# design 1

<file path="src/rtl/serial_adder_if.sv">
// Operand/result bundle for serial_adder; ovf only exists when
// SERIAL_ADDER_OVF_EN is defined.
interface serial_adder_if #(parameter int WIDTH = 8);
  logic             start;
  logic [WIDTH-1:0] a;
  logic [WIDTH-1:0] b;
  logic             cin;
  logic             busy;
  logic             done;
  logic [WIDTH-1:0] sum;
  logic             cout;
`ifdef SERIAL_ADDER_OVF_EN
  logic             ovf;

  modport master (output start, a, b, cin, input busy, done, sum, cout, ovf);
  modport slave  (input start, a, b, cin, output busy, done, sum, cout, ovf);
`else
  modport master (output start, a, b, cin, input busy, done, sum, cout);
  modport slave  (input start, a, b, cin, output busy, done, sum, cout);
`endif
endinterface

</file>
<file path="src/rtl/serial_adder.sv">
// Bit-serial adder: one full-adder cell, LSB first, carry FF between bits.
// Optional SERIAL_ADDER_OVF_EN adds a registered signed-overflow flag.
module serial_adder_fa (
  input  logic x,
  input  logic y,
  input  logic ci,
  output logic s,
  output logic co
);
  assign s  = x ^ y ^ ci;
  assign co = (x & y) | (x & ci) | (y & ci);
endmodule

module serial_adder #(
  parameter int WIDTH = 8
) (
  input  logic           clk,
  input  logic           reset,
  serial_adder_if.slave  bus
);
  localparam logic [1:0] S_IDLE = 2'd0;
  localparam logic [1:0] S_RUN  = 2'd1;
  localparam logic [1:0] S_DONE = 2'd2;
  localparam int CW = (WIDTH > 1) ? $clog2(WIDTH) : 1;

  logic [1:0]       state;
  logic [WIDTH-1:0] sha, shb, shr, sum_q;
  logic             carry, cout_q;
  logic [CW-1:0]    cnt;
  logic             s, co;
`ifdef SERIAL_ADDER_OVF_EN
  logic             ovf_q;
`endif

  serial_adder_fa u_fa (.x(sha[0]), .y(shb[0]), .ci(carry), .s(s), .co(co));

  assign bus.busy = (state == S_RUN);
  assign bus.done = (state == S_DONE);
  assign bus.sum  = sum_q;
  assign bus.cout = cout_q;
`ifdef SERIAL_ADDER_OVF_EN
  assign bus.ovf  = ovf_q;
`endif

  always_ff @(posedge clk) begin
    if (!reset) begin
      state  <= S_IDLE;
      sha    <= '0;
      shb    <= '0;
      shr    <= '0;
      sum_q  <= '0;
      carry  <= 1'b0;
      cout_q <= 1'b0;
      cnt    <= '0;
`ifdef SERIAL_ADDER_OVF_EN
      ovf_q  <= 1'b0;
`endif
    end else begin
      case (state)
        S_IDLE: if (bus.start) begin
          sha   <= bus.a;
          shb   <= bus.b;
          carry <= bus.cin;
          cnt   <= '0;
          state <= S_RUN;
        end
        S_RUN: begin
          carry <= co;
          shr   <= {s, shr[WIDTH-1:1]};
          sha   <= sha >> 1;
          shb   <= shb >> 1;
          cnt   <= cnt + CW'(1);
          // last bit: publish the assembled word straight from the cell output
          if (cnt == CW'(WIDTH-1)) begin
            sum_q  <= {s, shr[WIDTH-1:1]};
            cout_q <= co;
`ifdef SERIAL_ADDER_OVF_EN
            ovf_q  <= carry ^ co;
`endif
            state  <= S_DONE;
          end
        end
        S_DONE:  state <= S_IDLE;
        default: state <= S_IDLE;
      endcase
    end
  end
endmodule

</file>
<file path="src/flat_wrapper.sv">
// flat-port wrapper written by rule: the top's interface ports become plain ports
module serial_adder_flat 
#(
  parameter int WIDTH = 8
)
  (clk, reset, bus_start, bus_a, bus_b, bus_cin, bus_busy, bus_done, bus_sum, bus_cout);
  serial_adder_if #(.WIDTH(WIDTH)) bus_i ();
  input  logic clk;
  input  logic reset;
  input wire logic [$bits(bus_i.start)-1:0] bus_start;
  input wire logic [$bits(bus_i.a)-1:0] bus_a;
  input wire logic [$bits(bus_i.b)-1:0] bus_b;
  input wire logic [$bits(bus_i.cin)-1:0] bus_cin;
  output wire logic [$bits(bus_i.busy)-1:0] bus_busy;
  output wire logic [$bits(bus_i.done)-1:0] bus_done;
  output wire logic [$bits(bus_i.sum)-1:0] bus_sum;
  output wire logic [$bits(bus_i.cout)-1:0] bus_cout;
  assign bus_i.start = bus_start;
  assign bus_i.a = bus_a;
  assign bus_i.b = bus_b;
  assign bus_i.cin = bus_cin;
  assign bus_busy = bus_i.busy;
  assign bus_done = bus_i.done;
  assign bus_sum = bus_i.sum;
  assign bus_cout = bus_i.cout;
  serial_adder #(.WIDTH(WIDTH)) u_core (.clk(clk), .reset(reset), .bus(bus_i));
endmodule
</file>
<file path="config.mk">
export PLATFORM = sky130hd
export DESIGN_NAME = serial_adder_flat
export DESIGN_NICKNAME = d
export VERILOG_FILES = /design/src/rtl/serial_adder_if.sv /design/src/rtl/serial_adder.sv /design/src/flat_wrapper.sv
export SDC_FILE = /design/constraint.sdc
export NUM_CORES = 1
export LEC_CHECK = 0
export ABC_AREA = 1
export CAP_MARGIN = 20
export CORE_UTILIZATION = 55
export DETAILED_ROUTE_END_ITERATION = 6
export PLACE_DENSITY = 0.84
export SETUP_SLACK_MARGIN = 0.1
export SLEW_MARGIN = 40
export SYNTH_ARGS = -nofsm -noshare
export SYNTH_HDL_FRONTEND = slang
export SYNTH_SLANG_ARGS = --single-unit
</file>
<file path="constraint.sdc">
create_clock -name clk -period 2.5 [get_ports clk]
set_clock_uncertainty 0.1 [all_clocks]
set_input_delay 0.5 -clock clk [delete_from_list [all_inputs] [get_ports clk]]
set_output_delay 0.5 -clock clk [all_outputs]
set_load 0.01 [all_outputs]
</file>
# design 2

$ cat src/rtl/vram_arb_pkg.sv
// Shared definitions for the VRAM slot arbiter: write-width codes,
// slot-owner encoding and the rotating-priority pick function.
package vram_arb_pkg;

    // Write-width codes, mirroring the shared MEMORY_WIDTH_* defines.
    localparam logic [1:0] MEMORY_WIDTH_8  = 2'b00;
    localparam logic [1:0] MEMORY_WIDTH_16 = 2'b01;
    localparam logic [1:0] MEMORY_WIDTH_32 = 2'b10;

    // Widest channel count the pick function has to cover.
    localparam int MAX_CH = 8;

    typedef enum logic [1:0] {
        OWN_IDLE,
        OWN_DISP,
        OWN_SPRT,
        OWN_CH
    } slot_owner_e;

    // First pending channel at or after ptr, wrapping modulo n.
    // Result is {valid, id[2:0]}. Scans from the farthest offset down so the
    // nearest pending channel is the last one written.
    function automatic logic [3:0] rr_pick(input logic [7:0] pending,
                                           input logic [2:0] ptr,
                                           input int         n);
        logic [3:0] res;
        int         idx;
        res = '0;
        for (int k = MAX_CH - 1; k >= 0; k--) begin
            if (k < n) begin
                idx = (int'(ptr) + k) % n;
                if (pending[idx[2:0]]) begin
                    res = {1'b1, idx[2:0]};
                end
            end
        end
        return res;
    endfunction

endpackage

$ cat src/rtl/vram_arb_pick.sv
// Combinational priority picker: fixed (lowest index first) when mode_i=0,
// rotating from ptr_i when mode_i=1.
module vram_arb_pick
    import vram_arb_pkg::*;
#(
    parameter int NUM_CH = 4,
    parameter int ID_W   = $clog2(NUM_CH)
) (
    input  logic [NUM_CH-1:0] pending_i,
    input  logic [ID_W-1:0]   ptr_i,
    input  logic              mode_i,
    output logic [ID_W-1:0]   id_o,
    output logic              valid_o
);

    logic [7:0] pend8;
    logic [2:0] ptr3;
    logic [3:0] res;

    // Widen to the function's fixed width; a zero pointer gives fixed priority.
    always_comb begin
        pend8                 = '0;
        pend8[NUM_CH-1:0]     = pending_i;
        ptr3                  = '0;
        ptr3[ID_W-1:0]        = mode_i ? ptr_i : '0;
        res                   = rr_pick(pend8, ptr3, NUM_CH);
        id_o                  = ID_W'(res[2:0]);
        valid_o               = res[3];
    end

endmodule

$ cat src/rtl/vram_slot_arbiter.sv
// VRAM slot arbiter: on each arbitration slot hands the single VRAM port to
// display, sprite, or one of NUM_CH toggle-handshake channels.
module vram_slot_arbiter
    import vram_arb_pkg::*;
#(
    parameter int NUM_CH   = 4,
    parameter int ADDR_W   = 18,
    parameter int DATA_W   = 32,
    parameter int ARB_DOT  = 2,
    parameter int MAX_WAIT = 15
) (
    input  logic                       CLK21M,
    input  logic                       RESET_N,
    input  logic [1:0]                 dot_state,
    input  logic                       rr_mode,
    input  logic                       disp_claim,
    input  logic [ADDR_W-1:0]          disp_addr,
    input  logic                       sprt_claim,
    input  logic [ADDR_W-1:0]          sprt_addr,
    input  logic [NUM_CH-1:0]          ch_req,
    output logic [NUM_CH-1:0]          ch_ack,
    input  logic [NUM_CH-1:0]          ch_we,
    input  logic [NUM_CH*ADDR_W-1:0]   ch_addr,
    input  logic [NUM_CH*DATA_W-1:0]   ch_wdata,
    input  logic [NUM_CH*2-1:0]        ch_wsize,
    output logic [ADDR_W-1:0]          mem_addr,
    output logic [DATA_W-1:0]          mem_wdata,
    output logic                       mem_we_n,
    output logic [1:0]                 mem_wr_size,
    output logic                       grant_valid,
    output logic [$clog2(NUM_CH)-1:0]  grant_id
);

    localparam int         ID_W     = $clog2(NUM_CH);
    localparam logic [7:0] WAIT_MAX = 8'(MAX_WAIT);

    logic [NUM_CH-1:0] ack_q, ack_d;
    logic [NUM_CH-1:0] pend, prom;
    logic [7:0]        wait_q [NUM_CH];
    logic [7:0]        wait_d [NUM_CH];
    logic [ID_W-1:0]   rr_ptr_q, rr_ptr_d;
    logic [ID_W-1:0]   grant_id_q, grant_id_d;
    logic              grant_valid_q, grant_valid_d;
    logic [ADDR_W-1:0] mem_addr_q, mem_addr_d;
    logic [DATA_W-1:0] mem_wdata_q, mem_wdata_d;
    logic              mem_we_n_q, mem_we_n_d;
    logic [1:0]        mem_wr_size_q, mem_wr_size_d;

    logic [ID_W-1:0]   prom_id, norm_id, gid;
    logic              prom_valid, norm_valid, slot;
    slot_owner_e       owner;

    // Pending channels and the subset that has starved up to MAX_WAIT.
    always_comb begin
        pend = ch_req ^ ack_q;
        prom = '0;
        for (int i = 0; i < NUM_CH; i++) begin
            prom[i] = pend[i] && (wait_q[i] == WAIT_MAX);
        end
    end

    vram_arb_pick #(.NUM_CH(NUM_CH), .ID_W(ID_W)) u_pick_prom (
        .pending_i (prom),
        .ptr_i     ('0),
        .mode_i    (1'b0),
        .id_o      (prom_id),
        .valid_o   (prom_valid)
    );

    vram_arb_pick #(.NUM_CH(NUM_CH), .ID_W(ID_W)) u_pick_norm (
        .pending_i (pend),
        .ptr_i     (rr_ptr_q),
        .mode_i    (rr_mode),
        .id_o      (norm_id),
        .valid_o   (norm_valid)
    );

    // Decide who owns the current slot: display, sprite, promoted, normal.
    always_comb begin
        slot  = (dot_state == 2'(ARB_DOT));
        owner = OWN_IDLE;
        gid   = norm_id;
        if (slot) begin
            if (disp_claim) begin
                owner = OWN_DISP;
            end else if (sprt_claim) begin
                owner = OWN_SPRT;
            end else if (prom_valid) begin
                owner = OWN_CH;
                gid   = prom_id;
            end else if (norm_valid) begin
                owner = OWN_CH;
            end
        end
    end

    // Next-state for the VRAM port, handshake, pointer and wait counters.
    always_comb begin
        ack_d         = ack_q;
        wait_d        = wait_q;
        rr_ptr_d      = rr_ptr_q;
        grant_id_d    = grant_id_q;
        grant_valid_d = 1'b0;
        mem_addr_d    = mem_addr_q;
        mem_wdata_d   = mem_wdata_q;
        mem_we_n_d    = 1'b1;
        mem_wr_size_d = mem_wr_size_q;

        case (owner)
            OWN_DISP: mem_addr_d = disp_addr;
            OWN_SPRT: mem_addr_d = sprt_addr;
            OWN_CH: begin
                mem_addr_d = ch_addr[gid*ADDR_W +: ADDR_W];
                if (ch_we[gid]) begin
                    mem_wdata_d   = ch_wdata[gid*DATA_W +: DATA_W];
                    mem_wr_size_d = ch_wsize[gid*2 +: 2];
                    mem_we_n_d    = 1'b0;
                end
                ack_d[gid]    = ~ack_q[gid];
                grant_valid_d = 1'b1;
                grant_id_d    = gid;
                rr_ptr_d      = (gid == ID_W'(NUM_CH - 1)) ? '0 : gid + 1'b1;
            end
            default: ;
        endcase

        // Reserved display/sprite slots are not counted as lost slots.
        if (slot && (owner != OWN_DISP) && (owner != OWN_SPRT)) begin
            for (int i = 0; i < NUM_CH; i++) begin
                if (!pend[i] || ((owner == OWN_CH) && (gid == ID_W'(i)))) begin
                    wait_d[i] = '0;
                end else if (wait_q[i] != WAIT_MAX) begin
                    wait_d[i] = wait_q[i] + 8'd1;
                end
            end
        end
    end

    // State registers; reset also aborts any in-flight write.
    always_ff @(posedge CLK21M or negedge RESET_N) begin
        if (!RESET_N) begin
            ack_q         <= '0;
            rr_ptr_q      <= '0;
            grant_id_q    <= '0;
            grant_valid_q <= 1'b0;
            mem_addr_q    <= '1;
            mem_wdata_q   <= '0;
            mem_we_n_q    <= 1'b1;
            mem_wr_size_q <= MEMORY_WIDTH_8;
            for (int i = 0; i < NUM_CH; i++) begin
                wait_q[i] <= '0;
            end
        end else begin
            ack_q         <= ack_d;
            rr_ptr_q      <= rr_ptr_d;
            grant_id_q    <= grant_id_d;
            grant_valid_q <= grant_valid_d;
            mem_addr_q    <= mem_addr_d;
            mem_wdata_q   <= mem_wdata_d;
            mem_we_n_q    <= mem_we_n_d;
            mem_wr_size_q <= mem_wr_size_d;
            for (int i = 0; i < NUM_CH; i++) begin
                wait_q[i] <= wait_d[i];
            end
        end
    end

    assign ch_ack      = ack_q;
    assign mem_addr    = mem_addr_q;
    assign mem_wdata   = mem_wdata_q;
    assign mem_we_n    = mem_we_n_q;
    assign mem_wr_size = mem_wr_size_q;
    assign grant_valid = grant_valid_q;
    assign grant_id    = grant_id_q;

endmodule

$ cat config.mk
export PLATFORM = sky130hd
export DESIGN_NAME = vram_slot_arbiter
export DESIGN_NICKNAME = d
export VERILOG_FILES = /design/src/rtl/vram_arb_pkg.sv /design/src/rtl/vram_arb_pick.sv /design/src/rtl/vram_slot_arbiter.sv
export SDC_FILE = /design/constraint.sdc
export NUM_CORES = 1
export LEC_CHECK = 0
export CAP_MARGIN = 20
export CORE_MARGIN = 2
export CORE_UTILIZATION = 30
export CTS_CLUSTER_DIAMETER = 50
export CTS_CLUSTER_SIZE = 14
export DETAILED_ROUTE_END_ITERATION = 8
export PLACE_DENSITY = 0.59
export SYNTH_ARGS = -nofsm -noshare
export SYNTH_HDL_FRONTEND = slang
export SYNTH_HIERARCHICAL = 1
export SYNTH_SLANG_ARGS = --single-unit
$ cat constraint.sdc
create_clock -name CLK21M -period 4.05 [get_ports CLK21M]
set_clock_uncertainty 0.15 [all_clocks]
set_input_delay 0.81 -clock CLK21M [delete_from_list [all_inputs] [get_ports CLK21M]]
set_output_delay 0.81 -clock CLK21M [all_outputs]
set_load 0.1 [all_outputs]
# design 3

<file path="config.mk">
export PLATFORM = sky130hd
export DESIGN_NAME = ili9341_init_seq
export DESIGN_NICKNAME = d
export VERILOG_FILES = /design/src/rtl/ili9341_init_seq.sv
export SDC_FILE = /design/constraint.sdc
export NUM_CORES = 1
export LEC_CHECK = 0
export CORE_MARGIN = 5
export CORE_UTILIZATION = 40
export CTS_BUF_LIST = sky130_fd_sc_hd__clkbuf_8
export DETAILED_ROUTE_END_ITERATION = 8
export PLACE_DENSITY = 0.61
export SLEW_MARGIN = 5
export SYNTH_ARGS = -nofsm -noshare
export SYNTH_HDL_FRONTEND = slang
export SYNTH_SLANG_ARGS = --single-unit
</file>
<file path="constraint.sdc">
create_clock -name clk -period 3.94 [get_ports clk]
set_input_delay 0.394 -clock clk [delete_from_list [all_inputs] [get_ports clk]]
set_output_delay 0.394 -clock clk [all_outputs]
set_load 0.05 [all_outputs]
</file>
<file path="src/rtl/ili9341_init_seq.sv">
// ILI9341 init sequencer: walks an init ROM of command/data/delay/end entries and
// hands each command/data word to a bus driver. Optional panel reset pulse: INIT_HW_RESET_EN.

module ili9341_init_seq #(
  parameter int N_ENTRIES = 64,
  parameter int DW        = 8,
  parameter int DLY_UNIT  = 100000,
  parameter int RST_LOW   = 1000,
  parameter int RST_WAIT  = 12000000,
  localparam int AW       = $clog2(N_ENTRIES)
) (
  input  logic          clk,
  input  logic          rst,
  input  logic          start,
  output logic [AW-1:0] rom_addr,
  input  logic [DW+1:0] rom_data,
  output logic          tx_valid,
  input  logic          tx_ready,
  output logic          tx_dc,
  output logic [DW-1:0] tx_data,
  output logic          busy,
  output logic          done,
  output logic          lcd_rst_n
);

  // Longest delay entry in cycles; the counter is sized so it never overflows.
  localparam longint unsigned DLY_MAX = ((64'd1 << DW) - 64'd1) * 64'(DLY_UNIT);
  localparam int              CW      = $clog2(DLY_MAX + 64'd1);

  typedef enum logic [2:0] {
    IDLE, HWRST_LOW, HWRST_WAIT, FETCH, DECODE, SEND, DELAY, DONE
  } state_e;

  typedef enum logic [1:0] {
    ENT_CMD   = 2'b00,
    ENT_DATA  = 2'b01,
    ENT_DELAY = 2'b10,
    ENT_END   = 2'b11
  } entry_e;

  if (N_ENTRIES < 2) begin : g_bad_entries
    $error("ili9341_init_seq: N_ENTRIES must be at least 2");
  end
  if ((DW != 8) && (DW != 16)) begin : g_bad_dw
    $error("ili9341_init_seq: DW must be 8 or 16");
  end
  if ((DLY_UNIT < 1) || (RST_LOW < 1) || (RST_WAIT < 1)) begin : g_bad_timing
    $error("ili9341_init_seq: DLY_UNIT, RST_LOW and RST_WAIT must be at least 1");
  end

  state_e          state_q;
  logic [AW-1:0]   rom_addr_q;
  logic            tx_valid_q;
  logic            tx_dc_q;
  logic [DW-1:0]   tx_data_q;
  logic            busy_q;
  logic            done_q;
  logic [CW-1:0]   dly_cnt_q;

  entry_e          entry_type;
  logic [DW-1:0]   payload;
  logic [CW-1:0]   dly_cycles;
  logic            last_entry;
  logic            start_ok;
  state_e          adv_state;
  logic [AW-1:0]   adv_addr;

  assign entry_type = entry_e'(rom_data[DW+1:DW]);
  assign payload    = rom_data[DW-1:0];
  assign dly_cycles = CW'(payload) * CW'(DLY_UNIT);

  // Where the walk goes after a finished send or delay: next entry, or stop at the last one.
  assign last_entry = (rom_addr_q == AW'(N_ENTRIES - 1));
  assign adv_state  = last_entry ? DONE : FETCH;
  assign adv_addr   = last_entry ? rom_addr_q : rom_addr_q + 1'b1;
  assign start_ok   = start && ((state_q == IDLE) || (state_q == DONE));

`ifdef INIT_HW_RESET_EN
  localparam int HW_MAX = (RST_LOW > RST_WAIT) ? RST_LOW : RST_WAIT;
  localparam int HW_CW  = $clog2(HW_MAX + 1);

  logic [HW_CW-1:0] hw_cnt_q;
  logic             lcd_rst_n_q;

  assign lcd_rst_n = lcd_rst_n_q;
`else
  assign lcd_rst_n = 1'b1;
`endif

  // NOTE: every register below uses <= so all of them update from the same pre-edge values.
  always_ff @(posedge clk or posedge rst) begin
    if (rst) begin
      state_q     <= IDLE;
      rom_addr_q  <= '0;
      tx_valid_q  <= 1'b0;
      tx_dc_q     <= 1'b0;
      tx_data_q   <= '0;
      busy_q      <= 1'b0;
      done_q      <= 1'b0;
      dly_cnt_q   <= '0;
`ifdef INIT_HW_RESET_EN
      hw_cnt_q    <= '0;
      lcd_rst_n_q <= 1'b1;
`endif
    end else if (start_ok) begin
      rom_addr_q <= '0;
      done_q     <= 1'b0;
      busy_q     <= 1'b1;
      tx_valid_q <= 1'b0;
`ifdef INIT_HW_RESET_EN
      state_q     <= HWRST_LOW;
      lcd_rst_n_q <= 1'b0;
      hw_cnt_q    <= HW_CW'(RST_LOW - 1);
`else
      state_q    <= FETCH;
`endif
    end else begin
      case (state_q)
`ifdef INIT_HW_RESET_EN
        HWRST_LOW: begin
          if (hw_cnt_q == '0) begin
            lcd_rst_n_q <= 1'b1;
            hw_cnt_q    <= HW_CW'(RST_WAIT - 1);
            state_q     <= HWRST_WAIT;
          end else begin
            hw_cnt_q <= hw_cnt_q - 1'b1;
          end
        end

        HWRST_WAIT: begin
          if (hw_cnt_q == '0) begin
            state_q <= FETCH;
          end else begin
            hw_cnt_q <= hw_cnt_q - 1'b1;
          end
        end
`endif

        // rom_addr is already on the ROM; its data is valid while in DECODE.
        FETCH: state_q <= DECODE;

        DECODE: begin
          case (entry_type)
            ENT_CMD, ENT_DATA: begin
              tx_dc_q   <= (entry_type == ENT_DATA);
              tx_data_q <= payload;
              state_q   <= SEND;
            end
            ENT_DELAY: begin
              if (payload == '0) begin
                state_q    <= adv_state;
                rom_addr_q <= adv_addr;
                busy_q     <= ~last_entry;
                done_q     <= last_entry;
              end else begin
                dly_cnt_q <= dly_cycles - 1'b1;
                state_q   <= DELAY;
              end
            end
            default: begin
              state_q <= DONE;
              busy_q  <= 1'b0;
              done_q  <= 1'b1;
            end
          endcase
        end

        // First SEND cycle raises tx_valid; the word then holds until the driver takes it.
        SEND: begin
          if (!tx_valid_q) begin
            tx_valid_q <= 1'b1;
          end else if (tx_ready) begin
            tx_valid_q <= 1'b0;
            state_q    <= adv_state;
            rom_addr_q <= adv_addr;
            busy_q     <= ~last_entry;
            done_q     <= last_entry;
          end
        end

        DELAY: begin
          if (dly_cnt_q == '0) begin
            state_q    <= adv_state;
            rom_addr_q <= adv_addr;
            busy_q     <= ~last_entry;
            done_q     <= last_entry;
          end else begin
            dly_cnt_q <= dly_cnt_q - 1'b1;
          end
        end

        default: ;
      endcase
    end
  end

  assign rom_addr = rom_addr_q;
  assign tx_valid = tx_valid_q;
  assign tx_dc    = tx_dc_q;
  assign tx_data  = tx_data_q;
  assign busy     = busy_q;
  assign done     = done_q;

endmodule

</file>
# design 4

===== src/rtl/keypad_pkg.sv =====
`default_nettype none
// ============================================================================
//  Module   : keypad_pkg
//  Purpose  : Shared types, key map and helper functions for the 4x4
//             matrix keypad scanner.
//  Revision : 1.0  initial release
// ============================================================================
package keypad_pkg;

    // Scanner FSM states.
    typedef enum logic [1:0] {
        SCAN     = 2'd0,
        DEBOUNCE = 2'd1,
        PRESSED  = 2'd2,
        RELEASE  = 2'd3
    } state_t;

    // Key map indexed by {row, col}; entry 0 is row 0 / col 0.
    //   r0: 1 2 3 A   r1: 4 5 6 B   r2: 7 8 9 C   r3: E 0 F D
    localparam logic [15:0][3:0] KEYMAP = 64'hDF0E_C987_B654_A321;

    // Hex code of the key at a given row/column crossing.
    function automatic logic [3:0] key_lookup(input logic [1:0] row, input logic [1:0] col);
        return KEYMAP[{row, col}];
    endfunction

    // Lowest-index row reading low; rows are active-low.
    function automatic logic [1:0] first_low_row(input logic [3:0] rows);
        logic [1:0] idx;
        idx = 2'd0;
        for (int i = 3; i >= 0; i--) begin
            if (!rows[i]) begin
                idx = 2'(i);
            end
        end
        return idx;
    endfunction

endpackage : keypad_pkg
`default_nettype wire


===== src/rtl/keypad_scanner_if.sv =====
`default_nettype none
// ============================================================================
//  Module   : keypad_scanner_if
//  Purpose  : Keypad matrix pins plus the debounced key event outputs.
//             master = scanner side, slave = keypad/consumer side.
//  Revision : 1.0  initial release
// ============================================================================
interface keypad_scanner_if;

    logic [3:0] rows;       // keypad rows, active-low, asynchronous
    logic [3:0] cols;       // column drive, active-low, one-hot-low
    logic [3:0] key_code;   // last accepted key
    logic       key_valid;  // single-cycle acceptance pulse
    logic       key_held;   // high while accepted key is down

    modport master (
        input  rows,
        output cols,
        output key_code,
        output key_valid,
        output key_held
    );

    modport slave (
        output rows,
        input  cols,
        input  key_code,
        input  key_valid,
        input  key_held
    );

endinterface : keypad_scanner_if
`default_nettype wire


===== src/rtl/sync_2ff.sv =====
`default_nettype none
// ============================================================================
//  Module   : sync_2ff
//  Purpose  : Two-flop synchronizer for asynchronous inputs; resets to
//             all-ones (idle level of pulled-up keypad rows).
//  Revision : 1.0  initial release
// ============================================================================
module sync_2ff #(
    parameter int WIDTH = 4
) (
    input  wire logic             clk,
    input  wire logic             rst_n,
    input  wire logic [WIDTH-1:0] din,
    output logic      [WIDTH-1:0] dout
);

    logic [WIDTH-1:0] meta_d, meta_q;
    logic [WIDTH-1:0] sync_d, sync_q;

    // Next values: shift the input one stage per clock.
    always_comb begin
        meta_d = din;
        sync_d = meta_q;
    end

    // Synchronizer flops.
    always_ff @(posedge clk or negedge rst_n) begin
        if (!rst_n) begin
            meta_q <= '1;
            sync_q <= '1;
        end else begin
            meta_q <= meta_d;
            sync_q <= sync_d;
        end
    end

    assign dout = sync_q;

endmodule : sync_2ff
`default_nettype wire


===== src/rtl/keypad_scanner.sv =====
`default_nettype none
// ============================================================================
//  Module   : keypad_scanner
//  Purpose  : 4x4 matrix keypad scanner with tick-based debounce of presses
//             and releases; emits one key_valid pulse per accepted press.
//  Revision : 1.0  initial release
// ============================================================================
module keypad_scanner
    import keypad_pkg::*;
#(
    parameter int TICK_BIT  = 15,
    parameter int DEB_TICKS = 8
) (
    input  wire logic        int_osc,
    input  wire logic        reset,
    input  wire logic [24:0] counter,
    keypad_scanner_if.master kp
);

    localparam logic [3:0] DEB_LIMIT = 4'(DEB_TICKS);

    // Only one counter bit is used; the rest is intentionally ignored.
    logic unused_counter;
    assign unused_counter = ^counter;

    logic       tick_prev_d, tick_prev_q;
    logic       tick;
    logic [3:0] rs;
    state_t     state_d, state_q;
    logic [1:0] col_idx_d, col_idx_q;
    logic [1:0] row_idx_d, row_idx_q;
    logic [3:0] deb_cnt_d, deb_cnt_q;
    logic [3:0] deb_cnt_inc;
    logic [3:0] key_code_d, key_code_q;
    logic       key_valid_d, key_valid_q;
    logic       key_held_d, key_held_q;

    sync_2ff #(.WIDTH(4)) u_row_sync (
        .clk   (int_osc),
        .rst_n (reset),
        .din   (kp.rows),
        .dout  (rs)
    );

    // Rising edge of the selected counter bit marks a scan tick.
    assign tick_prev_d = counter[TICK_BIT];
    assign tick        = counter[TICK_BIT] & ~tick_prev_q;
    assign deb_cnt_inc = deb_cnt_q + 4'd1;

    // Scan / debounce next-state logic; everything advances only on a tick.
    always_comb begin
        state_d     = state_q;
        col_idx_d   = col_idx_q;
        row_idx_d   = row_idx_q;
        deb_cnt_d   = deb_cnt_q;
        key_code_d  = key_code_q;
        key_valid_d = 1'b0;
        key_held_d  = key_held_q;
        if (tick) begin
            case (state_q)
                SCAN: begin
                    if (!(&rs)) begin
                        row_idx_d = first_low_row(rs);
                        deb_cnt_d = 4'd0;
                        state_d   = DEBOUNCE;
                    end else begin
                        col_idx_d = col_idx_q + 2'd1;
                    end
                end
                DEBOUNCE: begin
                    if (!rs[row_idx_q]) begin
                        deb_cnt_d = deb_cnt_inc;
                        if (deb_cnt_inc == DEB_LIMIT) begin
                            state_d     = PRESSED;
                            key_code_d  = key_lookup(row_idx_q, col_idx_q);
                            key_valid_d = 1'b1;
                            key_held_d  = 1'b1;
                        end
                    end else begin
                        // Bounce: drop back to scanning, column advances next tick.
                        state_d = SCAN;
                    end
                end
                PRESSED: begin
                    // Column frozen; only the accepted row is watched (no rollover).
                    if (rs[row_idx_q]) begin
                        deb_cnt_d = 4'd0;
                        state_d   = RELEASE;
                    end
                end
                RELEASE: begin
                    if (rs[row_idx_q]) begin
                        deb_cnt_d = deb_cnt_inc;
                        if (deb_cnt_inc == DEB_LIMIT) begin
                            key_held_d = 1'b0;
                            state_d    = SCAN;
                            col_idx_d  = col_idx_q + 2'd1;
                        end
                    end else begin
                        state_d = PRESSED;
                    end
                end
                default: state_d = SCAN;
            endcase
        end
    end

    // State and registered outputs.
    always_ff @(posedge int_osc or negedge reset) begin
        if (!reset) begin
            tick_prev_q <= 1'b0;
            state_q     <= SCAN;
            col_idx_q   <= 2'd0;
            row_idx_q   <= 2'd0;
            deb_cnt_q   <= 4'd0;
            key_code_q  <= 4'd0;
            key_valid_q <= 1'b0;
            key_held_q  <= 1'b0;
        end else begin
            tick_prev_q <= tick_prev_d;
            state_q     <= state_d;
            col_idx_q   <= col_idx_d;
            row_idx_q   <= row_idx_d;
            deb_cnt_q   <= deb_cnt_d;
            key_code_q  <= key_code_d;
            key_valid_q <= key_valid_d;
            key_held_q  <= key_held_d;
        end
    end

    assign kp.cols      = ~(4'b0001 << col_idx_q);
    assign kp.key_code  = key_code_q;
    assign kp.key_valid = key_valid_q;
    assign kp.key_held  = key_held_q;

endmodule : keypad_scanner
`default_nettype wire


===== src/flat_wrapper.sv =====
// flat-port wrapper written by rule: the top's interface ports become plain ports
module keypad_scanner_flat import keypad_pkg::*;
#(
    parameter int TICK_BIT  = 15,
    parameter int DEB_TICKS = 8
)
  (int_osc, reset, counter, kp_rows, kp_cols, kp_key_code, kp_key_valid, kp_key_held);
  keypad_scanner_if kp_i ();
  input  wire logic int_osc;
  input  wire logic reset;
  input  wire logic [24:0] counter;
  input wire logic [$bits(kp_i.rows)-1:0] kp_rows;
  output wire logic [$bits(kp_i.cols)-1:0] kp_cols;
  output wire logic [$bits(kp_i.key_code)-1:0] kp_key_code;
  output wire logic [$bits(kp_i.key_valid)-1:0] kp_key_valid;
  output wire logic [$bits(kp_i.key_held)-1:0] kp_key_held;
  assign kp_i.rows = kp_rows;
  assign kp_cols = kp_i.cols;
  assign kp_key_code = kp_i.key_code;
  assign kp_key_valid = kp_i.key_valid;
  assign kp_key_held = kp_i.key_held;
  keypad_scanner #(.TICK_BIT(TICK_BIT), .DEB_TICKS(DEB_TICKS)) u_core (.int_osc(int_osc), .reset(reset), .counter(counter), .kp(kp_i));
endmodule

===== config.mk =====
export PLATFORM = sky130hd
export DESIGN_NAME = keypad_scanner_flat
export DESIGN_NICKNAME = d
export VERILOG_FILES = /design/src/rtl/keypad_pkg.sv /design/src/rtl/keypad_scanner_if.sv /design/src/rtl/sync_2ff.sv /design/src/rtl/keypad_scanner.sv /design/src/flat_wrapper.sv
export SDC_FILE = /design/constraint.sdc
export NUM_CORES = 1
export LEC_CHECK = 0
export ABC_AREA = 1
export CORE_MARGIN = 2
export CORE_UTILIZATION = 42
export DETAILED_ROUTE_END_ITERATION = 12
export PLACE_DENSITY_LB_ADDON = 0.25
export SLEW_MARGIN = 20
export SYNTH_ARGS = -nofsm -noshare
export SYNTH_HDL_FRONTEND = slang
export SYNTH_HIERARCHICAL = 1
export SYNTH_SLANG_ARGS = --single-unit

===== constraint.sdc =====
create_clock -name int_osc -period 1.5 [get_ports int_osc]
set_clock_uncertainty 0.1 [all_clocks]
set_input_delay 0.45 -clock int_osc [delete_from_list [all_inputs] [get_ports int_osc]]
set_output_delay 0.45 -clock int_osc [all_outputs]
set_load 0.005 [all_outputs]

### Placement by cell class, design 2

Scale bar: 50 µm.
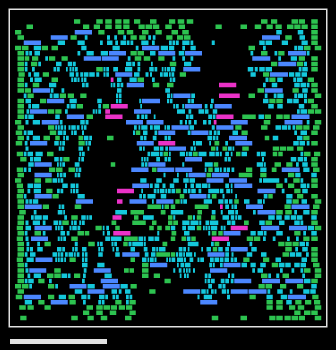
[other buffers and delay cells] green | cells: 384
[flops] blue | cells: 94
[clock drivers and dummy loads] magenta | cells: 16
[all other logic] cyan | cells: 769

==> flow_summary.ini, design 2 <==
; generated from flow reports
[route]
route.vias.total = 8859

[logic_synthesis]
ys_types = 55
post_synth_mux_area_share_pct = 8.15

[cts]
post_cts_hold_buffer_count = 0

[outcome]
run_status = finished clean

[final_layout]
comb_area_share_pct = 41.0
clock_area_share_pct = 2.56
seq_share_pct = 20.3
final_layout_top_logic_cells = clkdlybuf4s50_1, o21ai_0, nand3_1, nand2_1, dfrtp_1

[min_path]
hold_path_startpoint = wait_q[15]
worstHoldPathCells = 1
hold_path_class = flop to flop

[worst_setup_path]
worstSetupEndpointType = flop
timing.setup.critical_path_class = input pin to flop
cp-endpoint = wait_q[22]
timing.rr.end = mem_wdata[30]
setup.worst_path.start = ch_req[2]

[floorplanning]
core_area_um2 = 24500
die_width_um = 162

[timing]
worst_hold_slack_ns = 0.326
-- design 2: critical path: stages --
cell             delay (ns)
clkdlybuf4s50_1        0.43
xnor2_1                0.17
or4_1                  0.55
inv_1                  0.14
nor2_1                 0.05
a31oi_1                0.14
o22ai_1                0.12
and3_1                 0.22
nor2_4                 0.16
buf_12                 0.12
inv_1                  0.06
ha_1                   0.20
and3_1                 0.15
nor2_1                 0.14
nand3_1                0.22
o31ai_1                0.28
-- design 2: metal layers --
metal	vias up	global-route usage, %	wire length, µm
met5	-	0	0
met4	0	8.13	773
met3	45	6.85	2860
met2	367	39.2	14800
met1	4246	29.8	13900
li1	4201	-	-
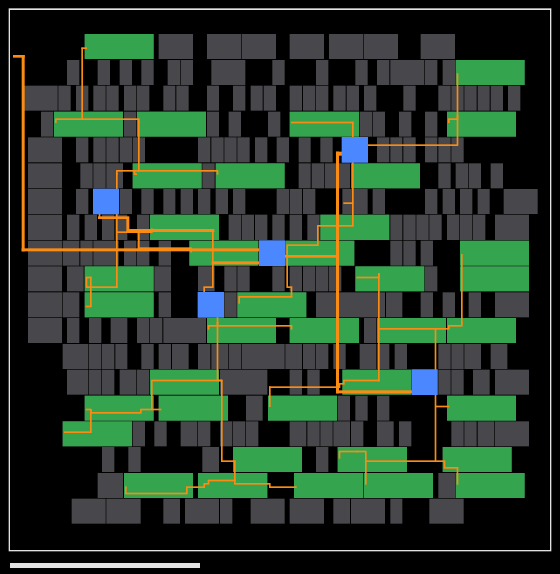
*Clock wires, drivers and flops, design 1*
Scale bar: 20 µm.
[clock wires] orange | length: 400 µm
[flip-flops] green | count: 38
[cells driving clock nets] blue | count: 5
routed clock nets: 6
flops lie: spread over the die
Latency at later pin: 0.34 ns
fraction of power consumed by the clock network: 29.3%

==> flow_summary.ini, design 1 <==
; generated from flow reports
[power_and_ir_drop]
power_clock_w = 0.000335
internal_power_w = 0.000839
seqPwrFrac_pct = 56.6

[final_layout]
fin_util_pct = 72.1
multi_input_comb_area_um2 = 751
final_cell_area_um2 = 2020
clock_area_share_pct = 3.15
final.signal_inverter_count = 23
seq_share_pct = 37.6
register_area_um2 = 761

[logic_synthesis]
ys_area_um2 = 1660
synthAoiAreaFrac_pct = 6.64
synth.cell_area_um2 = 1660
synthDominantAreaCellType = dfxtp_1
ys_top_cells_by_count = nand2_1, nor2_1, dfxtp_1, inv_1, a21oi_1
post_synth_mux_area_share_pct = 0
flop_cell = dfxtp_1
synth_async_sr_flop_share_pct = 0
ys_types = 17

[worst_setup_path]
timing.setup.critical_path_class = flop to primary output
r2r_setup_slack_ns = 0.75
timing.rr.end = u_core.carry
slowest_delay_ns = 0.56
worstSetupPathDepth = 3
worstPathRequired_ns = 1.90
path_max_fanout = 11
timing.critical_path.max_delay_family = buffers and inverters
regToRegStartpoint = u_core.state[1]
path_buffers = 2

[timing]
worst_hold_slack_ns = 0.367
timing.max_slew.rel_slack_pct = 64.9
tightest_slew_ns = 0.524
finalCriticalPeriod_ns = 2.17
final_critical_path_setup_slack_ns = 0.333
timing_hold_violations_final = 0

[job]
openroad.warnings = 26
max_cap_violations = 0

[global_route]
grt_util_met2_pct = 35.1
grt_first_pass_wirelength_um = 5670
grt_util_met3_pct = 5.53
maximum_number_of_pins_on_one_net_before_global_route_repair = 39
grt_usage_pct = 22.4

[floorplanning]
floorplanUtilization_pct = 59.1
top_level_ports = 31
tapcell.inserted = 31

[min_path]
hold_path_startpoint = u_core.sha[7]
hold_path_class = flop to flop

[outcome]
run_status = complete, but fails checks
violated_checks = design-rule violations

[route]
detail-route-antenna-nets = 0
highest_routing_layer_actually_used = met4
drt_first_iter_violations = 78
met3_length_um = 109
remaining_drc_errors = 2
met2_length_um = 1370

[cts]
clockRootBuffer = clkbuf_4
tritoncts_clock_tree = built
post_cts_hold_buffer_count = 0
cts.repair_timing.setup_buffer_count = 0
htree_num_levels = 2
clkSinkCount = 38
postCtsResizedCells = 0
clock_tree.buffer_depth = 2

[place]
post-dp-hpwl_um = 2030
## design 1: state kept, by name, summed over array words and instances, names as in the netlist
name             cells
u_core.shr           7
u_core.state         2
u_core.sha           8
u_core.bus.cout      1
u_core.carry         1
u_core.shb           8
u_core.cnt           3
u_core.bus.sum       8
## design 1: layout by cell type, fill, tap and decap left out, drive strengths merged
master         instances
nand2                 85
nor2                  69
dfxtp                 38
clkdlybuf4s50         30
inv                   23
a21oi                 11
o21ai                 11
clkbuf                 6
buf                    3
nand3                  2
ha                     2
nor3                   1
fa                     1
clkinv                 1
clkinvlp               1
### Gate families picked out, design 4

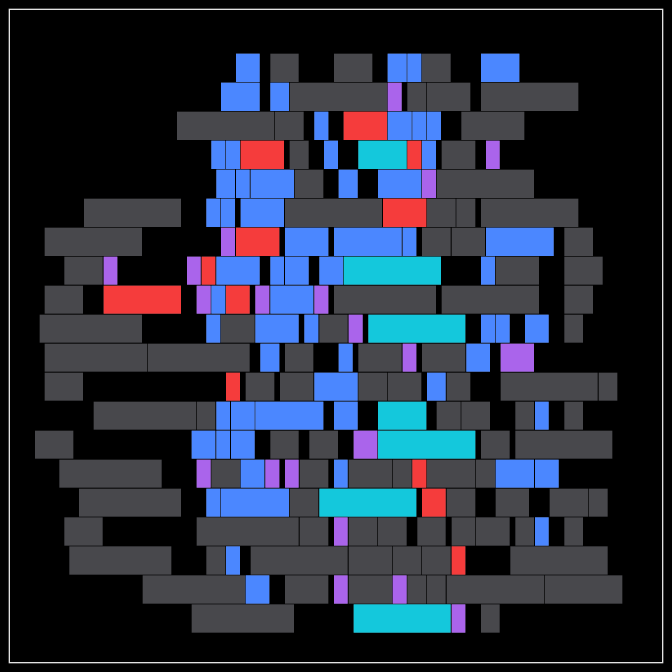
[adder and majority cells] cyan | cells: 7 | most used: ha_4
[NAND gates] blue | cells: 61 | most used: nand2_1
[inverters] purple | cells: 20 | most used: inv_2
[NOR gates] red | cells: 12 | most used: nor2_1

==> flow_summary.ini, design 4 <==
; generated from flow reports
[timing]
timing.max_slew.rel_slack_pct = 78.3
setup_viol = 16
timing_max_transition_violations_final = 0
finalCriticalPeriod_ns = 1.78
final_critical_path_setup_slack_ns = -0.285

[power_and_ir_drop]
seqPwrFrac_pct = 30.1
switching_fraction_pct = 44.3
power_clock_w = 0.000304

[cts]
clk_pin_slew_worst_paths_ns = 0.14
tritoncts.num_buffers = 3
clkSinkCount = 25

[logic_synthesis]
synth.top_cells.by_area = dfrtp_1, dfstp_2, nand2_1, ha_1, inv_1
syn-num-nets = 187
yosys_top_cell_by_instances = nand2_1
ys_types = 28
ys_sh_xor_pct = 1.18
post_synth_main_logic_family = simple AND/OR/NAND/NOR gates

[worst_setup_path]
most_prevalent_standard_cell_on_the_critical_path = inv_2
worstSetupPathDepth = 5
path_max_fanout = 2
critPathSlowestCell = dfrtp_1
regToRegStartpoint = u_core/u_row_sync/dout[0]
timing.critical_path.max_delay_family = flip-flops
path_buffers = 4

[floorplanning]
core_area_um2 = 3080
num_rows = 20
floorplanUtilization_pct = 44.6
top_level_ports = 41

[final_layout]
layout.filler_cells = 242
n_all_buffers = 45
n_sequential_cell = 25
fin_util_pct = 65.2

[outcome]
violated_checks = negative setup slack
run_status = complete, but fails checks

[min_path]
hold_path_startpoint = u_core/u_row_sync/meta_q[0]

[job]
max_cap_violations = 0

[route]
met2_length_um = 1970
route.vias.total = 1232
vias_per_cell = 5.11

[global_route]
maximum_number_of_pins_on_one_net_before_global_route_repair = 26

[place]
post_place_worst_slack_ns = -0.365
[design 4: cells in the final DEF, fill, tap and decap left out, drive strengths merged, types with 3 or more instances in the layout]
master         Yosys  layout
buf                2      33
clkbuf             0       8
clkdlybuf4s50      0       6
clkinv             2       3
dfrtp             17      17
dfstp              8       8
ha                 7       7
inv               18      18
nand2             44      44
nand3             12      13
nand4              4       4
nor2              12      12
o21ai             14      14
o22ai              3       3
### Sequential cells colored by netlist name, design 3

Scale bar: 20 µm. Other sequential cells in the stronger gray, the rest of the logic in the fainter gray.
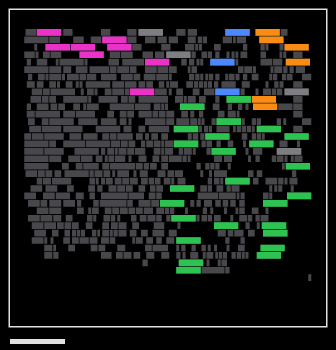
[state_q] blue | flops: 3
[tx_data] magenta | flops: 8
[rom_addr] orange | flops: 6 | where: north-east
[dly_cnt_q] green | flops: 25
not colored: 4

==> flow_summary.ini, design 3 <==
; generated from flow reports
[worst_setup_path]
worst_setup_path_start_kind = input pin
data_arrival_at_the_endpoint_of_the_critical_path_ns = 4.08
timing.critical_path.max_delay_family = adder cells
most_prevalent_standard_cell_on_the_critical_path = ha_4
timing.setup.critical_path_class = input pin to flop
critPathSlowestCell = fa_1

[final_layout]
n_sequential_cell = 46
multi_input_comb_cells = 424
seq_share_pct = 18.8
top_register = dly_cnt_q
final_layout_top_logic_cells = buf_4, nand2_1, dfrtp_1, nor2_1, ha_1
clock_area_share_pct = 1.80

[logic_synthesis]
post_synth_main_logic_family = adder cells
yosysTopAreaCellShare_pct = 25.8
synthSimpleGateAreaFrac_pct = 19.5
ys_types = 65
avgSynthCellArea_um2 = 8.74
ys_top_cells_by_count = ha_1, nand2_1, dfrtp_1, nor2_1, a21oi_1

[floorplanning]
top_level_ports = 33
die_width_um = 116
core_area_um2 = 10900

[job]
max_cap_violations = 0

[timing]
setup_viol = 0

[place]
post-dp-hpwl_um = 9010

[global_route]
grt_first_pass_wirelength_um = 19600
top_usage_layer_grt = met2

[route]
postRouteWirelength_um = 11900
vias_per_cell = 5.50
routedWlPerCell_um = 15.5
drt_pass1_iterations = 5

[outcome]
run_status = finished clean

[cts]
tritoncts.num_buffers = 5
htree_num_levels = 2
clkSinkCount = 46
clk_pin_slew_worst_paths_ns = 0.09

[power_and_ir_drop]
clock_power_share_pct = 8.4

[min_path]
whs_endpoint = tx_data[7]
hold_path_startpoint = rom_data[7]
-- design 3: metrics by stage --
step / utilization, % / power [W] / std cells / setup TNS [ns] / area, µm²
final: 56.2 / 0.00419 / 768 / 0 / 6120
after floorplan: - / 0.00262 / 511 / 0 / 4580
after global routing: 56.2 / 0.00452 / 768 / -0.303 / 6120
after CTS: 54.3 / 0.00403 / 756 / 0 / 5910
after global placement: 51.2 / 0.00348 / 742 / -6.18 / 5570
after detailed placement: 51.2 / 0.00354 / 742 / -7.30 / 5570

# design 5

### Gate families picked out, design 5

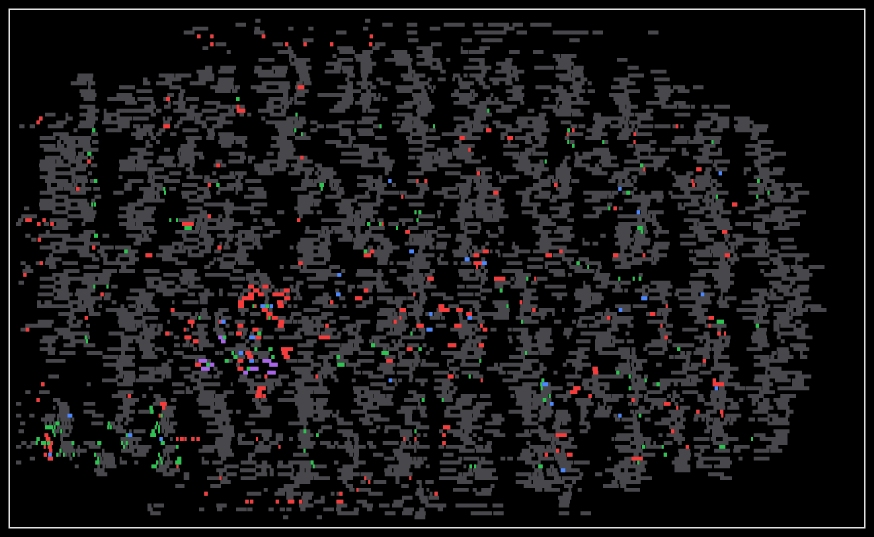

File: src/rtl/rf_pkg.sv
// Shared constants for the multi-ported register file.
//
// Contents:
//   RF_W_DEFAULT        default data width in bits
//   RF_AW_DEFAULT       default address width (depth = 2**AW)
//   RF_NR_DEFAULT       default number of read ports
//   RF_ZERO_REG_DEFAULT default for hard-wiring register 0 to zero
//   RF_NR_MAX           largest supported number of read ports
package rf_pkg;

    localparam int RF_W_DEFAULT        = 32;
    localparam int RF_AW_DEFAULT       = 5;
    localparam int RF_NR_DEFAULT       = 2;
    localparam int RF_ZERO_REG_DEFAULT = 1;
    localparam int RF_NR_MAX           = 4;

endpackage

File: src/rtl/rf_read_port.sv
// One read port of the register file: a stallable read-address register,
// the write-forwarding mux and the scoreboard (busy) bit select.
//
// Ports:
//   clock          rising-edge clock
//   rst            synchronous active-high reset (clears the address register)
//   rd_clk_cls_i   high = hold the registered read address
//   rdaddress_i    read address to capture when not held
//   r_wren_i       write stage valid (write lands in the bank at the next edge)
//   r_wraddress_i  write stage address
//   r_data_i       write stage data
//   bank_i         whole register bank, flattened
//   sb_i           whole scoreboard, one bit per register
//   q_o            read data for the registered address
//   busy_o         scoreboard bit for the registered address
module rf_read_port #(
    parameter int W        = 32,
    parameter int AW       = 5,
    parameter int ZERO_REG = 1
) (
    input  logic                          clock,
    input  logic                          rst,
    input  logic                          rd_clk_cls_i,
    input  logic [AW-1:0]                 rdaddress_i,
    input  logic                          r_wren_i,
    input  logic [AW-1:0]                 r_wraddress_i,
    input  logic [W-1:0]                  r_data_i,
    input  logic [(1<<AW)-1:0][W-1:0]     bank_i,
    input  logic [(1<<AW)-1:0]            sb_i,
    output logic [W-1:0]                  q_o,
    output logic                          busy_o
);

    logic [AW-1:0] raddr_q;
    logic [AW-1:0] raddr_d;

    always_comb begin
        raddr_d = rd_clk_cls_i ? raddr_q : rdaddress_i;
    end

    always_ff @(posedge clock) begin
        if (rst) begin
            raddr_q <= '0;
        end else begin
            raddr_q <= raddr_d;
        end
    end

    // The write stage holds data that reaches the bank only at the next
    // edge; forwarding it here gives zero-cycle read-after-write, and it also
    // applies to a held address so a stalled reader always sees newest data.
    always_comb begin
        q_o = bank_i[raddr_q];
        if (r_wren_i && (r_wraddress_i == raddr_q)) begin
            q_o = r_data_i;
        end
        if ((ZERO_REG != 0) && (raddr_q == '0)) begin
            q_o = '0;
        end
        busy_o = sb_i[raddr_q];
    end

endmodule

File: src/rtl/rf_multiport.sv
// Multi-read-port register file with a one-cycle write pipeline, read-after-
// write forwarding, stallable read addresses and a per-register pending
// (scoreboard) bit for long-latency loads.
//
// Ports:
//   clock       rising-edge clock for all state
//   rst         synchronous active-high reset
//   wren        write request this cycle
//   wraddress   write address
//   data        write data
//   rdaddress   packed read addresses, port i = [i*AW +: AW]
//   rd_clk_cls  high = hold all registered read addresses
//   sb_set      mark register sb_addr pending
//   sb_addr     scoreboard set address
//   q           packed read data, port i = [i*W +: W]
//   busy        per port: registered read address is pending
module rf_multiport
    import rf_pkg::*;
#(
    parameter int W        = RF_W_DEFAULT,
    parameter int AW       = RF_AW_DEFAULT,
    parameter int NR       = RF_NR_DEFAULT,
    parameter int ZERO_REG = RF_ZERO_REG_DEFAULT
) (
    input  logic              clock,
    input  logic              rst,
    input  logic              wren,
    input  logic [AW-1:0]     wraddress,
    input  logic [W-1:0]      data,
    input  logic [NR*AW-1:0]  rdaddress,
    input  logic              rd_clk_cls,
    input  logic              sb_set,
    input  logic [AW-1:0]     sb_addr,
    output logic [NR*W-1:0]   q,
    output logic [NR-1:0]     busy
);

    localparam int D = 1 << AW;

    if ((NR < 1) || (NR > RF_NR_MAX)) begin : g_bad_nr
        $error("rf_multiport: NR out of range");
    end

    logic [W-1:0]        r_data_q;
    logic [W-1:0]        r_data_d;
    logic [AW-1:0]       r_wraddress_q;
    logic [AW-1:0]       r_wraddress_d;
    logic                r_wren_q;
    logic                r_wren_d;
    logic [D-1:0][W-1:0] bank_q;
    logic [D-1:0]        sb_q;
    logic [D-1:0]        sb_d;
    logic                wr_capture;

    // Writes to the hard-wired zero register are dropped at capture so they
    // neither touch the bank nor disturb the scoreboard.
    always_comb begin
        wr_capture    = wren && !((ZERO_REG != 0) && (wraddress == '0));
        r_data_d      = data;
        r_wraddress_d = wraddress;
        r_wren_d      = wr_capture;
    end

    // Clear on a captured write first, then set, so a same-cycle set of the
    // same register wins (the new load is still outstanding).
    always_comb begin
        sb_d = sb_q;
        if (wr_capture) begin
            sb_d[wraddress] = 1'b0;
        end
        if (sb_set && !((ZERO_REG != 0) && (sb_addr == '0))) begin
            sb_d[sb_addr] = 1'b1;
        end
    end

    always_ff @(posedge clock) begin
        if (rst) begin
            r_data_q      <= '0;
            r_wraddress_q <= '0;
            r_wren_q      <= 1'b0;
            sb_q          <= '0;
        end else begin
            r_data_q      <= r_data_d;
            r_wraddress_q <= r_wraddress_d;
            r_wren_q      <= r_wren_d;
            sb_q          <= sb_d;
        end
    end

    // Bank is not reset; a write already in the write stage still retires.
    always_ff @(posedge clock) begin
        if (r_wren_q) begin
            bank_q[r_wraddress_q] <= r_data_q;
        end
    end

    for (genvar i = 0; i < NR; i++) begin : g_port
        rf_read_port #(
            .W        (W),
            .AW       (AW),
            .ZERO_REG (ZERO_REG)
        ) u_port (
            .clock         (clock),
            .rst           (rst),
            .rd_clk_cls_i  (rd_clk_cls),
            .rdaddress_i   (rdaddress[i*AW +: AW]),
            .r_wren_i      (r_wren_q),
            .r_wraddress_i (r_wraddress_q),
            .r_data_i      (r_data_q),
            .bank_i        (bank_q),
            .sb_i          (sb_q),
            .q_o           (q[i*W +: W]),
            .busy_o        (busy[i])
        );
    end

endmodule

File: config.mk
export PLATFORM = sky130hd
export DESIGN_NAME = rf_multiport
export DESIGN_NICKNAME = d
export VERILOG_FILES = /design/src/rtl/rf_pkg.sv /design/src/rtl/rf_read_port.sv /design/src/rtl/rf_multiport.sv
export SDC_FILE = /design/constraint.sdc
export NUM_CORES = 1
export LEC_CHECK = 0
export CAP_MARGIN = 20
export CORE_ASPECT_RATIO = 0.6
export CORE_MARGIN = 4
export CORE_UTILIZATION = 25
export CTS_BUF_LIST = sky130_fd_sc_hd__clkbuf_4 sky130_fd_sc_hd__clkbuf_8
export DETAILED_ROUTE_END_ITERATION = 12
export PLACE_DENSITY = 0.35
export SYNTH_ARGS = -nofsm -noshare
export SYNTH_HDL_FRONTEND = slang
export SYNTH_SLANG_ARGS = --single-unit
File: constraint.sdc
create_clock -name clock -period 3.1 [get_ports clock]
set_input_delay 0.465 -clock clock [delete_from_list [all_inputs] [get_ports clock]]
set_output_delay 0.465 -clock clock [all_outputs]
set_load 0.1 [all_outputs]
# design 6

<file path="src/rtl/port_uart_pkg.sv">
// Shared types and status-word field positions for the CPU output-port UART.
package port_uart_pkg;

  typedef enum logic [1:0] {
    IDLE,
    START,
    DATA,
    STOP
  } tx_state_t;

  localparam int STAT_OVF     = 15;
  localparam int STAT_BUSY    = 14;
  localparam int STAT_FULL    = 13;
  localparam int STAT_EMPTY   = 12;
  localparam int STAT_CNT_MSB = 4;

endpackage

</file>
<file path="src/rtl/sync_fifo.sv">
// Single-clock FIFO with first-word fall-through read; a push while full is
// accepted only when a pop frees a slot on the same edge.
module sync_fifo #(
  parameter int WIDTH = 16,
  parameter int DEPTH = 8
) (
  input  logic                     clk,
  input  logic                     rst_n,
  input  logic                     push,
  input  logic                     pop,
  input  logic [WIDTH-1:0]         din,
  output logic [WIDTH-1:0]         dout,
  output logic                     full,
  output logic                     empty,
  output logic [$clog2(DEPTH):0]   count
);

  localparam int AW = $clog2(DEPTH);

  logic [WIDTH-1:0] mem [DEPTH];
  logic [AW-1:0]    wr_ptr;
  logic [AW-1:0]    rd_ptr;
  logic [AW:0]      cnt;
  logic             do_push;
  logic             do_pop;

  assign full    = (cnt == (AW+1)'(DEPTH));
  assign empty   = (cnt == '0);
  assign do_pop  = pop && !empty;
  assign do_push = push && (!full || do_pop);
  assign dout    = mem[rd_ptr];
  assign count   = cnt;

  // NOTE: storage has no reset; only the pointers and count define validity.
  always_ff @(posedge clk) begin
    if (do_push) mem[wr_ptr] <= din;
  end

  // NOTE: sequential state uses non-blocking assignments only.
  always_ff @(posedge clk or negedge rst_n) begin
    if (!rst_n) begin
      wr_ptr <= '0;
      rd_ptr <= '0;
      cnt    <= '0;
    end else begin
      if (do_push) wr_ptr <= wr_ptr + AW'(1);
      if (do_pop)  rd_ptr <= rd_ptr + AW'(1);
      case ({do_push, do_pop})
        2'b10:   cnt <= cnt + (AW+1)'(1);
        2'b01:   cnt <= cnt - (AW+1)'(1);
        default: cnt <= cnt;
      endcase
    end
  end

endmodule

</file>
<file path="src/rtl/port_uart_tx.sv">
// CPU output-port peripheral: buffers 16-bit words and sends each as two
// 8N1 UART frames, low byte first, with a pollable status word.
module port_uart_tx
  import port_uart_pkg::*;
#(
  parameter int DEPTH        = 8,
  parameter int CLKS_PER_BIT = 16
) (
  input  logic        clk,
  input  logic        rst_n,
  input  logic [15:0] out_data,
  input  logic        out_valid,
  input  logic        ovf_clear,
  output logic        txd,
  output logic        busy,
  output logic [15:0] status
);

  localparam int AW   = $clog2(DEPTH);
  localparam int CNTW = $clog2(CLKS_PER_BIT);

  logic [15:0]   fifo_dout;
  logic          fifo_full;
  logic          fifo_empty;
  logic          fifo_pop;
  logic [AW:0]   fifo_cnt;

  tx_state_t     state, state_n;
  logic [CNTW-1:0] clk_cnt, clk_cnt_n;
  logic [2:0]    bit_idx, bit_idx_n;
  logic          hi_sel, hi_sel_n;
  logic [15:0]   shreg, shreg_n;
  logic          txd_q, txd_n;
  logic          busy_q, busy_n;
  logic          ovf_q;
  logic          push_acc;
  logic          drop;
  logic          bit_done;
  logic [7:0]    cur_byte;

  sync_fifo #(
    .WIDTH (16),
    .DEPTH (DEPTH)
  ) u_fifo (
    .clk   (clk),
    .rst_n (rst_n),
    .push  (out_valid),
    .pop   (fifo_pop),
    .din   (out_data),
    .dout  (fifo_dout),
    .full  (fifo_full),
    .empty (fifo_empty),
    .count (fifo_cnt)
  );

  assign bit_done = (clk_cnt == CNTW'(CLKS_PER_BIT - 1));
  assign cur_byte = hi_sel ? shreg[15:8] : shreg[7:0];
  assign push_acc = out_valid && (!fifo_full || fifo_pop);
  assign drop     = out_valid && fifo_full && !fifo_pop;

  // The line value is computed one edge ahead so txd comes straight off a flop.
  always_comb begin
    // NOTE: every output of this block gets a default first, so no latches.
    state_n   = state;
    clk_cnt_n = bit_done ? '0 : clk_cnt + CNTW'(1);
    bit_idx_n = bit_idx;
    hi_sel_n  = hi_sel;
    shreg_n   = shreg;
    txd_n     = txd_q;
    fifo_pop  = 1'b0;
    case (state)
      IDLE: begin
        clk_cnt_n = '0;
        txd_n     = 1'b1;
        if (!fifo_empty) begin
          fifo_pop = 1'b1;
          shreg_n  = fifo_dout;
          hi_sel_n = 1'b0;
          state_n  = START;
          txd_n    = 1'b0;
        end
      end
      START: begin
        if (bit_done) begin
          state_n   = DATA;
          bit_idx_n = 3'd0;
          txd_n     = cur_byte[0];
        end
      end
      DATA: begin
        if (bit_done) begin
          if (bit_idx == 3'd7) begin
            state_n = STOP;
            txd_n   = 1'b1;
          end else begin
            bit_idx_n = bit_idx + 3'd1;
            txd_n     = cur_byte[bit_idx_n];
          end
        end
      end
      STOP: begin
        if (bit_done) begin
          if (!hi_sel) begin
            hi_sel_n = 1'b1;
            state_n  = START;
            txd_n    = 1'b0;
          end else if (!fifo_empty) begin
            fifo_pop = 1'b1;
            shreg_n  = fifo_dout;
            hi_sel_n = 1'b0;
            state_n  = START;
            txd_n    = 1'b0;
          end else begin
            state_n = IDLE;
            txd_n   = 1'b1;
          end
        end
      end
      default: begin
        state_n = IDLE;
        txd_n   = 1'b1;
      end
    endcase
    // A pop only happens on a move to START, so an IDLE next state means the
    // FIFO will hold exactly what it holds now plus any accepted push.
    busy_n = (state_n != IDLE) || !fifo_empty || push_acc;
  end

  always_ff @(posedge clk or negedge rst_n) begin
    if (!rst_n) begin
      state   <= IDLE;
      clk_cnt <= '0;
      bit_idx <= 3'd0;
      hi_sel  <= 1'b0;
      shreg   <= '0;
      txd_q   <= 1'b1;
      busy_q  <= 1'b0;
      ovf_q   <= 1'b0;
    end else begin
      state   <= state_n;
      clk_cnt <= clk_cnt_n;
      bit_idx <= bit_idx_n;
      hi_sel  <= hi_sel_n;
      shreg   <= shreg_n;
      txd_q   <= txd_n;
      busy_q  <= busy_n;
      if (drop)           ovf_q <= 1'b1;
      else if (ovf_clear) ovf_q <= 1'b0;
    end
  end

  assign txd  = txd_q;
  assign busy = busy_q;

  always_comb begin
    status                   = '0;
    status[STAT_OVF]         = ovf_q;
    status[STAT_BUSY]        = busy_q;
    status[STAT_FULL]        = fifo_full;
    status[STAT_EMPTY]       = fifo_empty;
    status[STAT_CNT_MSB:0]   = 5'(fifo_cnt);
  end

endmodule

</file>
<file path="config.mk">
export PLATFORM = sky130hd
export DESIGN_NAME = port_uart_tx
export DESIGN_NICKNAME = d
export VERILOG_FILES = /design/src/rtl/port_uart_pkg.sv /design/src/rtl/sync_fifo.sv /design/src/rtl/port_uart_tx.sv
export SDC_FILE = /design/constraint.sdc
export NUM_CORES = 1
export LEC_CHECK = 0
export CAP_MARGIN = 0
export CORE_AREA = 2 2 138 140
export CTS_BUF_LIST = sky130_fd_sc_hd__clkbuf_8 sky130_fd_sc_hd__clkbuf_16
export DETAILED_ROUTE_END_ITERATION = 8
export DIE_AREA = 0 0 140 142
export PLACE_DENSITY = 0.6
export RECOVER_POWER = 100
export SLEW_MARGIN = 20
export SYNTH_ARGS = -nofsm -noshare
export SYNTH_HDL_FRONTEND = slang
export SYNTH_HIERARCHICAL = 1
export SYNTH_SLANG_ARGS = --single-unit
</file>
<file path="constraint.sdc">
create_clock -name clk -period 5.6 [get_ports clk]
set_clock_uncertainty 0.1 [all_clocks]
set_input_delay 1.12 -clock clk [delete_from_list [all_inputs] [get_ports clk]]
set_output_delay 1.12 -clock clk [all_outputs]
set_load 0.01 [all_outputs]
</file>
# design 7

<file path="config.mk">
export PLATFORM = sky130hd
export DESIGN_NAME = polar_encoder_stream
export DESIGN_NICKNAME = d
export VERILOG_FILES = /design/src/rtl/polar_encoder_stream.sv
export SDC_FILE = /design/constraint.sdc
export NUM_CORES = 1
export LEC_CHECK = 0
export CORE_UTILIZATION = 60
export DETAILED_ROUTE_END_ITERATION = 10
export MAX_ROUTING_LAYER = met4
export PLACE_DENSITY = 0.86
export SLEW_MARGIN = 30
export SYNTH_ARGS = -nofsm -noshare
export SYNTH_HDL_FRONTEND = slang
export SYNTH_SLANG_ARGS = --single-unit
</file>
<file path="constraint.sdc">
create_clock -name clk -period 3.1 [get_ports clk]
set_input_delay 0.465 -clock clk [delete_from_list [all_inputs] [get_ports clk]]
set_output_delay 0.465 -clock clk [all_outputs]
set_load 0.02 [all_outputs]
</file>
<file path="src/rtl/polar_encoder_stream.sv">
`default_nettype none
// =============================================================================
// Module : polar_encoder_stream
// Brief  : Serial info-bit collector with frozen-bit insertion feeding LOG2N
//          registered polar butterfly stages; valid/ready on both sides.
// Rev    : 1.0
// =============================================================================
module polar_encoder_stream #(
  parameter int           N           = 8,
  parameter int           K           = 4,
  parameter logic [N-1:0] FROZEN_MASK = 8'b0001_0111,
  parameter int           LOG2N       = $clog2(N)
) (
  input  logic         clk,
  input  logic         rst_n,
  input  logic         in_valid,
  output logic         in_ready,
  input  logic         in_bit,
  input  logic         in_last,
  output logic         cw_valid,
  input  logic         cw_ready,
  output logic [N-1:0] cw_data,
  output logic         err_frame
);

  localparam int CNT_W = (K > 1) ? $clog2(K) : 1;

  if ((N < 2) || (N > 1024) || ((N & (N - 1)) != 0) || (LOG2N != $clog2(N))) begin : g_chk_n
    $error("polar_encoder_stream: N must be a power of two in 2..1024 and LOG2N must not be overridden");
  end
  if ($countones(~FROZEN_MASK) != K) begin : g_chk_k
    $error("polar_encoder_stream: K must equal the number of non-frozen positions");
  end

  typedef enum logic [0:0] {
    COLLECT = 1'b0,
    FULL    = 1'b1
  } state_t;

  state_t           r_state, w_state_nxt;
  logic [CNT_W-1:0] r_cnt, w_cnt_nxt;
  logic [N-1:0]     r_u, w_u_nxt, w_sel;
  logic             r_err, w_err_nxt;
  logic             w_move, w_beat, w_kth;
  logic [LOG2N-1:0] w_sv, w_free;
  logic [N-1:0]     w_sd  [LOG2N];
  logic [N-1:0]     w_src [LOG2N];
  logic [N-1:0]     w_bf  [LOG2N];

  // One-hot write enable: the info position whose rank among non-frozen bits equals the counter
  for (genvar i = 0; i < N; i++) begin : g_sel
    if (FROZEN_MASK[i]) begin : g_frozen
      assign w_sel[i] = 1'b0;
    end else begin : g_info
      localparam logic [N-1:0] BELOW = (N'(1) << i) - N'(1);
      localparam int           RANK  = $countones(~FROZEN_MASK & BELOW);
      assign w_sel[i] = (r_cnt == CNT_W'(RANK));
    end
  end

  // A stage may load when it is empty or its contents leave this cycle
  always_comb begin
    logic w_down;
    w_down = cw_ready;
    for (int s = LOG2N - 1; s >= 0; s--) begin
      w_free[s] = !w_sv[s] || w_down;
      w_down    = w_free[s];
    end
  end

  assign w_move   = (r_state == FULL) && w_free[0];
  assign in_ready = rst_n && ((r_state == COLLECT) || w_move);
  assign w_beat   = in_valid && in_ready;
  assign w_kth    = (r_cnt == CNT_W'(K - 1));

  always_comb begin
    w_state_nxt = r_state;
    w_cnt_nxt   = r_cnt;
    w_u_nxt     = w_move ? '0 : r_u;
    w_err_nxt   = 1'b0;
    if (w_beat) begin
      w_u_nxt = (w_u_nxt & ~w_sel) | ({N{in_bit}} & w_sel);
      if (w_kth) begin
        w_state_nxt = FULL;
        w_cnt_nxt   = '0;
        w_err_nxt   = !in_last;
      end else if (in_last) begin
        w_state_nxt = COLLECT;
        w_cnt_nxt   = '0;
        w_u_nxt     = '0;
        w_err_nxt   = 1'b1;
      end else begin
        w_state_nxt = COLLECT;
        w_cnt_nxt   = r_cnt + CNT_W'(1);
      end
    end else if (w_move) begin
      w_state_nxt = COLLECT;
    end
  end

  always_ff @(posedge clk) begin
    if (!rst_n) begin
      r_state <= COLLECT;
      r_cnt   <= '0;
      r_u     <= '0;
      r_err   <= 1'b0;
    end else begin
      r_state <= w_state_nxt;
      r_cnt   <= w_cnt_nxt;
      r_u     <= w_u_nxt;
      r_err   <= w_err_nxt;
    end
  end

  for (genvar s = 0; s < LOG2N; s++) begin : g_stage
    logic         r_v;
    logic [N-1:0] r_d;
    logic         w_in_v;

    if (s == 0) begin : g_first
      assign w_src[s] = r_u;
      assign w_in_v   = w_move;
    end else begin : g_next
      assign w_src[s] = w_sd[s-1];
      assign w_in_v   = w_sv[s-1];
    end

    // Butterfly of span 2^s: upper index of each pair absorbs its partner
    for (genvar i = 0; i < N; i++) begin : g_bfly
      if (((i >> s) & 1) == 0) begin : g_top
        assign w_bf[s][i] = w_src[s][i] ^ w_src[s][i + (1 << s)];
      end else begin : g_bot
        assign w_bf[s][i] = w_src[s][i];
      end
    end

    always_ff @(posedge clk) begin
      if (!rst_n) begin
        r_v <= 1'b0;
        r_d <= '0;
      end else if (w_free[s]) begin
        r_v <= w_in_v;
        if (w_in_v) begin
          r_d <= w_bf[s];
        end
      end
    end

    assign w_sv[s] = r_v;
    assign w_sd[s] = r_d;
  end

  assign cw_valid  = w_sv[LOG2N-1];
  assign cw_data   = w_sd[LOG2N-1];
  assign err_frame = r_err;

endmodule
`default_nettype wire

</file>
### Routing congestion, design 7

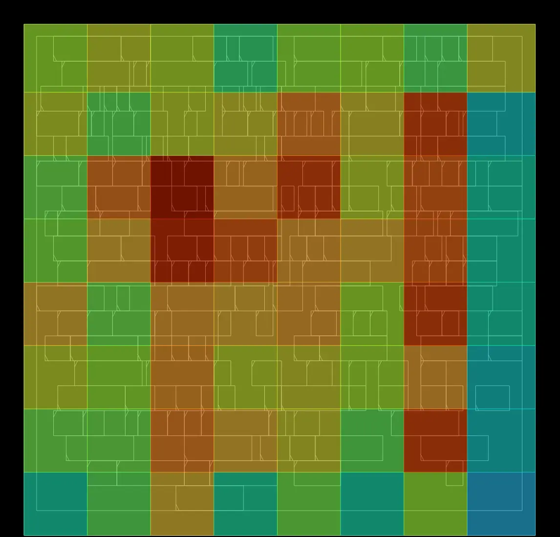
Top Usage Layer GRT: met2
GR met3 Demand/Resource: 6.74%
global-route met1 utilization: 28.6%
final standard cell utilization of the core: 71.2%

==> flow_summary.ini, design 7 <==
; generated from flow reports
[outcome]
run_status = finished clean

[min_path]
whs_endpoint = r_u[1]

[logic_synthesis]
synthDominantAreaCellType = dfxtp_1
avgSynthCellArea_um2 = 9.36
synth.top_cells.by_area = dfxtp_1, a21oi_1, xnor2_1, a211oi_1, nand3_1
synth.cell_area_um2 = 1730
ys_area_um2 = 1730
ys.warnings.count = 0
post_synth_mux_area_share_pct = 1.16

[worst_setup_path]
worstPathCellList = clkdlybuf4s50_1 -> and3b_1 -> a31oi_1 -> clkdlybuf4s50_1
slowest_delay_ns = 0.63
timing.critical_path.max_delay_family = buffers and inverters
worstSetupPathDepth = 4
path_max_fanout = 8
regToRegStartpoint = g_stage[0].r_v

[place]
dp.cells = 223

[final_layout]
flow.area_growth_from_synthesis_pct = 12.4
signal_buffer_area_fraction_pct = 9.00
comb_area_share_pct = 44.1
multi_input_comb_cells = 125
final_cell_area_um2 = 1950
clock_area_share_pct = 2.89
register_area_um2 = 781

[global_route]
grt_first_pass_wirelength_um = 5980

[timing]
timing.max_slew.rel_slack_pct = 60.1
final_critical_path_setup_slack_ns = 0.521
timing.final.crit_share_pct = 83.2

[power_and_ir_drop]
internal_power_w = 0.000629
switching_fraction_pct = 22.4
power_density_nw_per_um2 = 417
switchingPower_w = 0.000181

[cts]
clockRootBuffer = clkbuf_4

[floorplanning]
top_level_ports = 17

[route]
drt_pass1_iterations = 4
==> design 7: layer usage <==
| layer | part of all wire [%] | GRT usage (%) | routed length (µm) |
|---|---|---|---|
| met5 | 0 | - | 0 |
| met2 | 50 | 42.5 | 1690 |
| met1 | 43 | 28.6 | 1470 |
| met3 | 5.0 | 6.74 | 168 |
| met4 | 1.6 | 10.0 | 53 |
==> design 7: cell families after synthesis <==
logic type,Yosys count
compound gates,68
flops,39
simple gates,38
buf+inv,21
xor+xnor,13
fa+ha+maj,4
mux,2
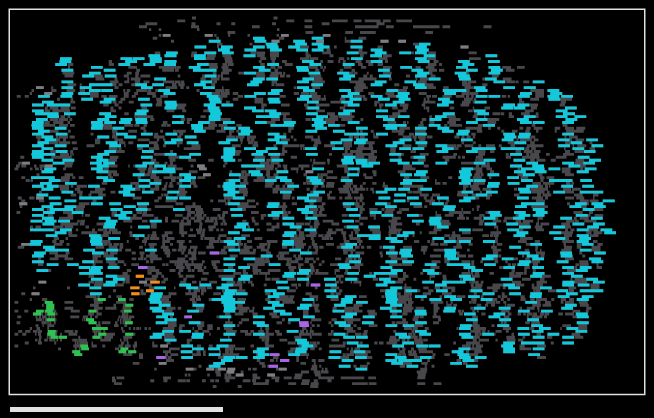
*Sequential cells colored by netlist name, design 5*
Scale bar: 200 µm. Other sequential cells in the stronger gray, the rest of the logic in the fainter gray.
[bank_q] cyan | flops: 1024 | where: spread over the die
[sb_q] green | flops: 32 | where: south-west
[r_wraddress_q] orange | flops: 5 | where: south-west
[g_port.u_port.raddr_q] purple | flops: 10 | where: south
not colored: 33

About 'Gate families picked out' of design 5:
[NAND gates] green | cells: 166 | most used: nand2_1
[XOR/XNOR gates] purple | cells: 10 | most used: xnor2_2
[NOR gates] red | cells: 237 | most used: nor2b_1
[AND and OR gates] blue | cells: 31 | most used: or3_1
logic gate fraction of the total cell area: 28.6%
most common cell after layout, fill and taps aside: edfxtp_1

==> flow_summary.ini, design 5 <==
; generated from flow reports
[timing]
tightest_slew_ns = 0.912
timing_max_transition_violations_final = 0
final_critical_path_setup_slack_ns = -0.963
timing_hold_violations_final = 0
finClkSkew_ns = 0.0640
setup_viol = 66

[outcome]
violated_checks = negative setup slack
run_status = complete, but fails checks

[floorplanning]
num_rows = 128
die_height_um = 360
chip_area_um2 = 214000
core_area_um2 = 204000

[worst_setup_path]
worstPathRequired_ns = 2.63
path_buffers = 7

[logic_synthesis]
synth_async_sr_flop_share_pct = 0
synthAoiAreaFrac_pct = 6.51
ys_area_um2 = 51600
seq_area_frac_synth_pct = 62.8

[power_and_ir_drop]
clock_power_share_pct = 38.0
comb_pwr_w = 0.00718

[route]
detail-route-antenna-nets = 0
route.vias.total = 35328

[final_layout]
final_layout_top_logic_cells = edfxtp_1, mux4_2, buf_4, clkbuf_8, buf_12

[min_path]
hold_path_startpoint = data[15]

[global_route]
top_usage_layer_grt = met1
## design 5: Yosys cell counts (all sizes together) (33+ instances only)
cell / number
nor3: 33
mux2: 48
nand2: 113
o22ai: 64
nor2: 105
nor2b: 68
o21ai: 77
mux2i: 192
dfxtp: 80
buf: 155
a21oi: 95
a22oi: 91
edfxtp: 1024
a221o: 33
clkbuf: 79
mux4: 428
## design 5: sequential cells by signal (all words and copies together), names as in the netlist
register / flops
r_wraddress_q: 5
g_port.u_port.raddr_q: 10
bank_q: 1024
sb_q: 32
r_data_q: 32
r_wren_q: 1
### Routing congestion, design 6

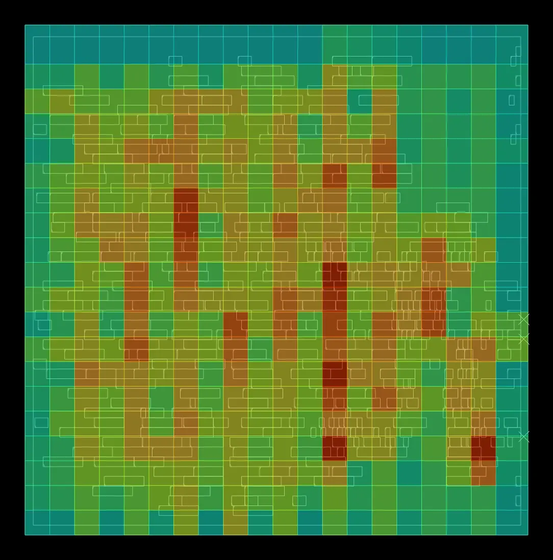
GR met3 Demand/Resource: 3.16%
final standard cell utilization of the core: 44.6%
Top Usage Layer GRT: met2
average wire length per cell after detail routing: 19.6 µm
met2 Use GR: 25.5%

==> flow_summary.ini, design 6 <==
; generated from flow reports
[worst_setup_path]
path_max_fanout = 16
timing.setup.critical_path_class = flop to flop
timing.rr.end = u_fifo/mem[0][7]
slowest_delay_ns = 1.03
worstPathCellList = ha_1 -> and3_1 -> a31oi_1 -> nor3_1 -> nand2b_1 -> o21ai_0 -> nor4_2 -> clkbuf_1

[final_layout]
n_all_buffers = 38
comb_area_share_pct = 25.8

[logic_synthesis]
synth.top_cells.by_area = edfxtp_1, dfrtp_1, mux4_2, mux2_2, ha_1
yosys_top_cell_by_instances = edfxtp_1

[timing]
tightest_slew_ns = 2.12
timing_max_transition_violations_final = 58
final_critical_path_setup_slack_ns = 1.34

[route]
drt_pass1_iterations = 8
remaining_drc_errors = 3

[outcome]
violated_checks = design-rule violations, max-capacitance violations, max-slew violations
run_status = complete, but fails checks

[job]
max_cap_violations = 2
openroad.warnings = 30

[place]
post_place_worst_slack_ns = 1.71

[power_and_ir_drop]
power_density_nw_per_um2 = 386
design 6: cells in the final DEF (no fill, tap or decap), types with 3 or more instances in the layout:
cell type / n
nor3_2: 3
mux2i_1: 7
a21oi_1: 6
nand3_1: 6
dlygate4sd3_1: 26
inv_1: 16
a22o_1: 5
clkbuf_1: 9
clkbuf_16: 17
nor3_1: 3
nor2_1: 12
nand2b_1: 3
conb_1: 8
bufinv_16: 4
o21ai_0: 5
clkinv_4: 4
ha_1: 12
dfrtp_1: 36
mux2_4: 7
mux4_2: 34
mux2_2: 28
edfxtp_1: 128
xnor2_1: 6
nand2_1: 12

# design 8

### Routing congestion, design 8

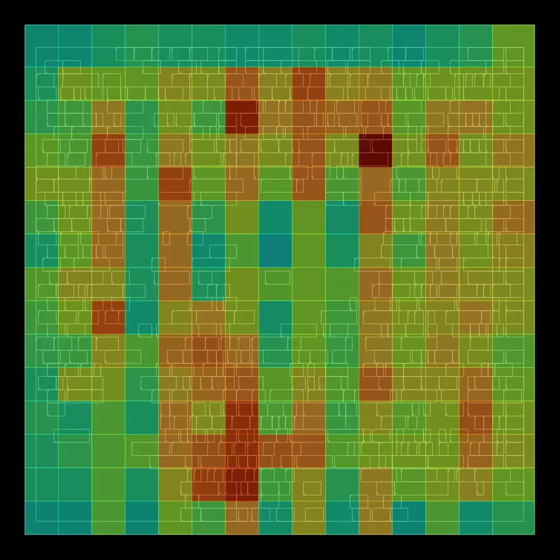

--- config.mk ---
export PLATFORM = sky130hd
export DESIGN_NAME = sram_requester_flat
export DESIGN_NICKNAME = d
export VERILOG_FILES = /design/src/rtl/sram_if_pkg.sv /design/src/rtl/sram_requester_if.sv /design/src/rtl/sram_rr_arbiter.sv /design/src/rtl/sram_requester.sv /design/src/flat_wrapper.sv
export SDC_FILE = /design/constraint.sdc
export NUM_CORES = 1
export LEC_CHECK = 0
export CORE_MARGIN = 2
export CORE_UTILIZATION = 37
export CTS_CLUSTER_SIZE = 30
export DETAILED_ROUTE_END_ITERATION = 8
export GPL_TIMING_DRIVEN = 1
export PLACE_DENSITY = 0.84
export SYNTH_ARGS = -nofsm -noshare
export SYNTH_HDL_FRONTEND = slang
export SYNTH_HIERARCHICAL = 1
export SYNTH_SLANG_ARGS = --single-unit
--- constraint.sdc ---
create_clock -name clk_sdram -period 1.65 [get_ports clk_sdram]
set_input_delay 0.33 -clock clk_sdram [delete_from_list [all_inputs] [get_ports clk_sdram]]
set_output_delay 0.33 -clock clk_sdram [all_outputs]
set_load 0.01 [all_outputs]
--- src/rtl/sram_if_pkg.sv ---
// Shared definitions for the sram requester: FSM states, grant ids, address width.
package sram_if_pkg;

  localparam int ADDR_W_DEF = 25;

  typedef enum logic [2:0] {
    IDLE,
    ISSUE,
    WAIT_LO,
    WAIT_HI,
    GAP
  } state_t;

  typedef logic grant_t;

  localparam grant_t GNT_VID = 1'b0;
  localparam grant_t GNT_CPU = 1'b1;

endpackage

--- src/rtl/sram_requester_if.sv ---
// Edge-triggered sram request bus: strobes, address, write data, mode, read data, ready.
interface sram_requester_if #(
  parameter int ADDR_W = sram_if_pkg::ADDR_W_DEF
);
  logic [ADDR_W-1:0] addr;
  logic [7:0]        din;
  logic              rd;
  logic              we;
  logic              mode32;
  logic [31:0]       dout;
  logic              ready;

  modport master (
    output addr, din, rd, we, mode32,
    input  dout, ready
  );

  modport slave (
    input  addr, din, rd, we, mode32,
    output dout, ready
  );
endinterface

--- src/rtl/sram_rr_arbiter.sv ---
// Two-way round-robin arbiter between the video and CPU ports.
// The pointer names the port that wins a tie; it moves to the other port after
// every completed grant and starts out favouring video.
module sram_rr_arbiter
  import sram_if_pkg::*;
(
  input  logic   clk,
  input  logic   rst,
  input  logic   vid_req,
  input  logic   cpu_req,
  input  logic   done,
  input  grant_t done_grant,
  output grant_t grant
);

  grant_t ptr;

  // Tie goes to the pointer, otherwise the lone requester wins.
  always_comb begin
    grant = GNT_VID;
    if (vid_req && cpu_req) grant = ptr;
    else if (cpu_req)       grant = GNT_CPU;
  end

  // Pointer moves away from whichever port just completed.
  always_ff @(posedge clk) begin
    if (rst)       ptr <= GNT_VID;
    else if (done) ptr <= (done_grant == GNT_VID) ? GNT_CPU : GNT_VID;
  end

endmodule

--- src/rtl/sram_requester.sv ---
// Initiator for the edge-triggered sram: arbitrates a 32-bit video read port and
// an 8-bit CPU read/write port, generates clean strobe edges with a guaranteed
// low gap, holds addr/din/mode32 until data time, and returns data with 1-cycle acks.
module sram_requester
  import sram_if_pkg::*;
#(
  parameter int ADDR_W        = ADDR_W_DEF,
  parameter int READY_TIMEOUT = 64,
  parameter int MIN_GAP       = 2
) (
  input  logic              clk_sdram,
  input  logic              init,
  input  logic              vid_req,
  input  logic [ADDR_W-1:0] vid_addr,
  output logic              vid_ack,
  output logic [31:0]       vid_data,
  input  logic              cpu_rd,
  input  logic              cpu_we,
  input  logic [ADDR_W-1:0] cpu_addr,
  input  logic [7:0]        cpu_din,
  output logic [7:0]        cpu_dout,
  output logic              cpu_ack,
  sram_requester_if.master  ram,
  output logic              busy,
  output logic              timeout_err
);

  localparam int CNT_MAX = (READY_TIMEOUT > MIN_GAP) ? READY_TIMEOUT : MIN_GAP;
  localparam int CNT_W   = $clog2(CNT_MAX + 1);
  typedef logic [CNT_W-1:0] cnt_t;
  localparam cnt_t TO_LAST  = cnt_t'(READY_TIMEOUT - 1);
  localparam cnt_t GAP_LAST = cnt_t'(MIN_GAP - 1);

  state_t            state, state_nxt;
  cnt_t              cnt, cnt_nxt;
  logic              is_write, is_write_nxt;
  grant_t            grant_q, grant_nxt;
  logic [ADDR_W-1:0] addr_r, addr_nxt;
  logic [7:0]        din_r, din_nxt;
  logic              rd_r, rd_nxt;
  logic              we_r, we_nxt;
  logic              mode32_r, mode32_nxt;
  logic              vid_ack_nxt, cpu_ack_nxt;
  logic [31:0]       vid_data_nxt;
  logic [7:0]        cpu_dout_nxt;
  logic              timeout_err_nxt;
  logic              done;
  logic              cpu_req;
  grant_t            arb_grant;

  assign cpu_req = cpu_rd | cpu_we;

  assign ram.addr   = addr_r;
  assign ram.din    = din_r;
  assign ram.rd     = rd_r;
  assign ram.we     = we_r;
  assign ram.mode32 = mode32_r;

  sram_rr_arbiter arb (
    .clk        (clk_sdram),
    .rst        (init),
    .vid_req    (vid_req),
    .cpu_req    (cpu_req),
    .done       (done),
    .done_grant (grant_q),
    .grant      (arb_grant)
  );

  // Next-state and next-output logic; every output is a register loaded from here.
  always_comb begin
    state_nxt       = state;
    cnt_nxt         = cnt;
    is_write_nxt    = is_write;
    grant_nxt       = grant_q;
    addr_nxt        = addr_r;
    din_nxt         = din_r;
    rd_nxt          = rd_r;
    we_nxt          = we_r;
    mode32_nxt      = mode32_r;
    vid_ack_nxt     = 1'b0;
    vid_data_nxt    = vid_data;
    cpu_ack_nxt     = 1'b0;
    cpu_dout_nxt    = cpu_dout;
    timeout_err_nxt = timeout_err;
    done            = 1'b0;

    case (state)
      IDLE: begin
        // sram holds ready low during its startup; nothing may be issued then.
        if ((vid_req || cpu_req) && ram.ready) begin
          grant_nxt    = arb_grant;
          // Both CPU strobes high counts as a write.
          is_write_nxt = (arb_grant == GNT_CPU) && cpu_we;
          addr_nxt     = (arb_grant == GNT_VID) ? vid_addr : cpu_addr;
          din_nxt      = cpu_din;
          // mode32 settles before the strobe and stays put until data time.
          mode32_nxt   = (arb_grant == GNT_VID);
          state_nxt    = ISSUE;
        end
      end
      ISSUE: begin
        rd_nxt    = !is_write;
        we_nxt    = is_write;
        cnt_nxt   = '0;
        state_nxt = WAIT_LO;
      end
      WAIT_LO: begin
        if (!ram.ready) begin
          state_nxt = WAIT_HI;
        end else if (cnt == TO_LAST) begin
          // sram never acknowledged the edge: abandon without an ack so the
          // still-pending request is re-arbitrated after the gap.
          rd_nxt          = 1'b0;
          we_nxt          = 1'b0;
          timeout_err_nxt = 1'b1;
          cnt_nxt         = '0;
          state_nxt       = GAP;
        end else begin
          cnt_nxt = cnt + cnt_t'(1);
        end
      end
      WAIT_HI: begin
        if (ram.ready) begin
          if (grant_q == GNT_VID) begin
            vid_ack_nxt  = 1'b1;
            vid_data_nxt = ram.dout;
          end else begin
            cpu_ack_nxt = 1'b1;
            if (!is_write) cpu_dout_nxt = ram.dout[7:0];
          end
          rd_nxt    = 1'b0;
          we_nxt    = 1'b0;
          done      = 1'b1;
          cnt_nxt   = '0;
          state_nxt = GAP;
        end
      end
      GAP: begin
        if (cnt == GAP_LAST) state_nxt = IDLE;
        else                 cnt_nxt   = cnt + cnt_t'(1);
      end
      default: state_nxt = IDLE;
    endcase
  end

  // State and output registers; init clears everything, dropping any strobe in flight.
  always_ff @(posedge clk_sdram) begin
    if (init) begin
      state       <= IDLE;
      cnt         <= '0;
      is_write    <= 1'b0;
      grant_q     <= GNT_VID;
      addr_r      <= '0;
      din_r       <= '0;
      rd_r        <= 1'b0;
      we_r        <= 1'b0;
      mode32_r    <= 1'b0;
      vid_ack     <= 1'b0;
      vid_data    <= '0;
      cpu_ack     <= 1'b0;
      cpu_dout    <= '0;
      busy        <= 1'b0;
      timeout_err <= 1'b0;
    end else begin
      state       <= state_nxt;
      cnt         <= cnt_nxt;
      is_write    <= is_write_nxt;
      grant_q     <= grant_nxt;
      addr_r      <= addr_nxt;
      din_r       <= din_nxt;
      rd_r        <= rd_nxt;
      we_r        <= we_nxt;
      mode32_r    <= mode32_nxt;
      vid_ack     <= vid_ack_nxt;
      vid_data    <= vid_data_nxt;
      cpu_ack     <= cpu_ack_nxt;
      cpu_dout    <= cpu_dout_nxt;
      busy        <= (state_nxt != IDLE);
      timeout_err <= timeout_err_nxt;
    end
  end

endmodule
--- src/flat_wrapper.sv ---
// flat-port wrapper written by rule: the top's interface ports become plain ports
module sram_requester_flat import sram_if_pkg::*;
#(
  parameter int ADDR_W        = ADDR_W_DEF,
  parameter int READY_TIMEOUT = 64,
  parameter int MIN_GAP       = 2
)
  (clk_sdram, init, vid_req, vid_addr, vid_ack, vid_data, cpu_rd, cpu_we, cpu_addr, cpu_din, cpu_dout, cpu_ack, busy, timeout_err, ram_addr, ram_din, ram_rd, ram_we, ram_mode32, ram_dout, ram_ready);
  sram_requester_if #(.ADDR_W(ADDR_W)) ram_i ();
  input  logic clk_sdram;
  input  logic init;
  input  logic vid_req;
  input  logic [ADDR_W-1:0] vid_addr;
  output logic vid_ack;
  output logic [31:0] vid_data;
  input  logic cpu_rd;
  input  logic cpu_we;
  input  logic [ADDR_W-1:0] cpu_addr;
  input  logic [7:0] cpu_din;
  output logic [7:0] cpu_dout;
  output logic cpu_ack;
  output logic busy;
  output logic timeout_err;
  output wire logic [$bits(ram_i.addr)-1:0] ram_addr;
  output wire logic [$bits(ram_i.din)-1:0] ram_din;
  output wire logic [$bits(ram_i.rd)-1:0] ram_rd;
  output wire logic [$bits(ram_i.we)-1:0] ram_we;
  output wire logic [$bits(ram_i.mode32)-1:0] ram_mode32;
  input wire logic [$bits(ram_i.dout)-1:0] ram_dout;
  input wire logic [$bits(ram_i.ready)-1:0] ram_ready;
  assign ram_addr = ram_i.addr;
  assign ram_din = ram_i.din;
  assign ram_rd = ram_i.rd;
  assign ram_we = ram_i.we;
  assign ram_mode32 = ram_i.mode32;
  assign ram_i.dout = ram_dout;
  assign ram_i.ready = ram_ready;
  sram_requester #(.ADDR_W(ADDR_W), .READY_TIMEOUT(READY_TIMEOUT), .MIN_GAP(MIN_GAP)) u_core (.clk_sdram(clk_sdram), .init(init), .vid_req(vid_req), .vid_addr(vid_addr), .vid_ack(vid_ack), .vid_data(vid_data), .cpu_rd(cpu_rd), .cpu_we(cpu_we), .cpu_addr(cpu_addr), .cpu_din(cpu_din), .cpu_dout(cpu_dout), .cpu_ack(cpu_ack), .ram(ram_i), .busy(busy), .timeout_err(timeout_err));
endmodule
# design 9

## src/rtl/fir_mac_scheduler_if.sv

```systemverilog
// Sample, coefficient and result streams of the shared-multiplier FIR engine.
// master = stimulus/consumer side, slave = engine side.
interface fir_mac_scheduler_if #(
  parameter int DATA_W = 8,
  parameter int COEF_W = 8,
  parameter int ACC_W  = 18
);
  logic                     s_valid;
  logic                     s_ready;
  logic [DATA_W-1:0]        s_data;
  logic                     cfg_valid;
  logic                     cfg_ready;
  logic [1:0]               cfg_addr;
  logic signed [COEF_W-1:0] cfg_data;
  logic                     flush;
  logic                     m_valid;
  logic                     m_ready;
  logic signed [ACC_W-1:0]  m_data;
  logic                     m_warm;
  logic                     busy;

  modport master (
    output s_valid, s_data, cfg_valid, cfg_addr, cfg_data, flush, m_ready,
    input  s_ready, cfg_ready, m_valid, m_data, m_warm, busy
  );

  modport slave (
    input  s_valid, s_data, cfg_valid, cfg_addr, cfg_data, flush, m_ready,
    output s_ready, cfg_ready, m_valid, m_data, m_warm, busy
  );
endinterface

```

## src/rtl/fir_mac_scheduler.sv

```systemverilog
// Time-multiplexed FIR: one signed MAC per tap, result valid TAPS+1 cycles after accept.
// Accepts samples/coefficients only in IDLE; result is held in OUT until m_ready.
module fir_mac_scheduler #(
  parameter int DATA_W = 8,
  parameter int COEF_W = 8,
  parameter int TAPS   = 4,
  parameter int ACC_W  = 18
) (
  input  logic              clk,
  input  logic              rst_n,
  fir_mac_scheduler_if.slave bus
);
  localparam int TAP_W  = (TAPS > 1) ? $clog2(TAPS) : 1;
  localparam int CNT_W  = $clog2(TAPS + 1);
  localparam int PROD_W = DATA_W + COEF_W + 1;

  localparam logic [1:0] ST_IDLE = 2'd0;
  localparam logic [1:0] ST_MAC  = 2'd1;
  localparam logic [1:0] ST_OUT  = 2'd2;

  logic [1:0]               state;
  logic [DATA_W-1:0]        x [TAPS];
  logic signed [COEF_W-1:0] h [TAPS];
  logic signed [ACC_W-1:0]  acc;
  logic signed [ACC_W-1:0]  acc_nxt;
  logic signed [ACC_W-1:0]  m_data_q;
  logic                     m_warm_q;
  logic [TAP_W-1:0]         tap;
  logic [CNT_W-1:0]         warm_cnt;
  logic signed [DATA_W:0]   x_ext;
  logic signed [PROD_W-1:0] prod;
  logic                     in_idle;
  logic                     s_fire;
  logic                     cfg_fire;

  assign in_idle       = (state == ST_IDLE);
  assign bus.s_ready   = in_idle && !bus.cfg_valid && !bus.flush;
  assign bus.cfg_ready = in_idle && !bus.flush;
  assign s_fire        = bus.s_valid && bus.s_ready;
  assign cfg_fire      = bus.cfg_valid && bus.cfg_ready;

  // Samples are unsigned: a zero MSB keeps them positive in the signed product.
  assign x_ext   = $signed({1'b0, x[tap]});
  assign prod    = PROD_W'(x_ext) * PROD_W'(h[tap]);
  assign acc_nxt = acc + ACC_W'(prod);

  assign bus.m_valid = (state == ST_OUT);
  assign bus.m_data  = m_data_q;
  assign bus.m_warm  = m_warm_q;
  assign bus.busy    = !in_idle;

  always_ff @(posedge clk or negedge rst_n) begin
    if (!rst_n) begin
      state    <= ST_IDLE;
      acc      <= '0;
      tap      <= '0;
      warm_cnt <= '0;
      m_data_q <= '0;
      m_warm_q <= 1'b0;
      for (int i = 0; i < TAPS; i++) begin
        x[i] <= '0;
        h[i] <= COEF_W'(1);
      end
    end else begin
      case (state)
        ST_IDLE: begin
          if (bus.flush) begin
            for (int i = 0; i < TAPS; i++) x[i] <= '0;
            warm_cnt <= '0;
          end else if (cfg_fire) begin
            // Addresses beyond the tap count match no entry and are dropped.
            for (int i = 0; i < TAPS; i++) begin
              if (bus.cfg_addr == 2'(i)) h[i] <= bus.cfg_data;
            end
          end else if (s_fire) begin
            x[0] <= bus.s_data;
            for (int i = 1; i < TAPS; i++) x[i] <= x[i-1];
            acc <= '0;
            tap <= '0;
            if (warm_cnt != CNT_W'(TAPS)) warm_cnt <= warm_cnt + 1'b1;
            state <= ST_MAC;
          end
        end
        ST_MAC: begin
          acc <= acc_nxt;
          tap <= tap + 1'b1;
          if (tap == TAP_W'(TAPS - 1)) begin
            m_data_q <= acc_nxt;
            m_warm_q <= (warm_cnt == CNT_W'(TAPS));
            state    <= ST_OUT;
          end
        end
        ST_OUT: begin
          if (bus.m_ready) state <= ST_IDLE;
        end
        default: state <= ST_IDLE;
      endcase
    end
  end
endmodule
```

## src/flat_wrapper.sv

```systemverilog
// flat-port wrapper written by rule: the top's interface ports become plain ports
module fir_mac_scheduler_flat 
#(
  parameter int DATA_W = 8,
  parameter int COEF_W = 8,
  parameter int TAPS   = 4,
  parameter int ACC_W  = 18
)
  (clk, rst_n, bus_s_valid, bus_s_data, bus_cfg_valid, bus_cfg_addr, bus_cfg_data, bus_flush, bus_m_ready, bus_s_ready, bus_cfg_ready, bus_m_valid, bus_m_data, bus_m_warm, bus_busy);
  fir_mac_scheduler_if #(.DATA_W(DATA_W), .COEF_W(COEF_W), .ACC_W(ACC_W)) bus_i ();
  input  logic clk;
  input  logic rst_n;
  input wire logic [$bits(bus_i.s_valid)-1:0] bus_s_valid;
  input wire logic [$bits(bus_i.s_data)-1:0] bus_s_data;
  input wire logic [$bits(bus_i.cfg_valid)-1:0] bus_cfg_valid;
  input wire logic [$bits(bus_i.cfg_addr)-1:0] bus_cfg_addr;
  input wire logic [$bits(bus_i.cfg_data)-1:0] bus_cfg_data;
  input wire logic [$bits(bus_i.flush)-1:0] bus_flush;
  input wire logic [$bits(bus_i.m_ready)-1:0] bus_m_ready;
  output wire logic [$bits(bus_i.s_ready)-1:0] bus_s_ready;
  output wire logic [$bits(bus_i.cfg_ready)-1:0] bus_cfg_ready;
  output wire logic [$bits(bus_i.m_valid)-1:0] bus_m_valid;
  output wire logic [$bits(bus_i.m_data)-1:0] bus_m_data;
  output wire logic [$bits(bus_i.m_warm)-1:0] bus_m_warm;
  output wire logic [$bits(bus_i.busy)-1:0] bus_busy;
  assign bus_i.s_valid = bus_s_valid;
  assign bus_i.s_data = bus_s_data;
  assign bus_i.cfg_valid = bus_cfg_valid;
  assign bus_i.cfg_addr = bus_cfg_addr;
  assign bus_i.cfg_data = bus_cfg_data;
  assign bus_i.flush = bus_flush;
  assign bus_i.m_ready = bus_m_ready;
  assign bus_s_ready = bus_i.s_ready;
  assign bus_cfg_ready = bus_i.cfg_ready;
  assign bus_m_valid = bus_i.m_valid;
  assign bus_m_data = bus_i.m_data;
  assign bus_m_warm = bus_i.m_warm;
  assign bus_busy = bus_i.busy;
  fir_mac_scheduler #(.DATA_W(DATA_W), .COEF_W(COEF_W), .TAPS(TAPS), .ACC_W(ACC_W)) u_core (.clk(clk), .rst_n(rst_n), .bus(bus_i));
endmodule
```

## config.mk

```make
export PLATFORM = sky130hd
export DESIGN_NAME = fir_mac_scheduler_flat
export DESIGN_NICKNAME = d
export VERILOG_FILES = /design/src/rtl/fir_mac_scheduler_if.sv /design/src/rtl/fir_mac_scheduler.sv /design/src/flat_wrapper.sv
export SDC_FILE = /design/constraint.sdc
export NUM_CORES = 1
export LEC_CHECK = 0
export ABC_AREA = 1
export CAP_MARGIN = 0
export CELL_PAD_IN_SITES_DETAIL_PLACEMENT = 0
export CELL_PAD_IN_SITES_GLOBAL_PLACEMENT = 2
export CORE_MARGIN = 10
export CORE_UTILIZATION = 36
export DETAILED_ROUTE_END_ITERATION = 7
export PLACE_DENSITY = 0.82
export SLEW_MARGIN = 25
export SYNTH_ARGS = -nofsm -noshare
export SYNTH_HDL_FRONTEND = slang
export SYNTH_SLANG_ARGS = --single-unit
```

## constraint.sdc

```tcl
create_clock -name clk -period 13.8 [get_ports clk]
set_clock_uncertainty 0.1 [all_clocks]
set_input_delay 2.76 -clock clk [delete_from_list [all_inputs] [get_ports clk]]
set_output_delay 2.76 -clock clk [all_outputs]
set_load 0.01 [all_outputs]
```

# design 10

===== config.mk =====
export PLATFORM = sky130hd
export DESIGN_NAME = nco_sweep_ctrl
export DESIGN_NICKNAME = d
export VERILOG_FILES = /design/src/rtl/nco_pkg.sv /design/src/rtl/nco_accum.sv /design/src/rtl/nco_sweep_ctrl.sv
export SDC_FILE = /design/constraint.sdc
export NUM_CORES = 1
export LEC_CHECK = 0
export CAP_MARGIN = 5
export CORE_MARGIN = 2
export CORE_UTILIZATION = 55
export CTS_CLUSTER_SIZE = 28
export DETAILED_ROUTE_END_ITERATION = 8
export GPL_ROUTABILITY_DRIVEN = 0
export PLACE_DENSITY = 0.77
export SYNTH_ARGS = -nofsm -noshare
export SYNTH_HDL_FRONTEND = slang
export SYNTH_SLANG_ARGS = --single-unit

===== constraint.sdc =====
create_clock -name clk -period 4 [get_ports clk]
set_input_delay 0.8 -clock clk [delete_from_list [all_inputs] [get_ports clk]]
set_output_delay 0.8 -clock clk [all_outputs]
set_load 0.03 [all_outputs]

===== src/rtl/nco_pkg.sv =====
// Shared state encoding, default widths and latched-config record for the
// NCO sweep sequencer.
package nco_pkg;
  localparam int ACC_W_DEF   = 32;
  localparam int DWELL_W_DEF = 16;
  localparam int CNT_W_DEF   = 8;

  typedef enum logic [1:0] {S_IDLE, S_DWELL, S_ARM, S_FINAL} nco_state_e;

  // Dwell is stored already clamped to a minimum of 1.
  typedef struct packed {
    logic [ACC_W_DEF-1:0]   start;
    logic [ACC_W_DEF-1:0]   step;
    logic [CNT_W_DEF-1:0]   count;
    logic [DWELL_W_DEF-1:0] dwell;
    logic                   loop;
  } nco_cfg_t;
endpackage


===== src/rtl/nco_accum.sv =====
// Phase accumulator: carry-out flags a wrap, the MSB is registered once more
// before it reaches the output pin.
module nco_accum #(
  parameter int ACC_W = 32
) (
  input  logic             clk,
  input  logic             rst_n,
  input  logic             i_en,
  input  logic             i_clr,
  input  logic [ACC_W-1:0] i_inc,
  output logic             o_wrap,
  output logic             o_msb
);
  logic [ACC_W-1:0] r_acc;
  logic             r_msb;
  logic [ACC_W:0]   w_sum;

  assign w_sum  = {1'b0, r_acc} + {1'b0, i_inc};
  assign o_wrap = w_sum[ACC_W];
  assign o_msb  = r_msb;

  always_ff @(posedge clk or negedge rst_n) begin
    if (!rst_n) begin
      r_acc <= '0;
      r_msb <= 1'b0;
    end else if (i_clr) begin
      r_acc <= '0;
      r_msb <= 1'b0;
    end else begin
      r_msb <= r_acc[ACC_W-1];
      if (i_en) r_acc <= w_sum[ACC_W-1:0];
    end
  end
endmodule


===== src/rtl/nco_sweep_ctrl.sv =====
// Frequency-sweep sequencer: walks the NCO increment through a programmed
// sweep, changing it only on accumulator wraps so clk_out stays continuous.
module nco_sweep_ctrl
  import nco_pkg::*;
#(
  parameter int ACC_W   = ACC_W_DEF,
  parameter int DWELL_W = DWELL_W_DEF,
  parameter int CNT_W   = CNT_W_DEF
) (
  input  logic               clk,
  input  logic               rst_n,
  input  logic               cfg_valid,
  output logic               cfg_ready,
  input  logic [ACC_W-1:0]   cfg_start,
  input  logic [ACC_W-1:0]   cfg_step,
  input  logic [CNT_W-1:0]   cfg_count,
  input  logic [DWELL_W-1:0] cfg_dwell,
  input  logic               cfg_loop,
  input  logic               abort,
  output logic               clk_out,
  output logic [ACC_W-1:0]   phase_inc,
  output logic [CNT_W-1:0]   step_idx,
  output logic               busy,
  output logic               done
);
  nco_state_e         r_state, w_state_nxt;
  nco_cfg_t           r_cfg;
  logic [ACC_W-1:0]   r_inc;
  logic [CNT_W-1:0]   r_idx;
  logic [DWELL_W-1:0] r_dwell;
  logic               r_reload, r_done;
  logic [DWELL_W-1:0] w_dwell_in;
  logic [CNT_W:0]     w_idx_nxt, w_cnt;
  logic               w_wrap, w_msb, w_acc_en, w_acc_clr, w_hs;
  logic               w_ld_start, w_ld_step, w_ld_dwell;
  logic               w_set_reload, w_clr_reload, w_done;

  assign cfg_ready  = ((r_state == S_IDLE) || (r_state == S_FINAL)) && !abort;
  assign w_dwell_in = (cfg_dwell == '0) ? DWELL_W'(1) : cfg_dwell;
  assign w_idx_nxt  = {1'b0, r_idx} + (CNT_W+1)'(1);
  assign w_cnt      = {1'b0, r_cfg.count};

  assign clk_out   = w_msb;
  assign phase_inc = r_inc;
  assign step_idx  = r_idx;
  assign busy      = (r_state != S_IDLE);
  assign done      = r_done;

  nco_accum #(.ACC_W(ACC_W)) u_accum (
    .clk    (clk),
    .rst_n  (rst_n),
    .i_en   (w_acc_en),
    .i_clr  (w_acc_clr),
    .i_inc  (r_inc),
    .o_wrap (w_wrap),
    .o_msb  (w_msb)
  );

  always_ff @(posedge clk or negedge rst_n) begin
    if (!rst_n) r_state <= S_IDLE;
    else        r_state <= w_state_nxt;
  end

  always_comb begin
    w_state_nxt  = r_state;
    w_acc_en     = 1'b0;
    w_acc_clr    = 1'b0;
    w_hs         = 1'b0;
    w_ld_start   = 1'b0;
    w_ld_step    = 1'b0;
    w_ld_dwell   = 1'b0;
    w_set_reload = 1'b0;
    w_clr_reload = 1'b0;
    w_done       = 1'b0;
    if (abort) begin
      w_state_nxt  = S_IDLE;
      w_acc_clr    = 1'b1;
      w_clr_reload = 1'b1;
    end else begin
      case (r_state)
        S_IDLE: begin
          w_acc_clr = 1'b1;
          if (cfg_valid) begin
            w_hs        = 1'b1;
            w_state_nxt = (cfg_count != '0) ? S_DWELL : S_FINAL;
          end
        end
        S_DWELL: begin
          w_acc_en = 1'b1;
          if (r_dwell == DWELL_W'(1)) w_state_nxt = S_ARM;
        end
        S_ARM: begin
          w_acc_en = 1'b1;
          if (w_wrap) begin
            w_ld_dwell = 1'b1;
            if (r_reload) begin
              w_ld_start   = 1'b1;
              w_clr_reload = 1'b1;
              w_state_nxt  = (r_cfg.count == '0) ? S_FINAL : S_DWELL;
            end else if (w_idx_nxt < w_cnt) begin
              w_ld_step   = 1'b1;
              w_state_nxt = S_DWELL;
            end else if (w_idx_nxt == w_cnt) begin
              // Last step: a looping sweep still dwells on it before restarting.
              w_ld_step   = 1'b1;
              w_done      = !r_cfg.loop;
              w_state_nxt = r_cfg.loop ? S_DWELL : S_FINAL;
            end else begin
              w_ld_start  = 1'b1;
              w_done      = 1'b1;
              w_state_nxt = S_DWELL;
            end
          end
        end
        S_FINAL: begin
          w_acc_en = 1'b1;
          if (cfg_valid) begin
            w_hs         = 1'b1;
            w_set_reload = 1'b1;
            w_state_nxt  = S_ARM;
          end
        end
        default: w_state_nxt = S_IDLE;
      endcase
    end
  end

  always_ff @(posedge clk or negedge rst_n) begin
    if (!rst_n) begin
      r_cfg    <= '0;
      r_inc    <= '0;
      r_idx    <= '0;
      r_dwell  <= '0;
      r_reload <= 1'b0;
      r_done   <= 1'b0;
    end else begin
      r_done <= w_done;
      if (w_hs)
        r_cfg <= '{start: cfg_start, step: cfg_step, count: cfg_count,
                   dwell: w_dwell_in, loop: cfg_loop};
      if (w_hs && (r_state == S_IDLE)) begin
        r_inc <= cfg_start;
        r_idx <= '0;
      end else if (w_ld_start) begin
        r_inc <= r_cfg.start;
        r_idx <= '0;
      end else if (w_ld_step) begin
        r_inc <= r_inc + r_cfg.step;
        r_idx <= r_idx + CNT_W'(1);
      end
      if (w_hs && (r_state == S_IDLE)) r_dwell <= w_dwell_in;
      else if (w_ld_dwell)             r_dwell <= r_cfg.dwell;
      else if (r_state == S_DWELL)     r_dwell <= r_dwell - DWELL_W'(1);
      if (w_clr_reload)      r_reload <= 1'b0;
      else if (w_set_reload) r_reload <= 1'b1;
    end
  end
endmodule


# design 11

**src/rtl/ddr_prbs_check_ctrl_if.sv**
```systemverilog
// Control, DDR sample and status bundle between the capture flops, the
// PRBS check sequencer and the status mux.
interface ddr_prbs_check_ctrl_if #(
    parameter int CNT_W = 8
);
    logic             ena;
    logic             start;
    logic [CNT_W-1:0] len;
    logic             rise_bit;
    logic             fall_bit;
    logic             capture_en;
    logic             busy;
    logic             done;
    logic             pass;
    logic [CNT_W-1:0] err_cnt;

    modport master (
        output ena, start, len, rise_bit, fall_bit,
        input  capture_en, busy, done, pass, err_cnt
    );

    modport slave (
        input  ena, start, len, rise_bit, fall_bit,
        output capture_en, busy, done, pass, err_cnt
    );
endinterface

```
**src/rtl/ddr_prbs_check_ctrl.sv**
```systemverilog
// Sequences the DDR capture path: self-seeds a PRBS5 predictor from the
// received stream, then counts rise/fall bit errors over a programmed length.
module ddr_prbs_check_ctrl #(
    parameter int CNT_W = 8
) (
    input  logic                  clk,
    input  logic                  rst_n,
    ddr_prbs_check_ctrl_if.slave  bus
);
    typedef enum logic [1:0] {IDLE, SEED, CHECK, DONE} state_e;

    state_e           state_q;
    logic [4:0]       s_q;
    logic [CNT_W-1:0] remain_q;
    logic [CNT_W-1:0] err_cnt_q;
    logic [1:0]       seed_cnt_q;
    logic             capture_en_q;
    logic             busy_q;
    logic             done_q;
    logic             pass_q;

    logic [4:0]       seed_s_d;
    logic [4:0]       pred_s_d;
    logic             p1;
    logic             p2;
    logic             e1;
    logic             e2;
    logic [CNT_W:0]   err_sum;
    logic [CNT_W-1:0] err_cnt_d;

    // s[0] is the newest bit; each cycle shifts in the earlier (rise) then the later (fall) bit.
    always_comb begin
        seed_s_d  = {s_q[2:0], bus.rise_bit, bus.fall_bit};
        p1        = ~(s_q[4] ^ s_q[2]);
        p2        = ~(s_q[3] ^ s_q[1]);
        pred_s_d  = {s_q[2:0], p1, p2};
        e1        = bus.rise_bit ^ p1;
        e2        = bus.fall_bit ^ p2;
        err_sum   = {1'b0, err_cnt_q} + {{CNT_W{1'b0}}, e1} + {{CNT_W{1'b0}}, e2};
        err_cnt_d = err_sum[CNT_W] ? '1 : err_sum[CNT_W-1:0];
    end

    always_ff @(posedge clk or negedge rst_n) begin
        if (!rst_n) begin
            state_q      <= IDLE;
            s_q          <= '0;
            remain_q     <= '0;
            err_cnt_q    <= '0;
            seed_cnt_q   <= '0;
            capture_en_q <= 1'b0;
            busy_q       <= 1'b0;
            done_q       <= 1'b0;
            pass_q       <= 1'b0;
        end else if (bus.ena) begin
            unique case (state_q)
                IDLE: begin
                    if (bus.start) begin
                        state_q      <= SEED;
                        remain_q     <= bus.len;
                        err_cnt_q    <= '0;
                        pass_q       <= 1'b0;
                        seed_cnt_q   <= '0;
                        capture_en_q <= 1'b1;
                        busy_q       <= 1'b1;
                    end
                end
                SEED: begin
                    s_q        <= seed_s_d;
                    seed_cnt_q <= seed_cnt_q + 2'd1;
                    // Three pairs fill the 5-bit history; an all-ones seed would lock the predictor.
                    if (seed_cnt_q == 2'd2) begin
                        if (seed_s_d == 5'b11111) begin
                            seed_cnt_q <= '0;
                        end else begin
                            state_q <= CHECK;
                        end
                    end
                end
                CHECK: begin
                    s_q       <= pred_s_d;
                    err_cnt_q <= err_cnt_d;
                    remain_q  <= remain_q - CNT_W'(1);
                    if (remain_q == CNT_W'(1)) begin
                        state_q      <= DONE;
                        done_q       <= 1'b1;
                        capture_en_q <= 1'b0;
                        busy_q       <= 1'b0;
                    end
                end
                DONE: begin
                    pass_q  <= (err_cnt_q == '0);
                    done_q  <= 1'b0;
                    state_q <= IDLE;
                end
                default: begin
                    state_q <= IDLE;
                end
            endcase
        end
    end

    assign bus.capture_en = capture_en_q;
    assign bus.busy       = busy_q;
    assign bus.done       = done_q;
    assign bus.pass       = pass_q;
    assign bus.err_cnt    = err_cnt_q;
endmodule

```
**src/flat_wrapper.sv**
```systemverilog
// flat-port wrapper written by rule: the top's interface ports become plain ports
module ddr_prbs_check_ctrl_flat 
#(
    parameter int CNT_W = 8
)
  (clk, rst_n, bus_ena, bus_start, bus_len, bus_rise_bit, bus_fall_bit, bus_capture_en, bus_busy, bus_done, bus_pass, bus_err_cnt);
  ddr_prbs_check_ctrl_if #(.CNT_W(CNT_W)) bus_i ();
  input  logic clk;
  input  logic rst_n;
  input wire logic [$bits(bus_i.ena)-1:0] bus_ena;
  input wire logic [$bits(bus_i.start)-1:0] bus_start;
  input wire logic [$bits(bus_i.len)-1:0] bus_len;
  input wire logic [$bits(bus_i.rise_bit)-1:0] bus_rise_bit;
  input wire logic [$bits(bus_i.fall_bit)-1:0] bus_fall_bit;
  output wire logic [$bits(bus_i.capture_en)-1:0] bus_capture_en;
  output wire logic [$bits(bus_i.busy)-1:0] bus_busy;
  output wire logic [$bits(bus_i.done)-1:0] bus_done;
  output wire logic [$bits(bus_i.pass)-1:0] bus_pass;
  output wire logic [$bits(bus_i.err_cnt)-1:0] bus_err_cnt;
  assign bus_i.ena = bus_ena;
  assign bus_i.start = bus_start;
  assign bus_i.len = bus_len;
  assign bus_i.rise_bit = bus_rise_bit;
  assign bus_i.fall_bit = bus_fall_bit;
  assign bus_capture_en = bus_i.capture_en;
  assign bus_busy = bus_i.busy;
  assign bus_done = bus_i.done;
  assign bus_pass = bus_i.pass;
  assign bus_err_cnt = bus_i.err_cnt;
  ddr_prbs_check_ctrl #(.CNT_W(CNT_W)) u_core (.clk(clk), .rst_n(rst_n), .bus(bus_i));
endmodule
```
**config.mk**
```make
export PLATFORM = sky130hd
export DESIGN_NAME = ddr_prbs_check_ctrl_flat
export DESIGN_NICKNAME = d
export VERILOG_FILES = /design/src/rtl/ddr_prbs_check_ctrl_if.sv /design/src/rtl/ddr_prbs_check_ctrl.sv /design/src/flat_wrapper.sv
export SDC_FILE = /design/constraint.sdc
export NUM_CORES = 1
export LEC_CHECK = 0
export ABC_AREA = 1
export CAP_MARGIN = 20
export CORE_ASPECT_RATIO = 1.2
export CORE_MARGIN = 3
export CORE_UTILIZATION = 55
export DETAILED_ROUTE_END_ITERATION = 12
export DONT_BUFFER_PORTS = 1
export PLACE_DENSITY = 0.66
export SYNTH_ARGS = -nofsm -noshare
export SYNTH_HDL_FRONTEND = slang
export SYNTH_SLANG_ARGS = --single-unit
```
**constraint.sdc**
```tcl
create_clock -name clk -period 2.6 [get_ports clk]
set_input_delay 0.26 -clock clk [delete_from_list [all_inputs] [get_ports clk]]
set_output_delay 0.26 -clock clk [all_outputs]
set_load 0.005 [all_outputs]
```

==> screenshots <==
Sequential cells colored by netlist name.
image #1
Scale bar: 50 µm. Other sequential cells in the stronger gray, the rest of the logic in the fainter gray.
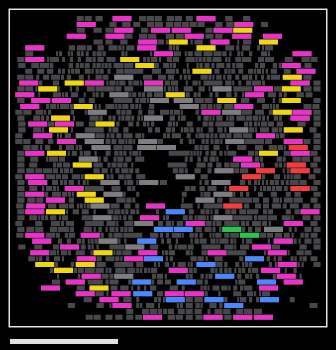
image #2
Scale bar: 50 µm. Other sequential cells in the stronger gray, the rest of the logic in the fainter gray.
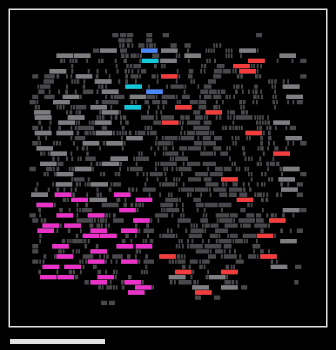
image #3
Scale bar: 20 µm. Other sequential cells in the stronger gray, the rest of the logic in the fainter gray.
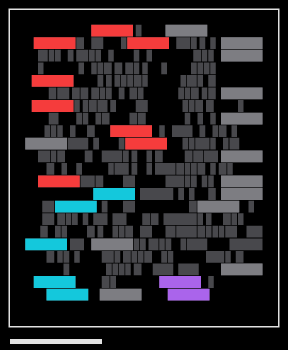
image #4
Scale bar: 20 µm. Other sequential cells in the stronger gray, the rest of the logic in the fainter gray.
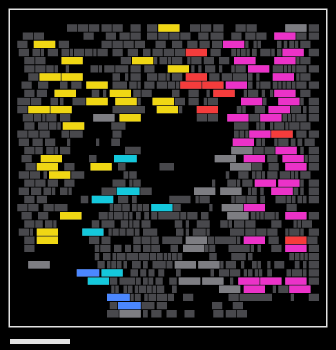
image #3 -> design 11
image #4 -> design 8
image #2 -> design 9
image #1 -> design 10
Of these, smallest die: image #3
Of these, fewest cells: image #3

Key to image #2:
[u_core.warm_cnt] cyan | flops: 3
[u_core.acc] red | flops: 18
[u_core.state] blue | flops: 2
[u_core.x] magenta | flops: 32
not colored: 53

### Gate families picked out, design 9

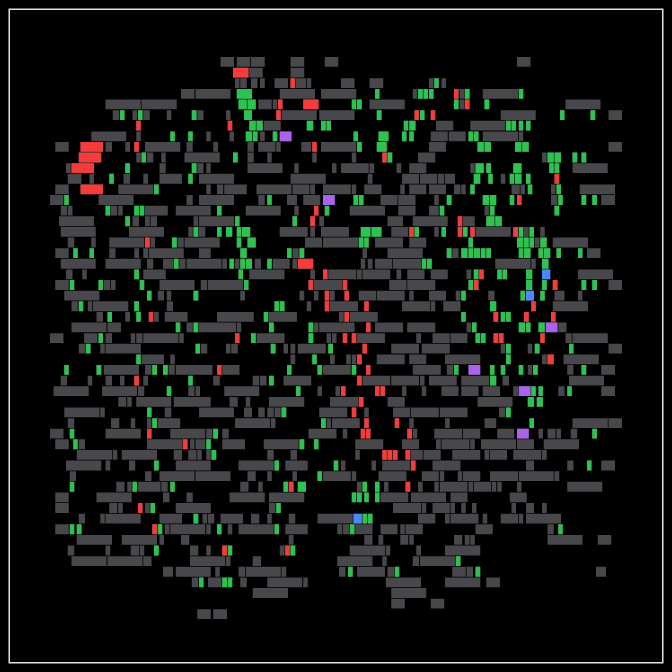
[NOR gates] red | cells: 82 | most used: nor2_1
[NAND gates] green | cells: 275 | most used: nand2_1
[XOR/XNOR gates] purple | cells: 6 | most used: xor2_1
[AND and OR gates] blue | cells: 3 | most used: or2_2
Cell Count, Final, Fillers Out: 1253
most common cell after layout, fill and taps aside: nand2_1
logic gate fraction of the total cell area: 47.6%

### Routing congestion, design 9

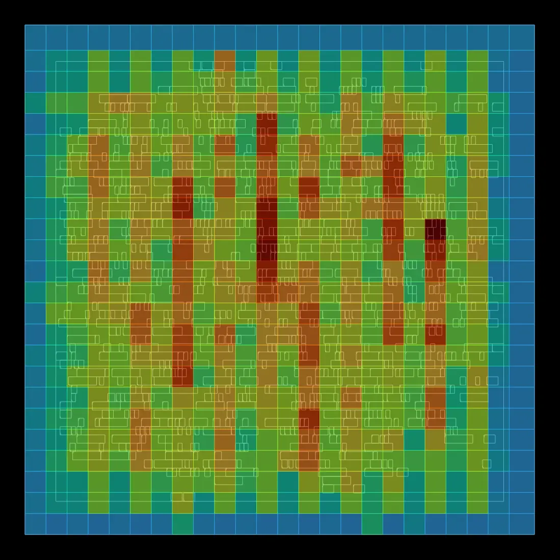
final standard cell utilization of the core: 41.2%
Top Usage Layer GRT: met2

==> flow_summary.ini, design 9 <==
; generated from flow reports
[logic_synthesis]
ys_cells = 936
seq_area_frac_synth_pct = 34.8
synth_async_sr_flop_share_pct = 100
yosysTopAreaCellShare_pct = 33.5
synthDominantAreaCellType = dfrtp_1
ys_top_cells_by_count = nand2_1, inv_1, dfrtp_1, nor2_1, o21ai_0

[worst_setup_path]
slowest_delay_ns = 0.56
timing.critical_path.max_delay_family = buffers and inverters
critPathSlowestCell = clkdlybuf4s50_1
data_arrival_at_the_endpoint_of_the_critical_path_ns = 4.09

[job]
max_cap_violations = 0

[place]
place_area_um2 = 8430

[min_path]
worstHoldPathCells = 2

[final_layout]
multi_input_comb_area_um2 = 4150
final.signal_inverter_count = 198

[outcome]
run_status = finished clean

[cts]
clockRootBuffer = clkbuf_16

[timing]
finalCriticalPeriod_ns = 6.95
## design 9: state kept, by name, summed over array words and instances (netlist names)
register / flops
u_core.bus.m_warm: 1
u_core.x: 32
u_core.bus.m_data: 18
u_core.warm_cnt: 3
u_core.state: 2
u_core.h: 32
u_core.tap: 2
u_core.acc: 18
## design 9: logic make-up after synthesis
logic type / after synthesis
DFF: 108
and+or+nand+nor: 360
buffers and inverters: 222
xor gates and xnor gates: 6
adders and majority gates: 106
AOI/OAI and AO/OA: 134
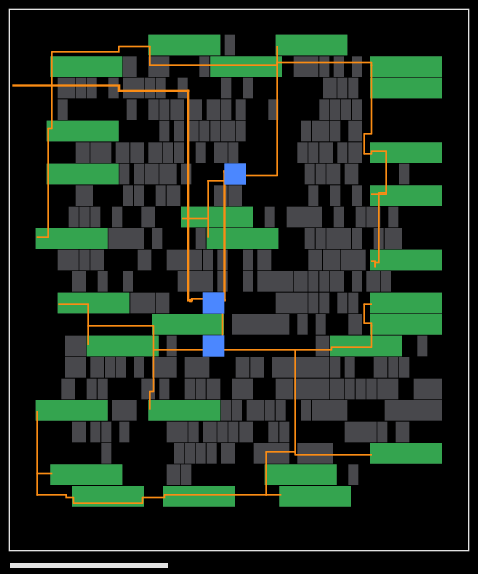
*Clock wires, drivers and flops, design 11*
Scale bar: 20 µm.
[clock wires] orange | length: 359 µm
[flip-flops] green | count: 28
[cells driving clock nets] blue | count: 3
flops lie: spread over the die
Clock Skew: 0.00266 ns
Latency at later pin: 0.32 ns

### Routing congestion, design 11

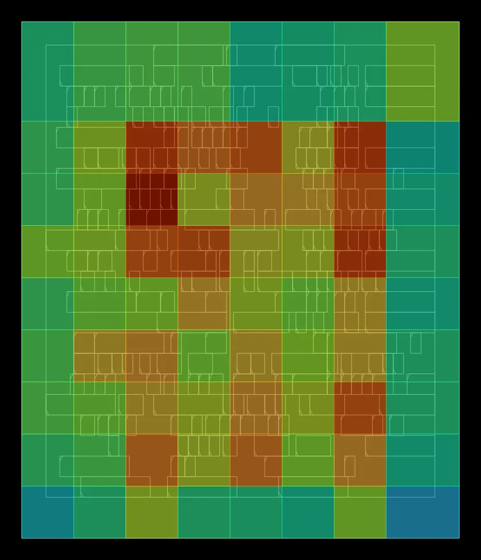
final standard cell utilization of the core: 60.0%
global-route met1 utilization: 25.1%
Top Usage Layer GRT: met2
global-route usage over all layers: 20.4%

==> flow_summary.ini, design 11 <==
; generated from flow reports
[logic_synthesis]
synthSimpleGateAreaFrac_pct = 30.9
ys_area_um2 = 1780
ys_cells = 240
avgSynthCellArea_um2 = 7.43
synthAdderAreaFrac_pct = 6.04
post_synth_mux_area_share_pct = 0
synth.top_cells.by_area = dfrtp_1, nand2_1, inv_1, nand3_1, ha_1
yosys_top_cell_by_instances = nand2_1
ys_types = 28
synth-edff-count = 0
ys_top_cells_by_count = nand2_1, inv_1, dfrtp_1, nor2_1, nand3_1

[cts]
clk_pin_slew_worst_paths_ns = 0.14
clockRootBuffer = clkbuf_4
post_cts_hold_buffer_count = 2
tritoncts.num_buffers = 3

[worst_setup_path]
path_max_fanout = 7
worstPathRequired_ns = 2.88
timing.rr.end = u_core.bus.err_cnt[7]
worstSetupPathDepth = 11
cp-endpoint = u_core.bus.err_cnt[7]
r2r_setup_slack_ns = 0.44
path_buffers = 1
timing.setup.critical_path_class = flop to flop
slowest_delay_ns = 0.44
regToRegStartpoint = u_core.s_q[2]
r2r_cells = 11

[job]
openroad.warnings = 30

[floorplanning]
tapcell.inserted = 36

[min_path]
hold_path_startpoint = bus_len[4]

[final_layout]
layout_cell_share_with_drive_strength_beyond_1_pct = 6.64
nets_final = 265
flow.area_growth_from_synthesis_pct = 3.72
comb_area_share_pct = 49.5
register_area_um2 = 701
clock_area_share_pct = 1.22

[global_route]
grt_antenna_before_repair = 0

[route]
met2_length_um = 1780

[timing]
finalSetupTns_ns = 0
timing_max_transition_violations_final = 0

[outcome]
run_status = finished clean
design 11: placed cells by master (no fill, tap or decap), drive strengths merged, types with 2 or more instances in the layout:
master / Yosys / layout
xor2: 5 / 5
ha: 7 / 7
dfrtp: 28 / 28
nand2: 71 / 71
o31ai: 2 / 2
a21oi: 3 / 3
clkbuf: 0 / 3
nand3: 19 / 19
inv: 34 / 34
nor2: 26 / 26
o211ai: 5 / 5
buf: 5 / 2
nand4: 5 / 5
o21ai: 26 / 26
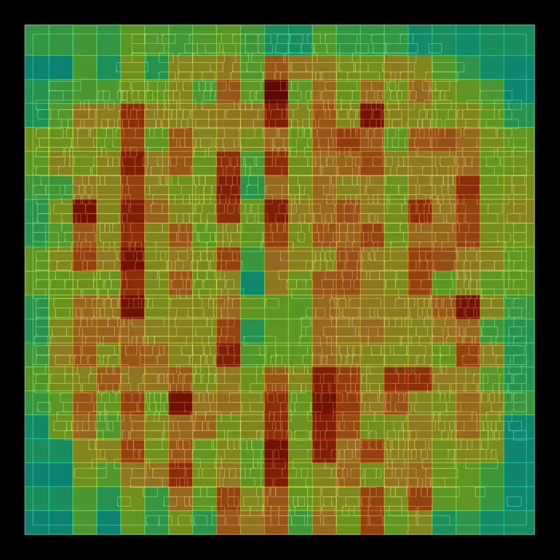
*Routing congestion, design 10*
final standard cell utilization of the core: 66.7%
average wire length per cell after detail routing: 17.2 µm
Top Usage Layer GRT: met2
global-route met1 utilization: 36.0%
met2 Use GR: 41.2%

==> flow_summary.ini, design 10 <==
; generated from flow reports
[floorplanning]
die_width_um = 147

[timing]
tightest_slew_ns = 0.807
final_critical_path_setup_slack_ns = 0.345

[logic_synthesis]
post_synth_main_logic_family = AND-OR/OR-AND gates
flop_cell = dfrtp_1
post_synth_mux_area_share_pct = 9.19

[final_layout]
num_antenna_cells = 1
layout_cell_share_with_drive_strength_beyond_1_pct = 11.2
top_register = r_cfg
signal_buffer_area_fraction_pct = 11.1

[route]
detail-route-antenna-nets = 0

[outcome]
run_status = finished clean

[place]
place_area_um2 = 12800

[cts]
tritoncts_clock_tree = built

[job]
openroad.warnings = 30
## design 10: worst register-to-register path, cell delays in order (launching register included)
cell and delay, ns:
dfrtp_1 0.39, ha_1 0.19, inv_1 0.06, fa_1 0.39
and2b_1 0.25, o2111ai_1 0.17, a211oi_1 0.57, o211ai_1 0.24
a211o_1 0.40, a31oi_1 0.22, a211oi_1 0.16, xor2_1 0.16
o311ai_0 0.33
## design 10: per-layer routing
metal  wire length [µm]  global-route usage (%)  vias to the layer above
met1              12800                    36.0                     4417
met3               1180                    3.98                       40
met4                532                    8.25                        2
met5                  7                       0                        -
met2              12500                    41.2                      229
li1                   -                       -                     4474
### Gate families picked out, design 8

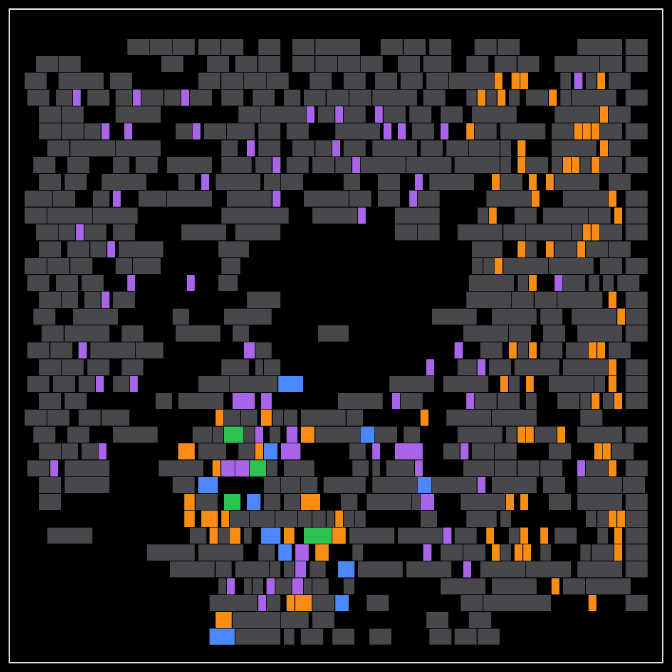
[NAND gates] orange | cells: 85 | most used: nand2_1
[AND-OR and OR-AND gates] green | cells: 4 | most used: a21o_1
[AND and OR gates] blue | cells: 11 | most used: or2_1 | where: south
[NOR gates] purple | cells: 63 | most used: nor2_1

## Picture notes: 'Routing congestion' of design 8
global-route met1 utilization: 21.1%
met2 Use GR: 32.3%
global-route usage over all layers: 18.3%
final standard cell utilization of the core: 61.6%

==> flow_summary.ini, design 8 <==
; generated from flow reports
[outcome]
run_status = finished clean

[cts]
clk_pin_slew_worst_paths_ns = 0.09
post_cts_hold_buffer_count = 0
clock_tree.buffer_depth = 2
tritoncts.num_buffers = 9
htree_num_levels = 3

[logic_synthesis]
seq_area_frac_synth_pct = 49.1
yosysTopAreaCellShare_pct = 49.1
synth_async_sr_flop_share_pct = 0
synthDominantAreaCellType = dfxtp_1

[floorplanning]
floorplanUtilization_pct = 38.5
num_rows = 36
top_level_ports = 176
chip_area_um2 = 11100

[final_layout]
lay_top_count = clkdlybuf4s50_1
multi_input_comb_cells = 296
num_antenna_cells = 0
layout.filler_cells = 804
nets_final = 705
layout_cell_share_with_drive_strength_beyond_1_pct = 9.80
seq_share_pct = 30.8
clkbuf_count = 9
n_all_buffers = 199

[worst_setup_path]
path_buffers = 1
data_arrival_at_the_endpoint_of_the_critical_path_ns = 1.84
critPathSlowestCell = dfxtp_2
timing.rr.end = u_core/busy
timing.critical_path.max_delay_family = AND-OR/OR-AND gates
worst_setup_path_start_kind = flop
worstPathRequired_ns = 1.86

[timing]
timing.max_slew.rel_slack_pct = 69.1
finalSetupTns_ns = 0
finClkSkew_ns = 0.00874

[route]
postRouteWirelength_um = 10500
remaining_drc_errors = 0
route.vias.total = 3667
drt_pass1_iterations = 4

[global_route]
maximum_number_of_pins_on_one_net_before_global_route_repair = 53
total_congestion_overflow_after_global_routing = 0
top_usage_layer_grt = met2
first_global_vias = 3535

[place]
post_place_worst_slack_ns = -0.341
post-dp-hpwl_um = 7690
placement.io_buffers = 175
globalplace.congestion = 0.780

[min_path]
whs_endpoint = u_core/ram.addr[19]
-- design 8: logic make-up after synthesis --
family,share of synthesized area [%]
compound gates,14.7
xor+xnor,0.231
fa+ha+maj,0.659
buf+inv,5.04
flops,49.1
mux,12.1
simple gates,18.2


==> notes/layouts.md <==
Pictures saved along the way, in no particular order.

Sequential cells colored by netlist name.
Plate I
Scale bar: 20 µm. Other sequential cells in the stronger gray, the rest of the logic in the fainter gray.
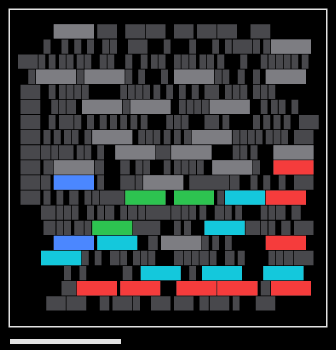
Plate II
Scale bar: 50 µm. Other sequential cells in the stronger gray, the rest of the logic in the fainter gray.
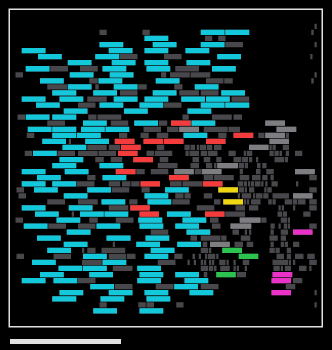
Plate III
Scale bar: 50 µm. Other sequential cells in the stronger gray, the rest of the logic in the fainter gray.
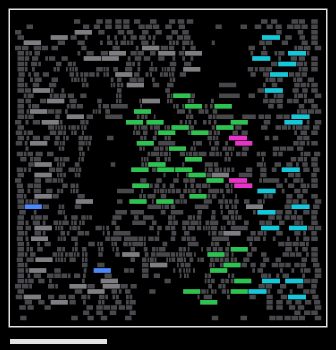
Plate IV
Scale bar: 20 µm. Other sequential cells in the stronger gray, the rest of the logic in the fainter gray.
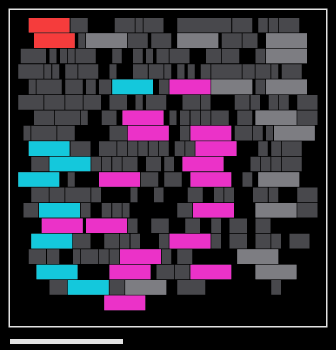
| picture | from |
|---|---|
| Plate I | design 1 |
| Plate IV | design 7 |
| Plate III | design 2 |
| Plate II | design 6 |
The one with the fewest cells is Plate IV.


==> notes/layouts.md <==
Pictures saved along the way, in no particular order.

Gate families picked out.
shot_01.png
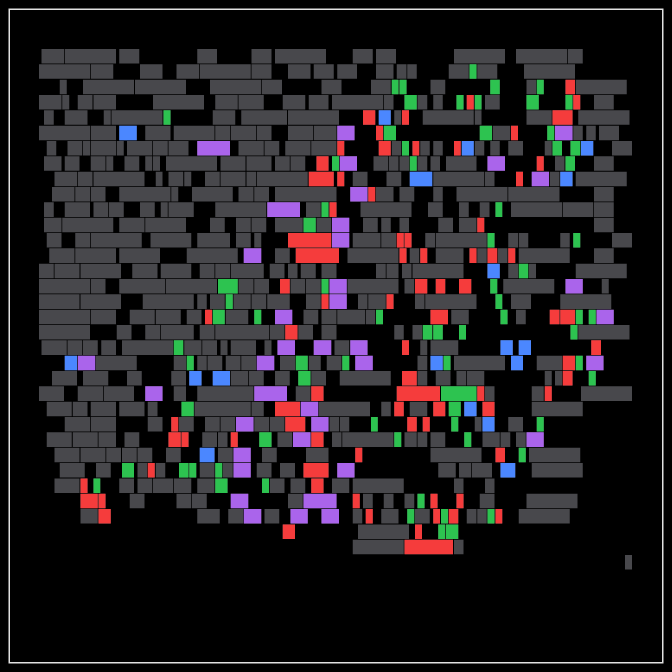
shot_02.png
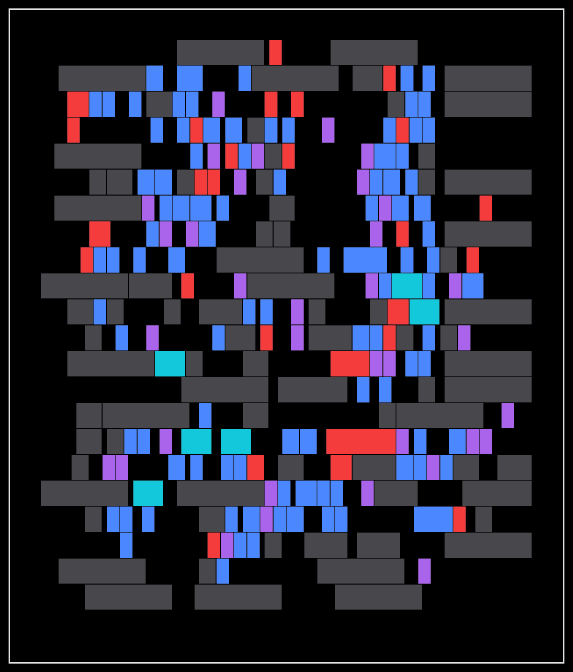
shot_03.png
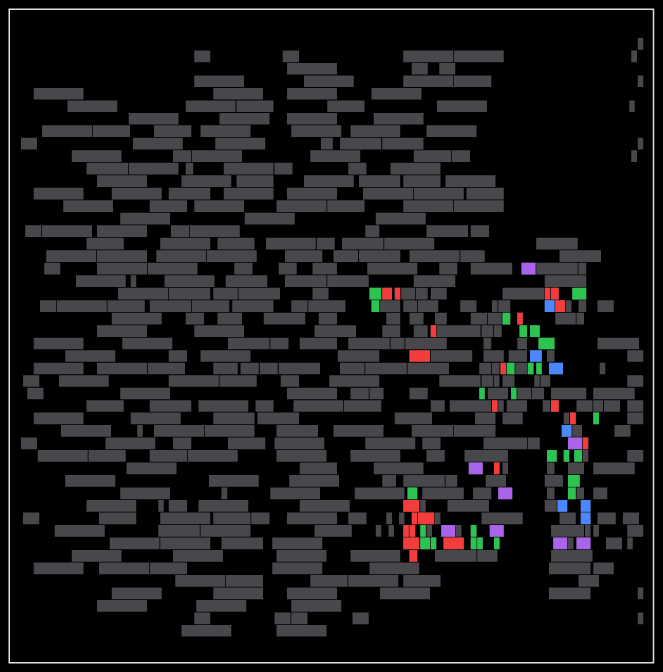
shot_04.png
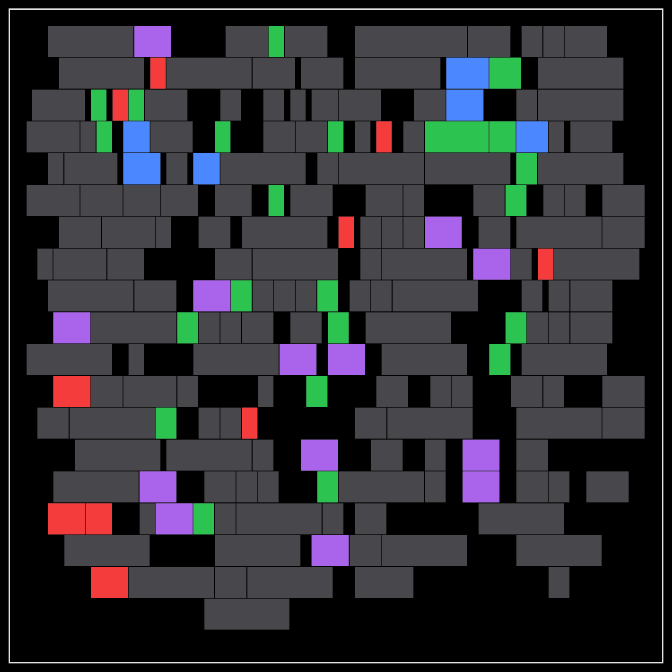
shot_05.png
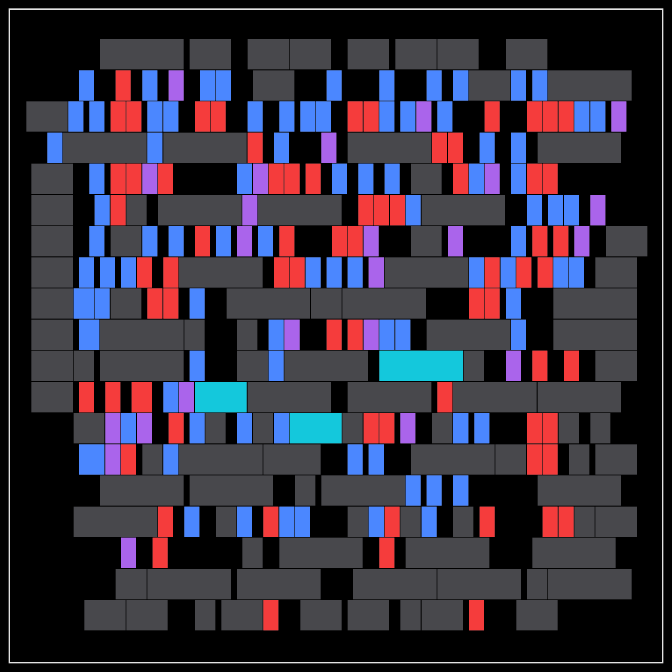
Of these, fewest cells: shot_04.png
shot_04.png is design 7.
shot_05.png is design 1.
shot_03.png is design 6.
shot_01.png is design 3.
shot_02.png is design 11.

Key to shot_04.png:
[NAND gates] green | cells: 22 | most used: nand3_1
[XOR/XNOR gates] purple | cells: 13 | most used: xnor2_1
[NOR gates] red | cells: 10 | most used: nor2_1
[AND and OR gates] blue | cells: 6 | most used: and3b_1

Power is estimated from default activity; no workload was simulated.
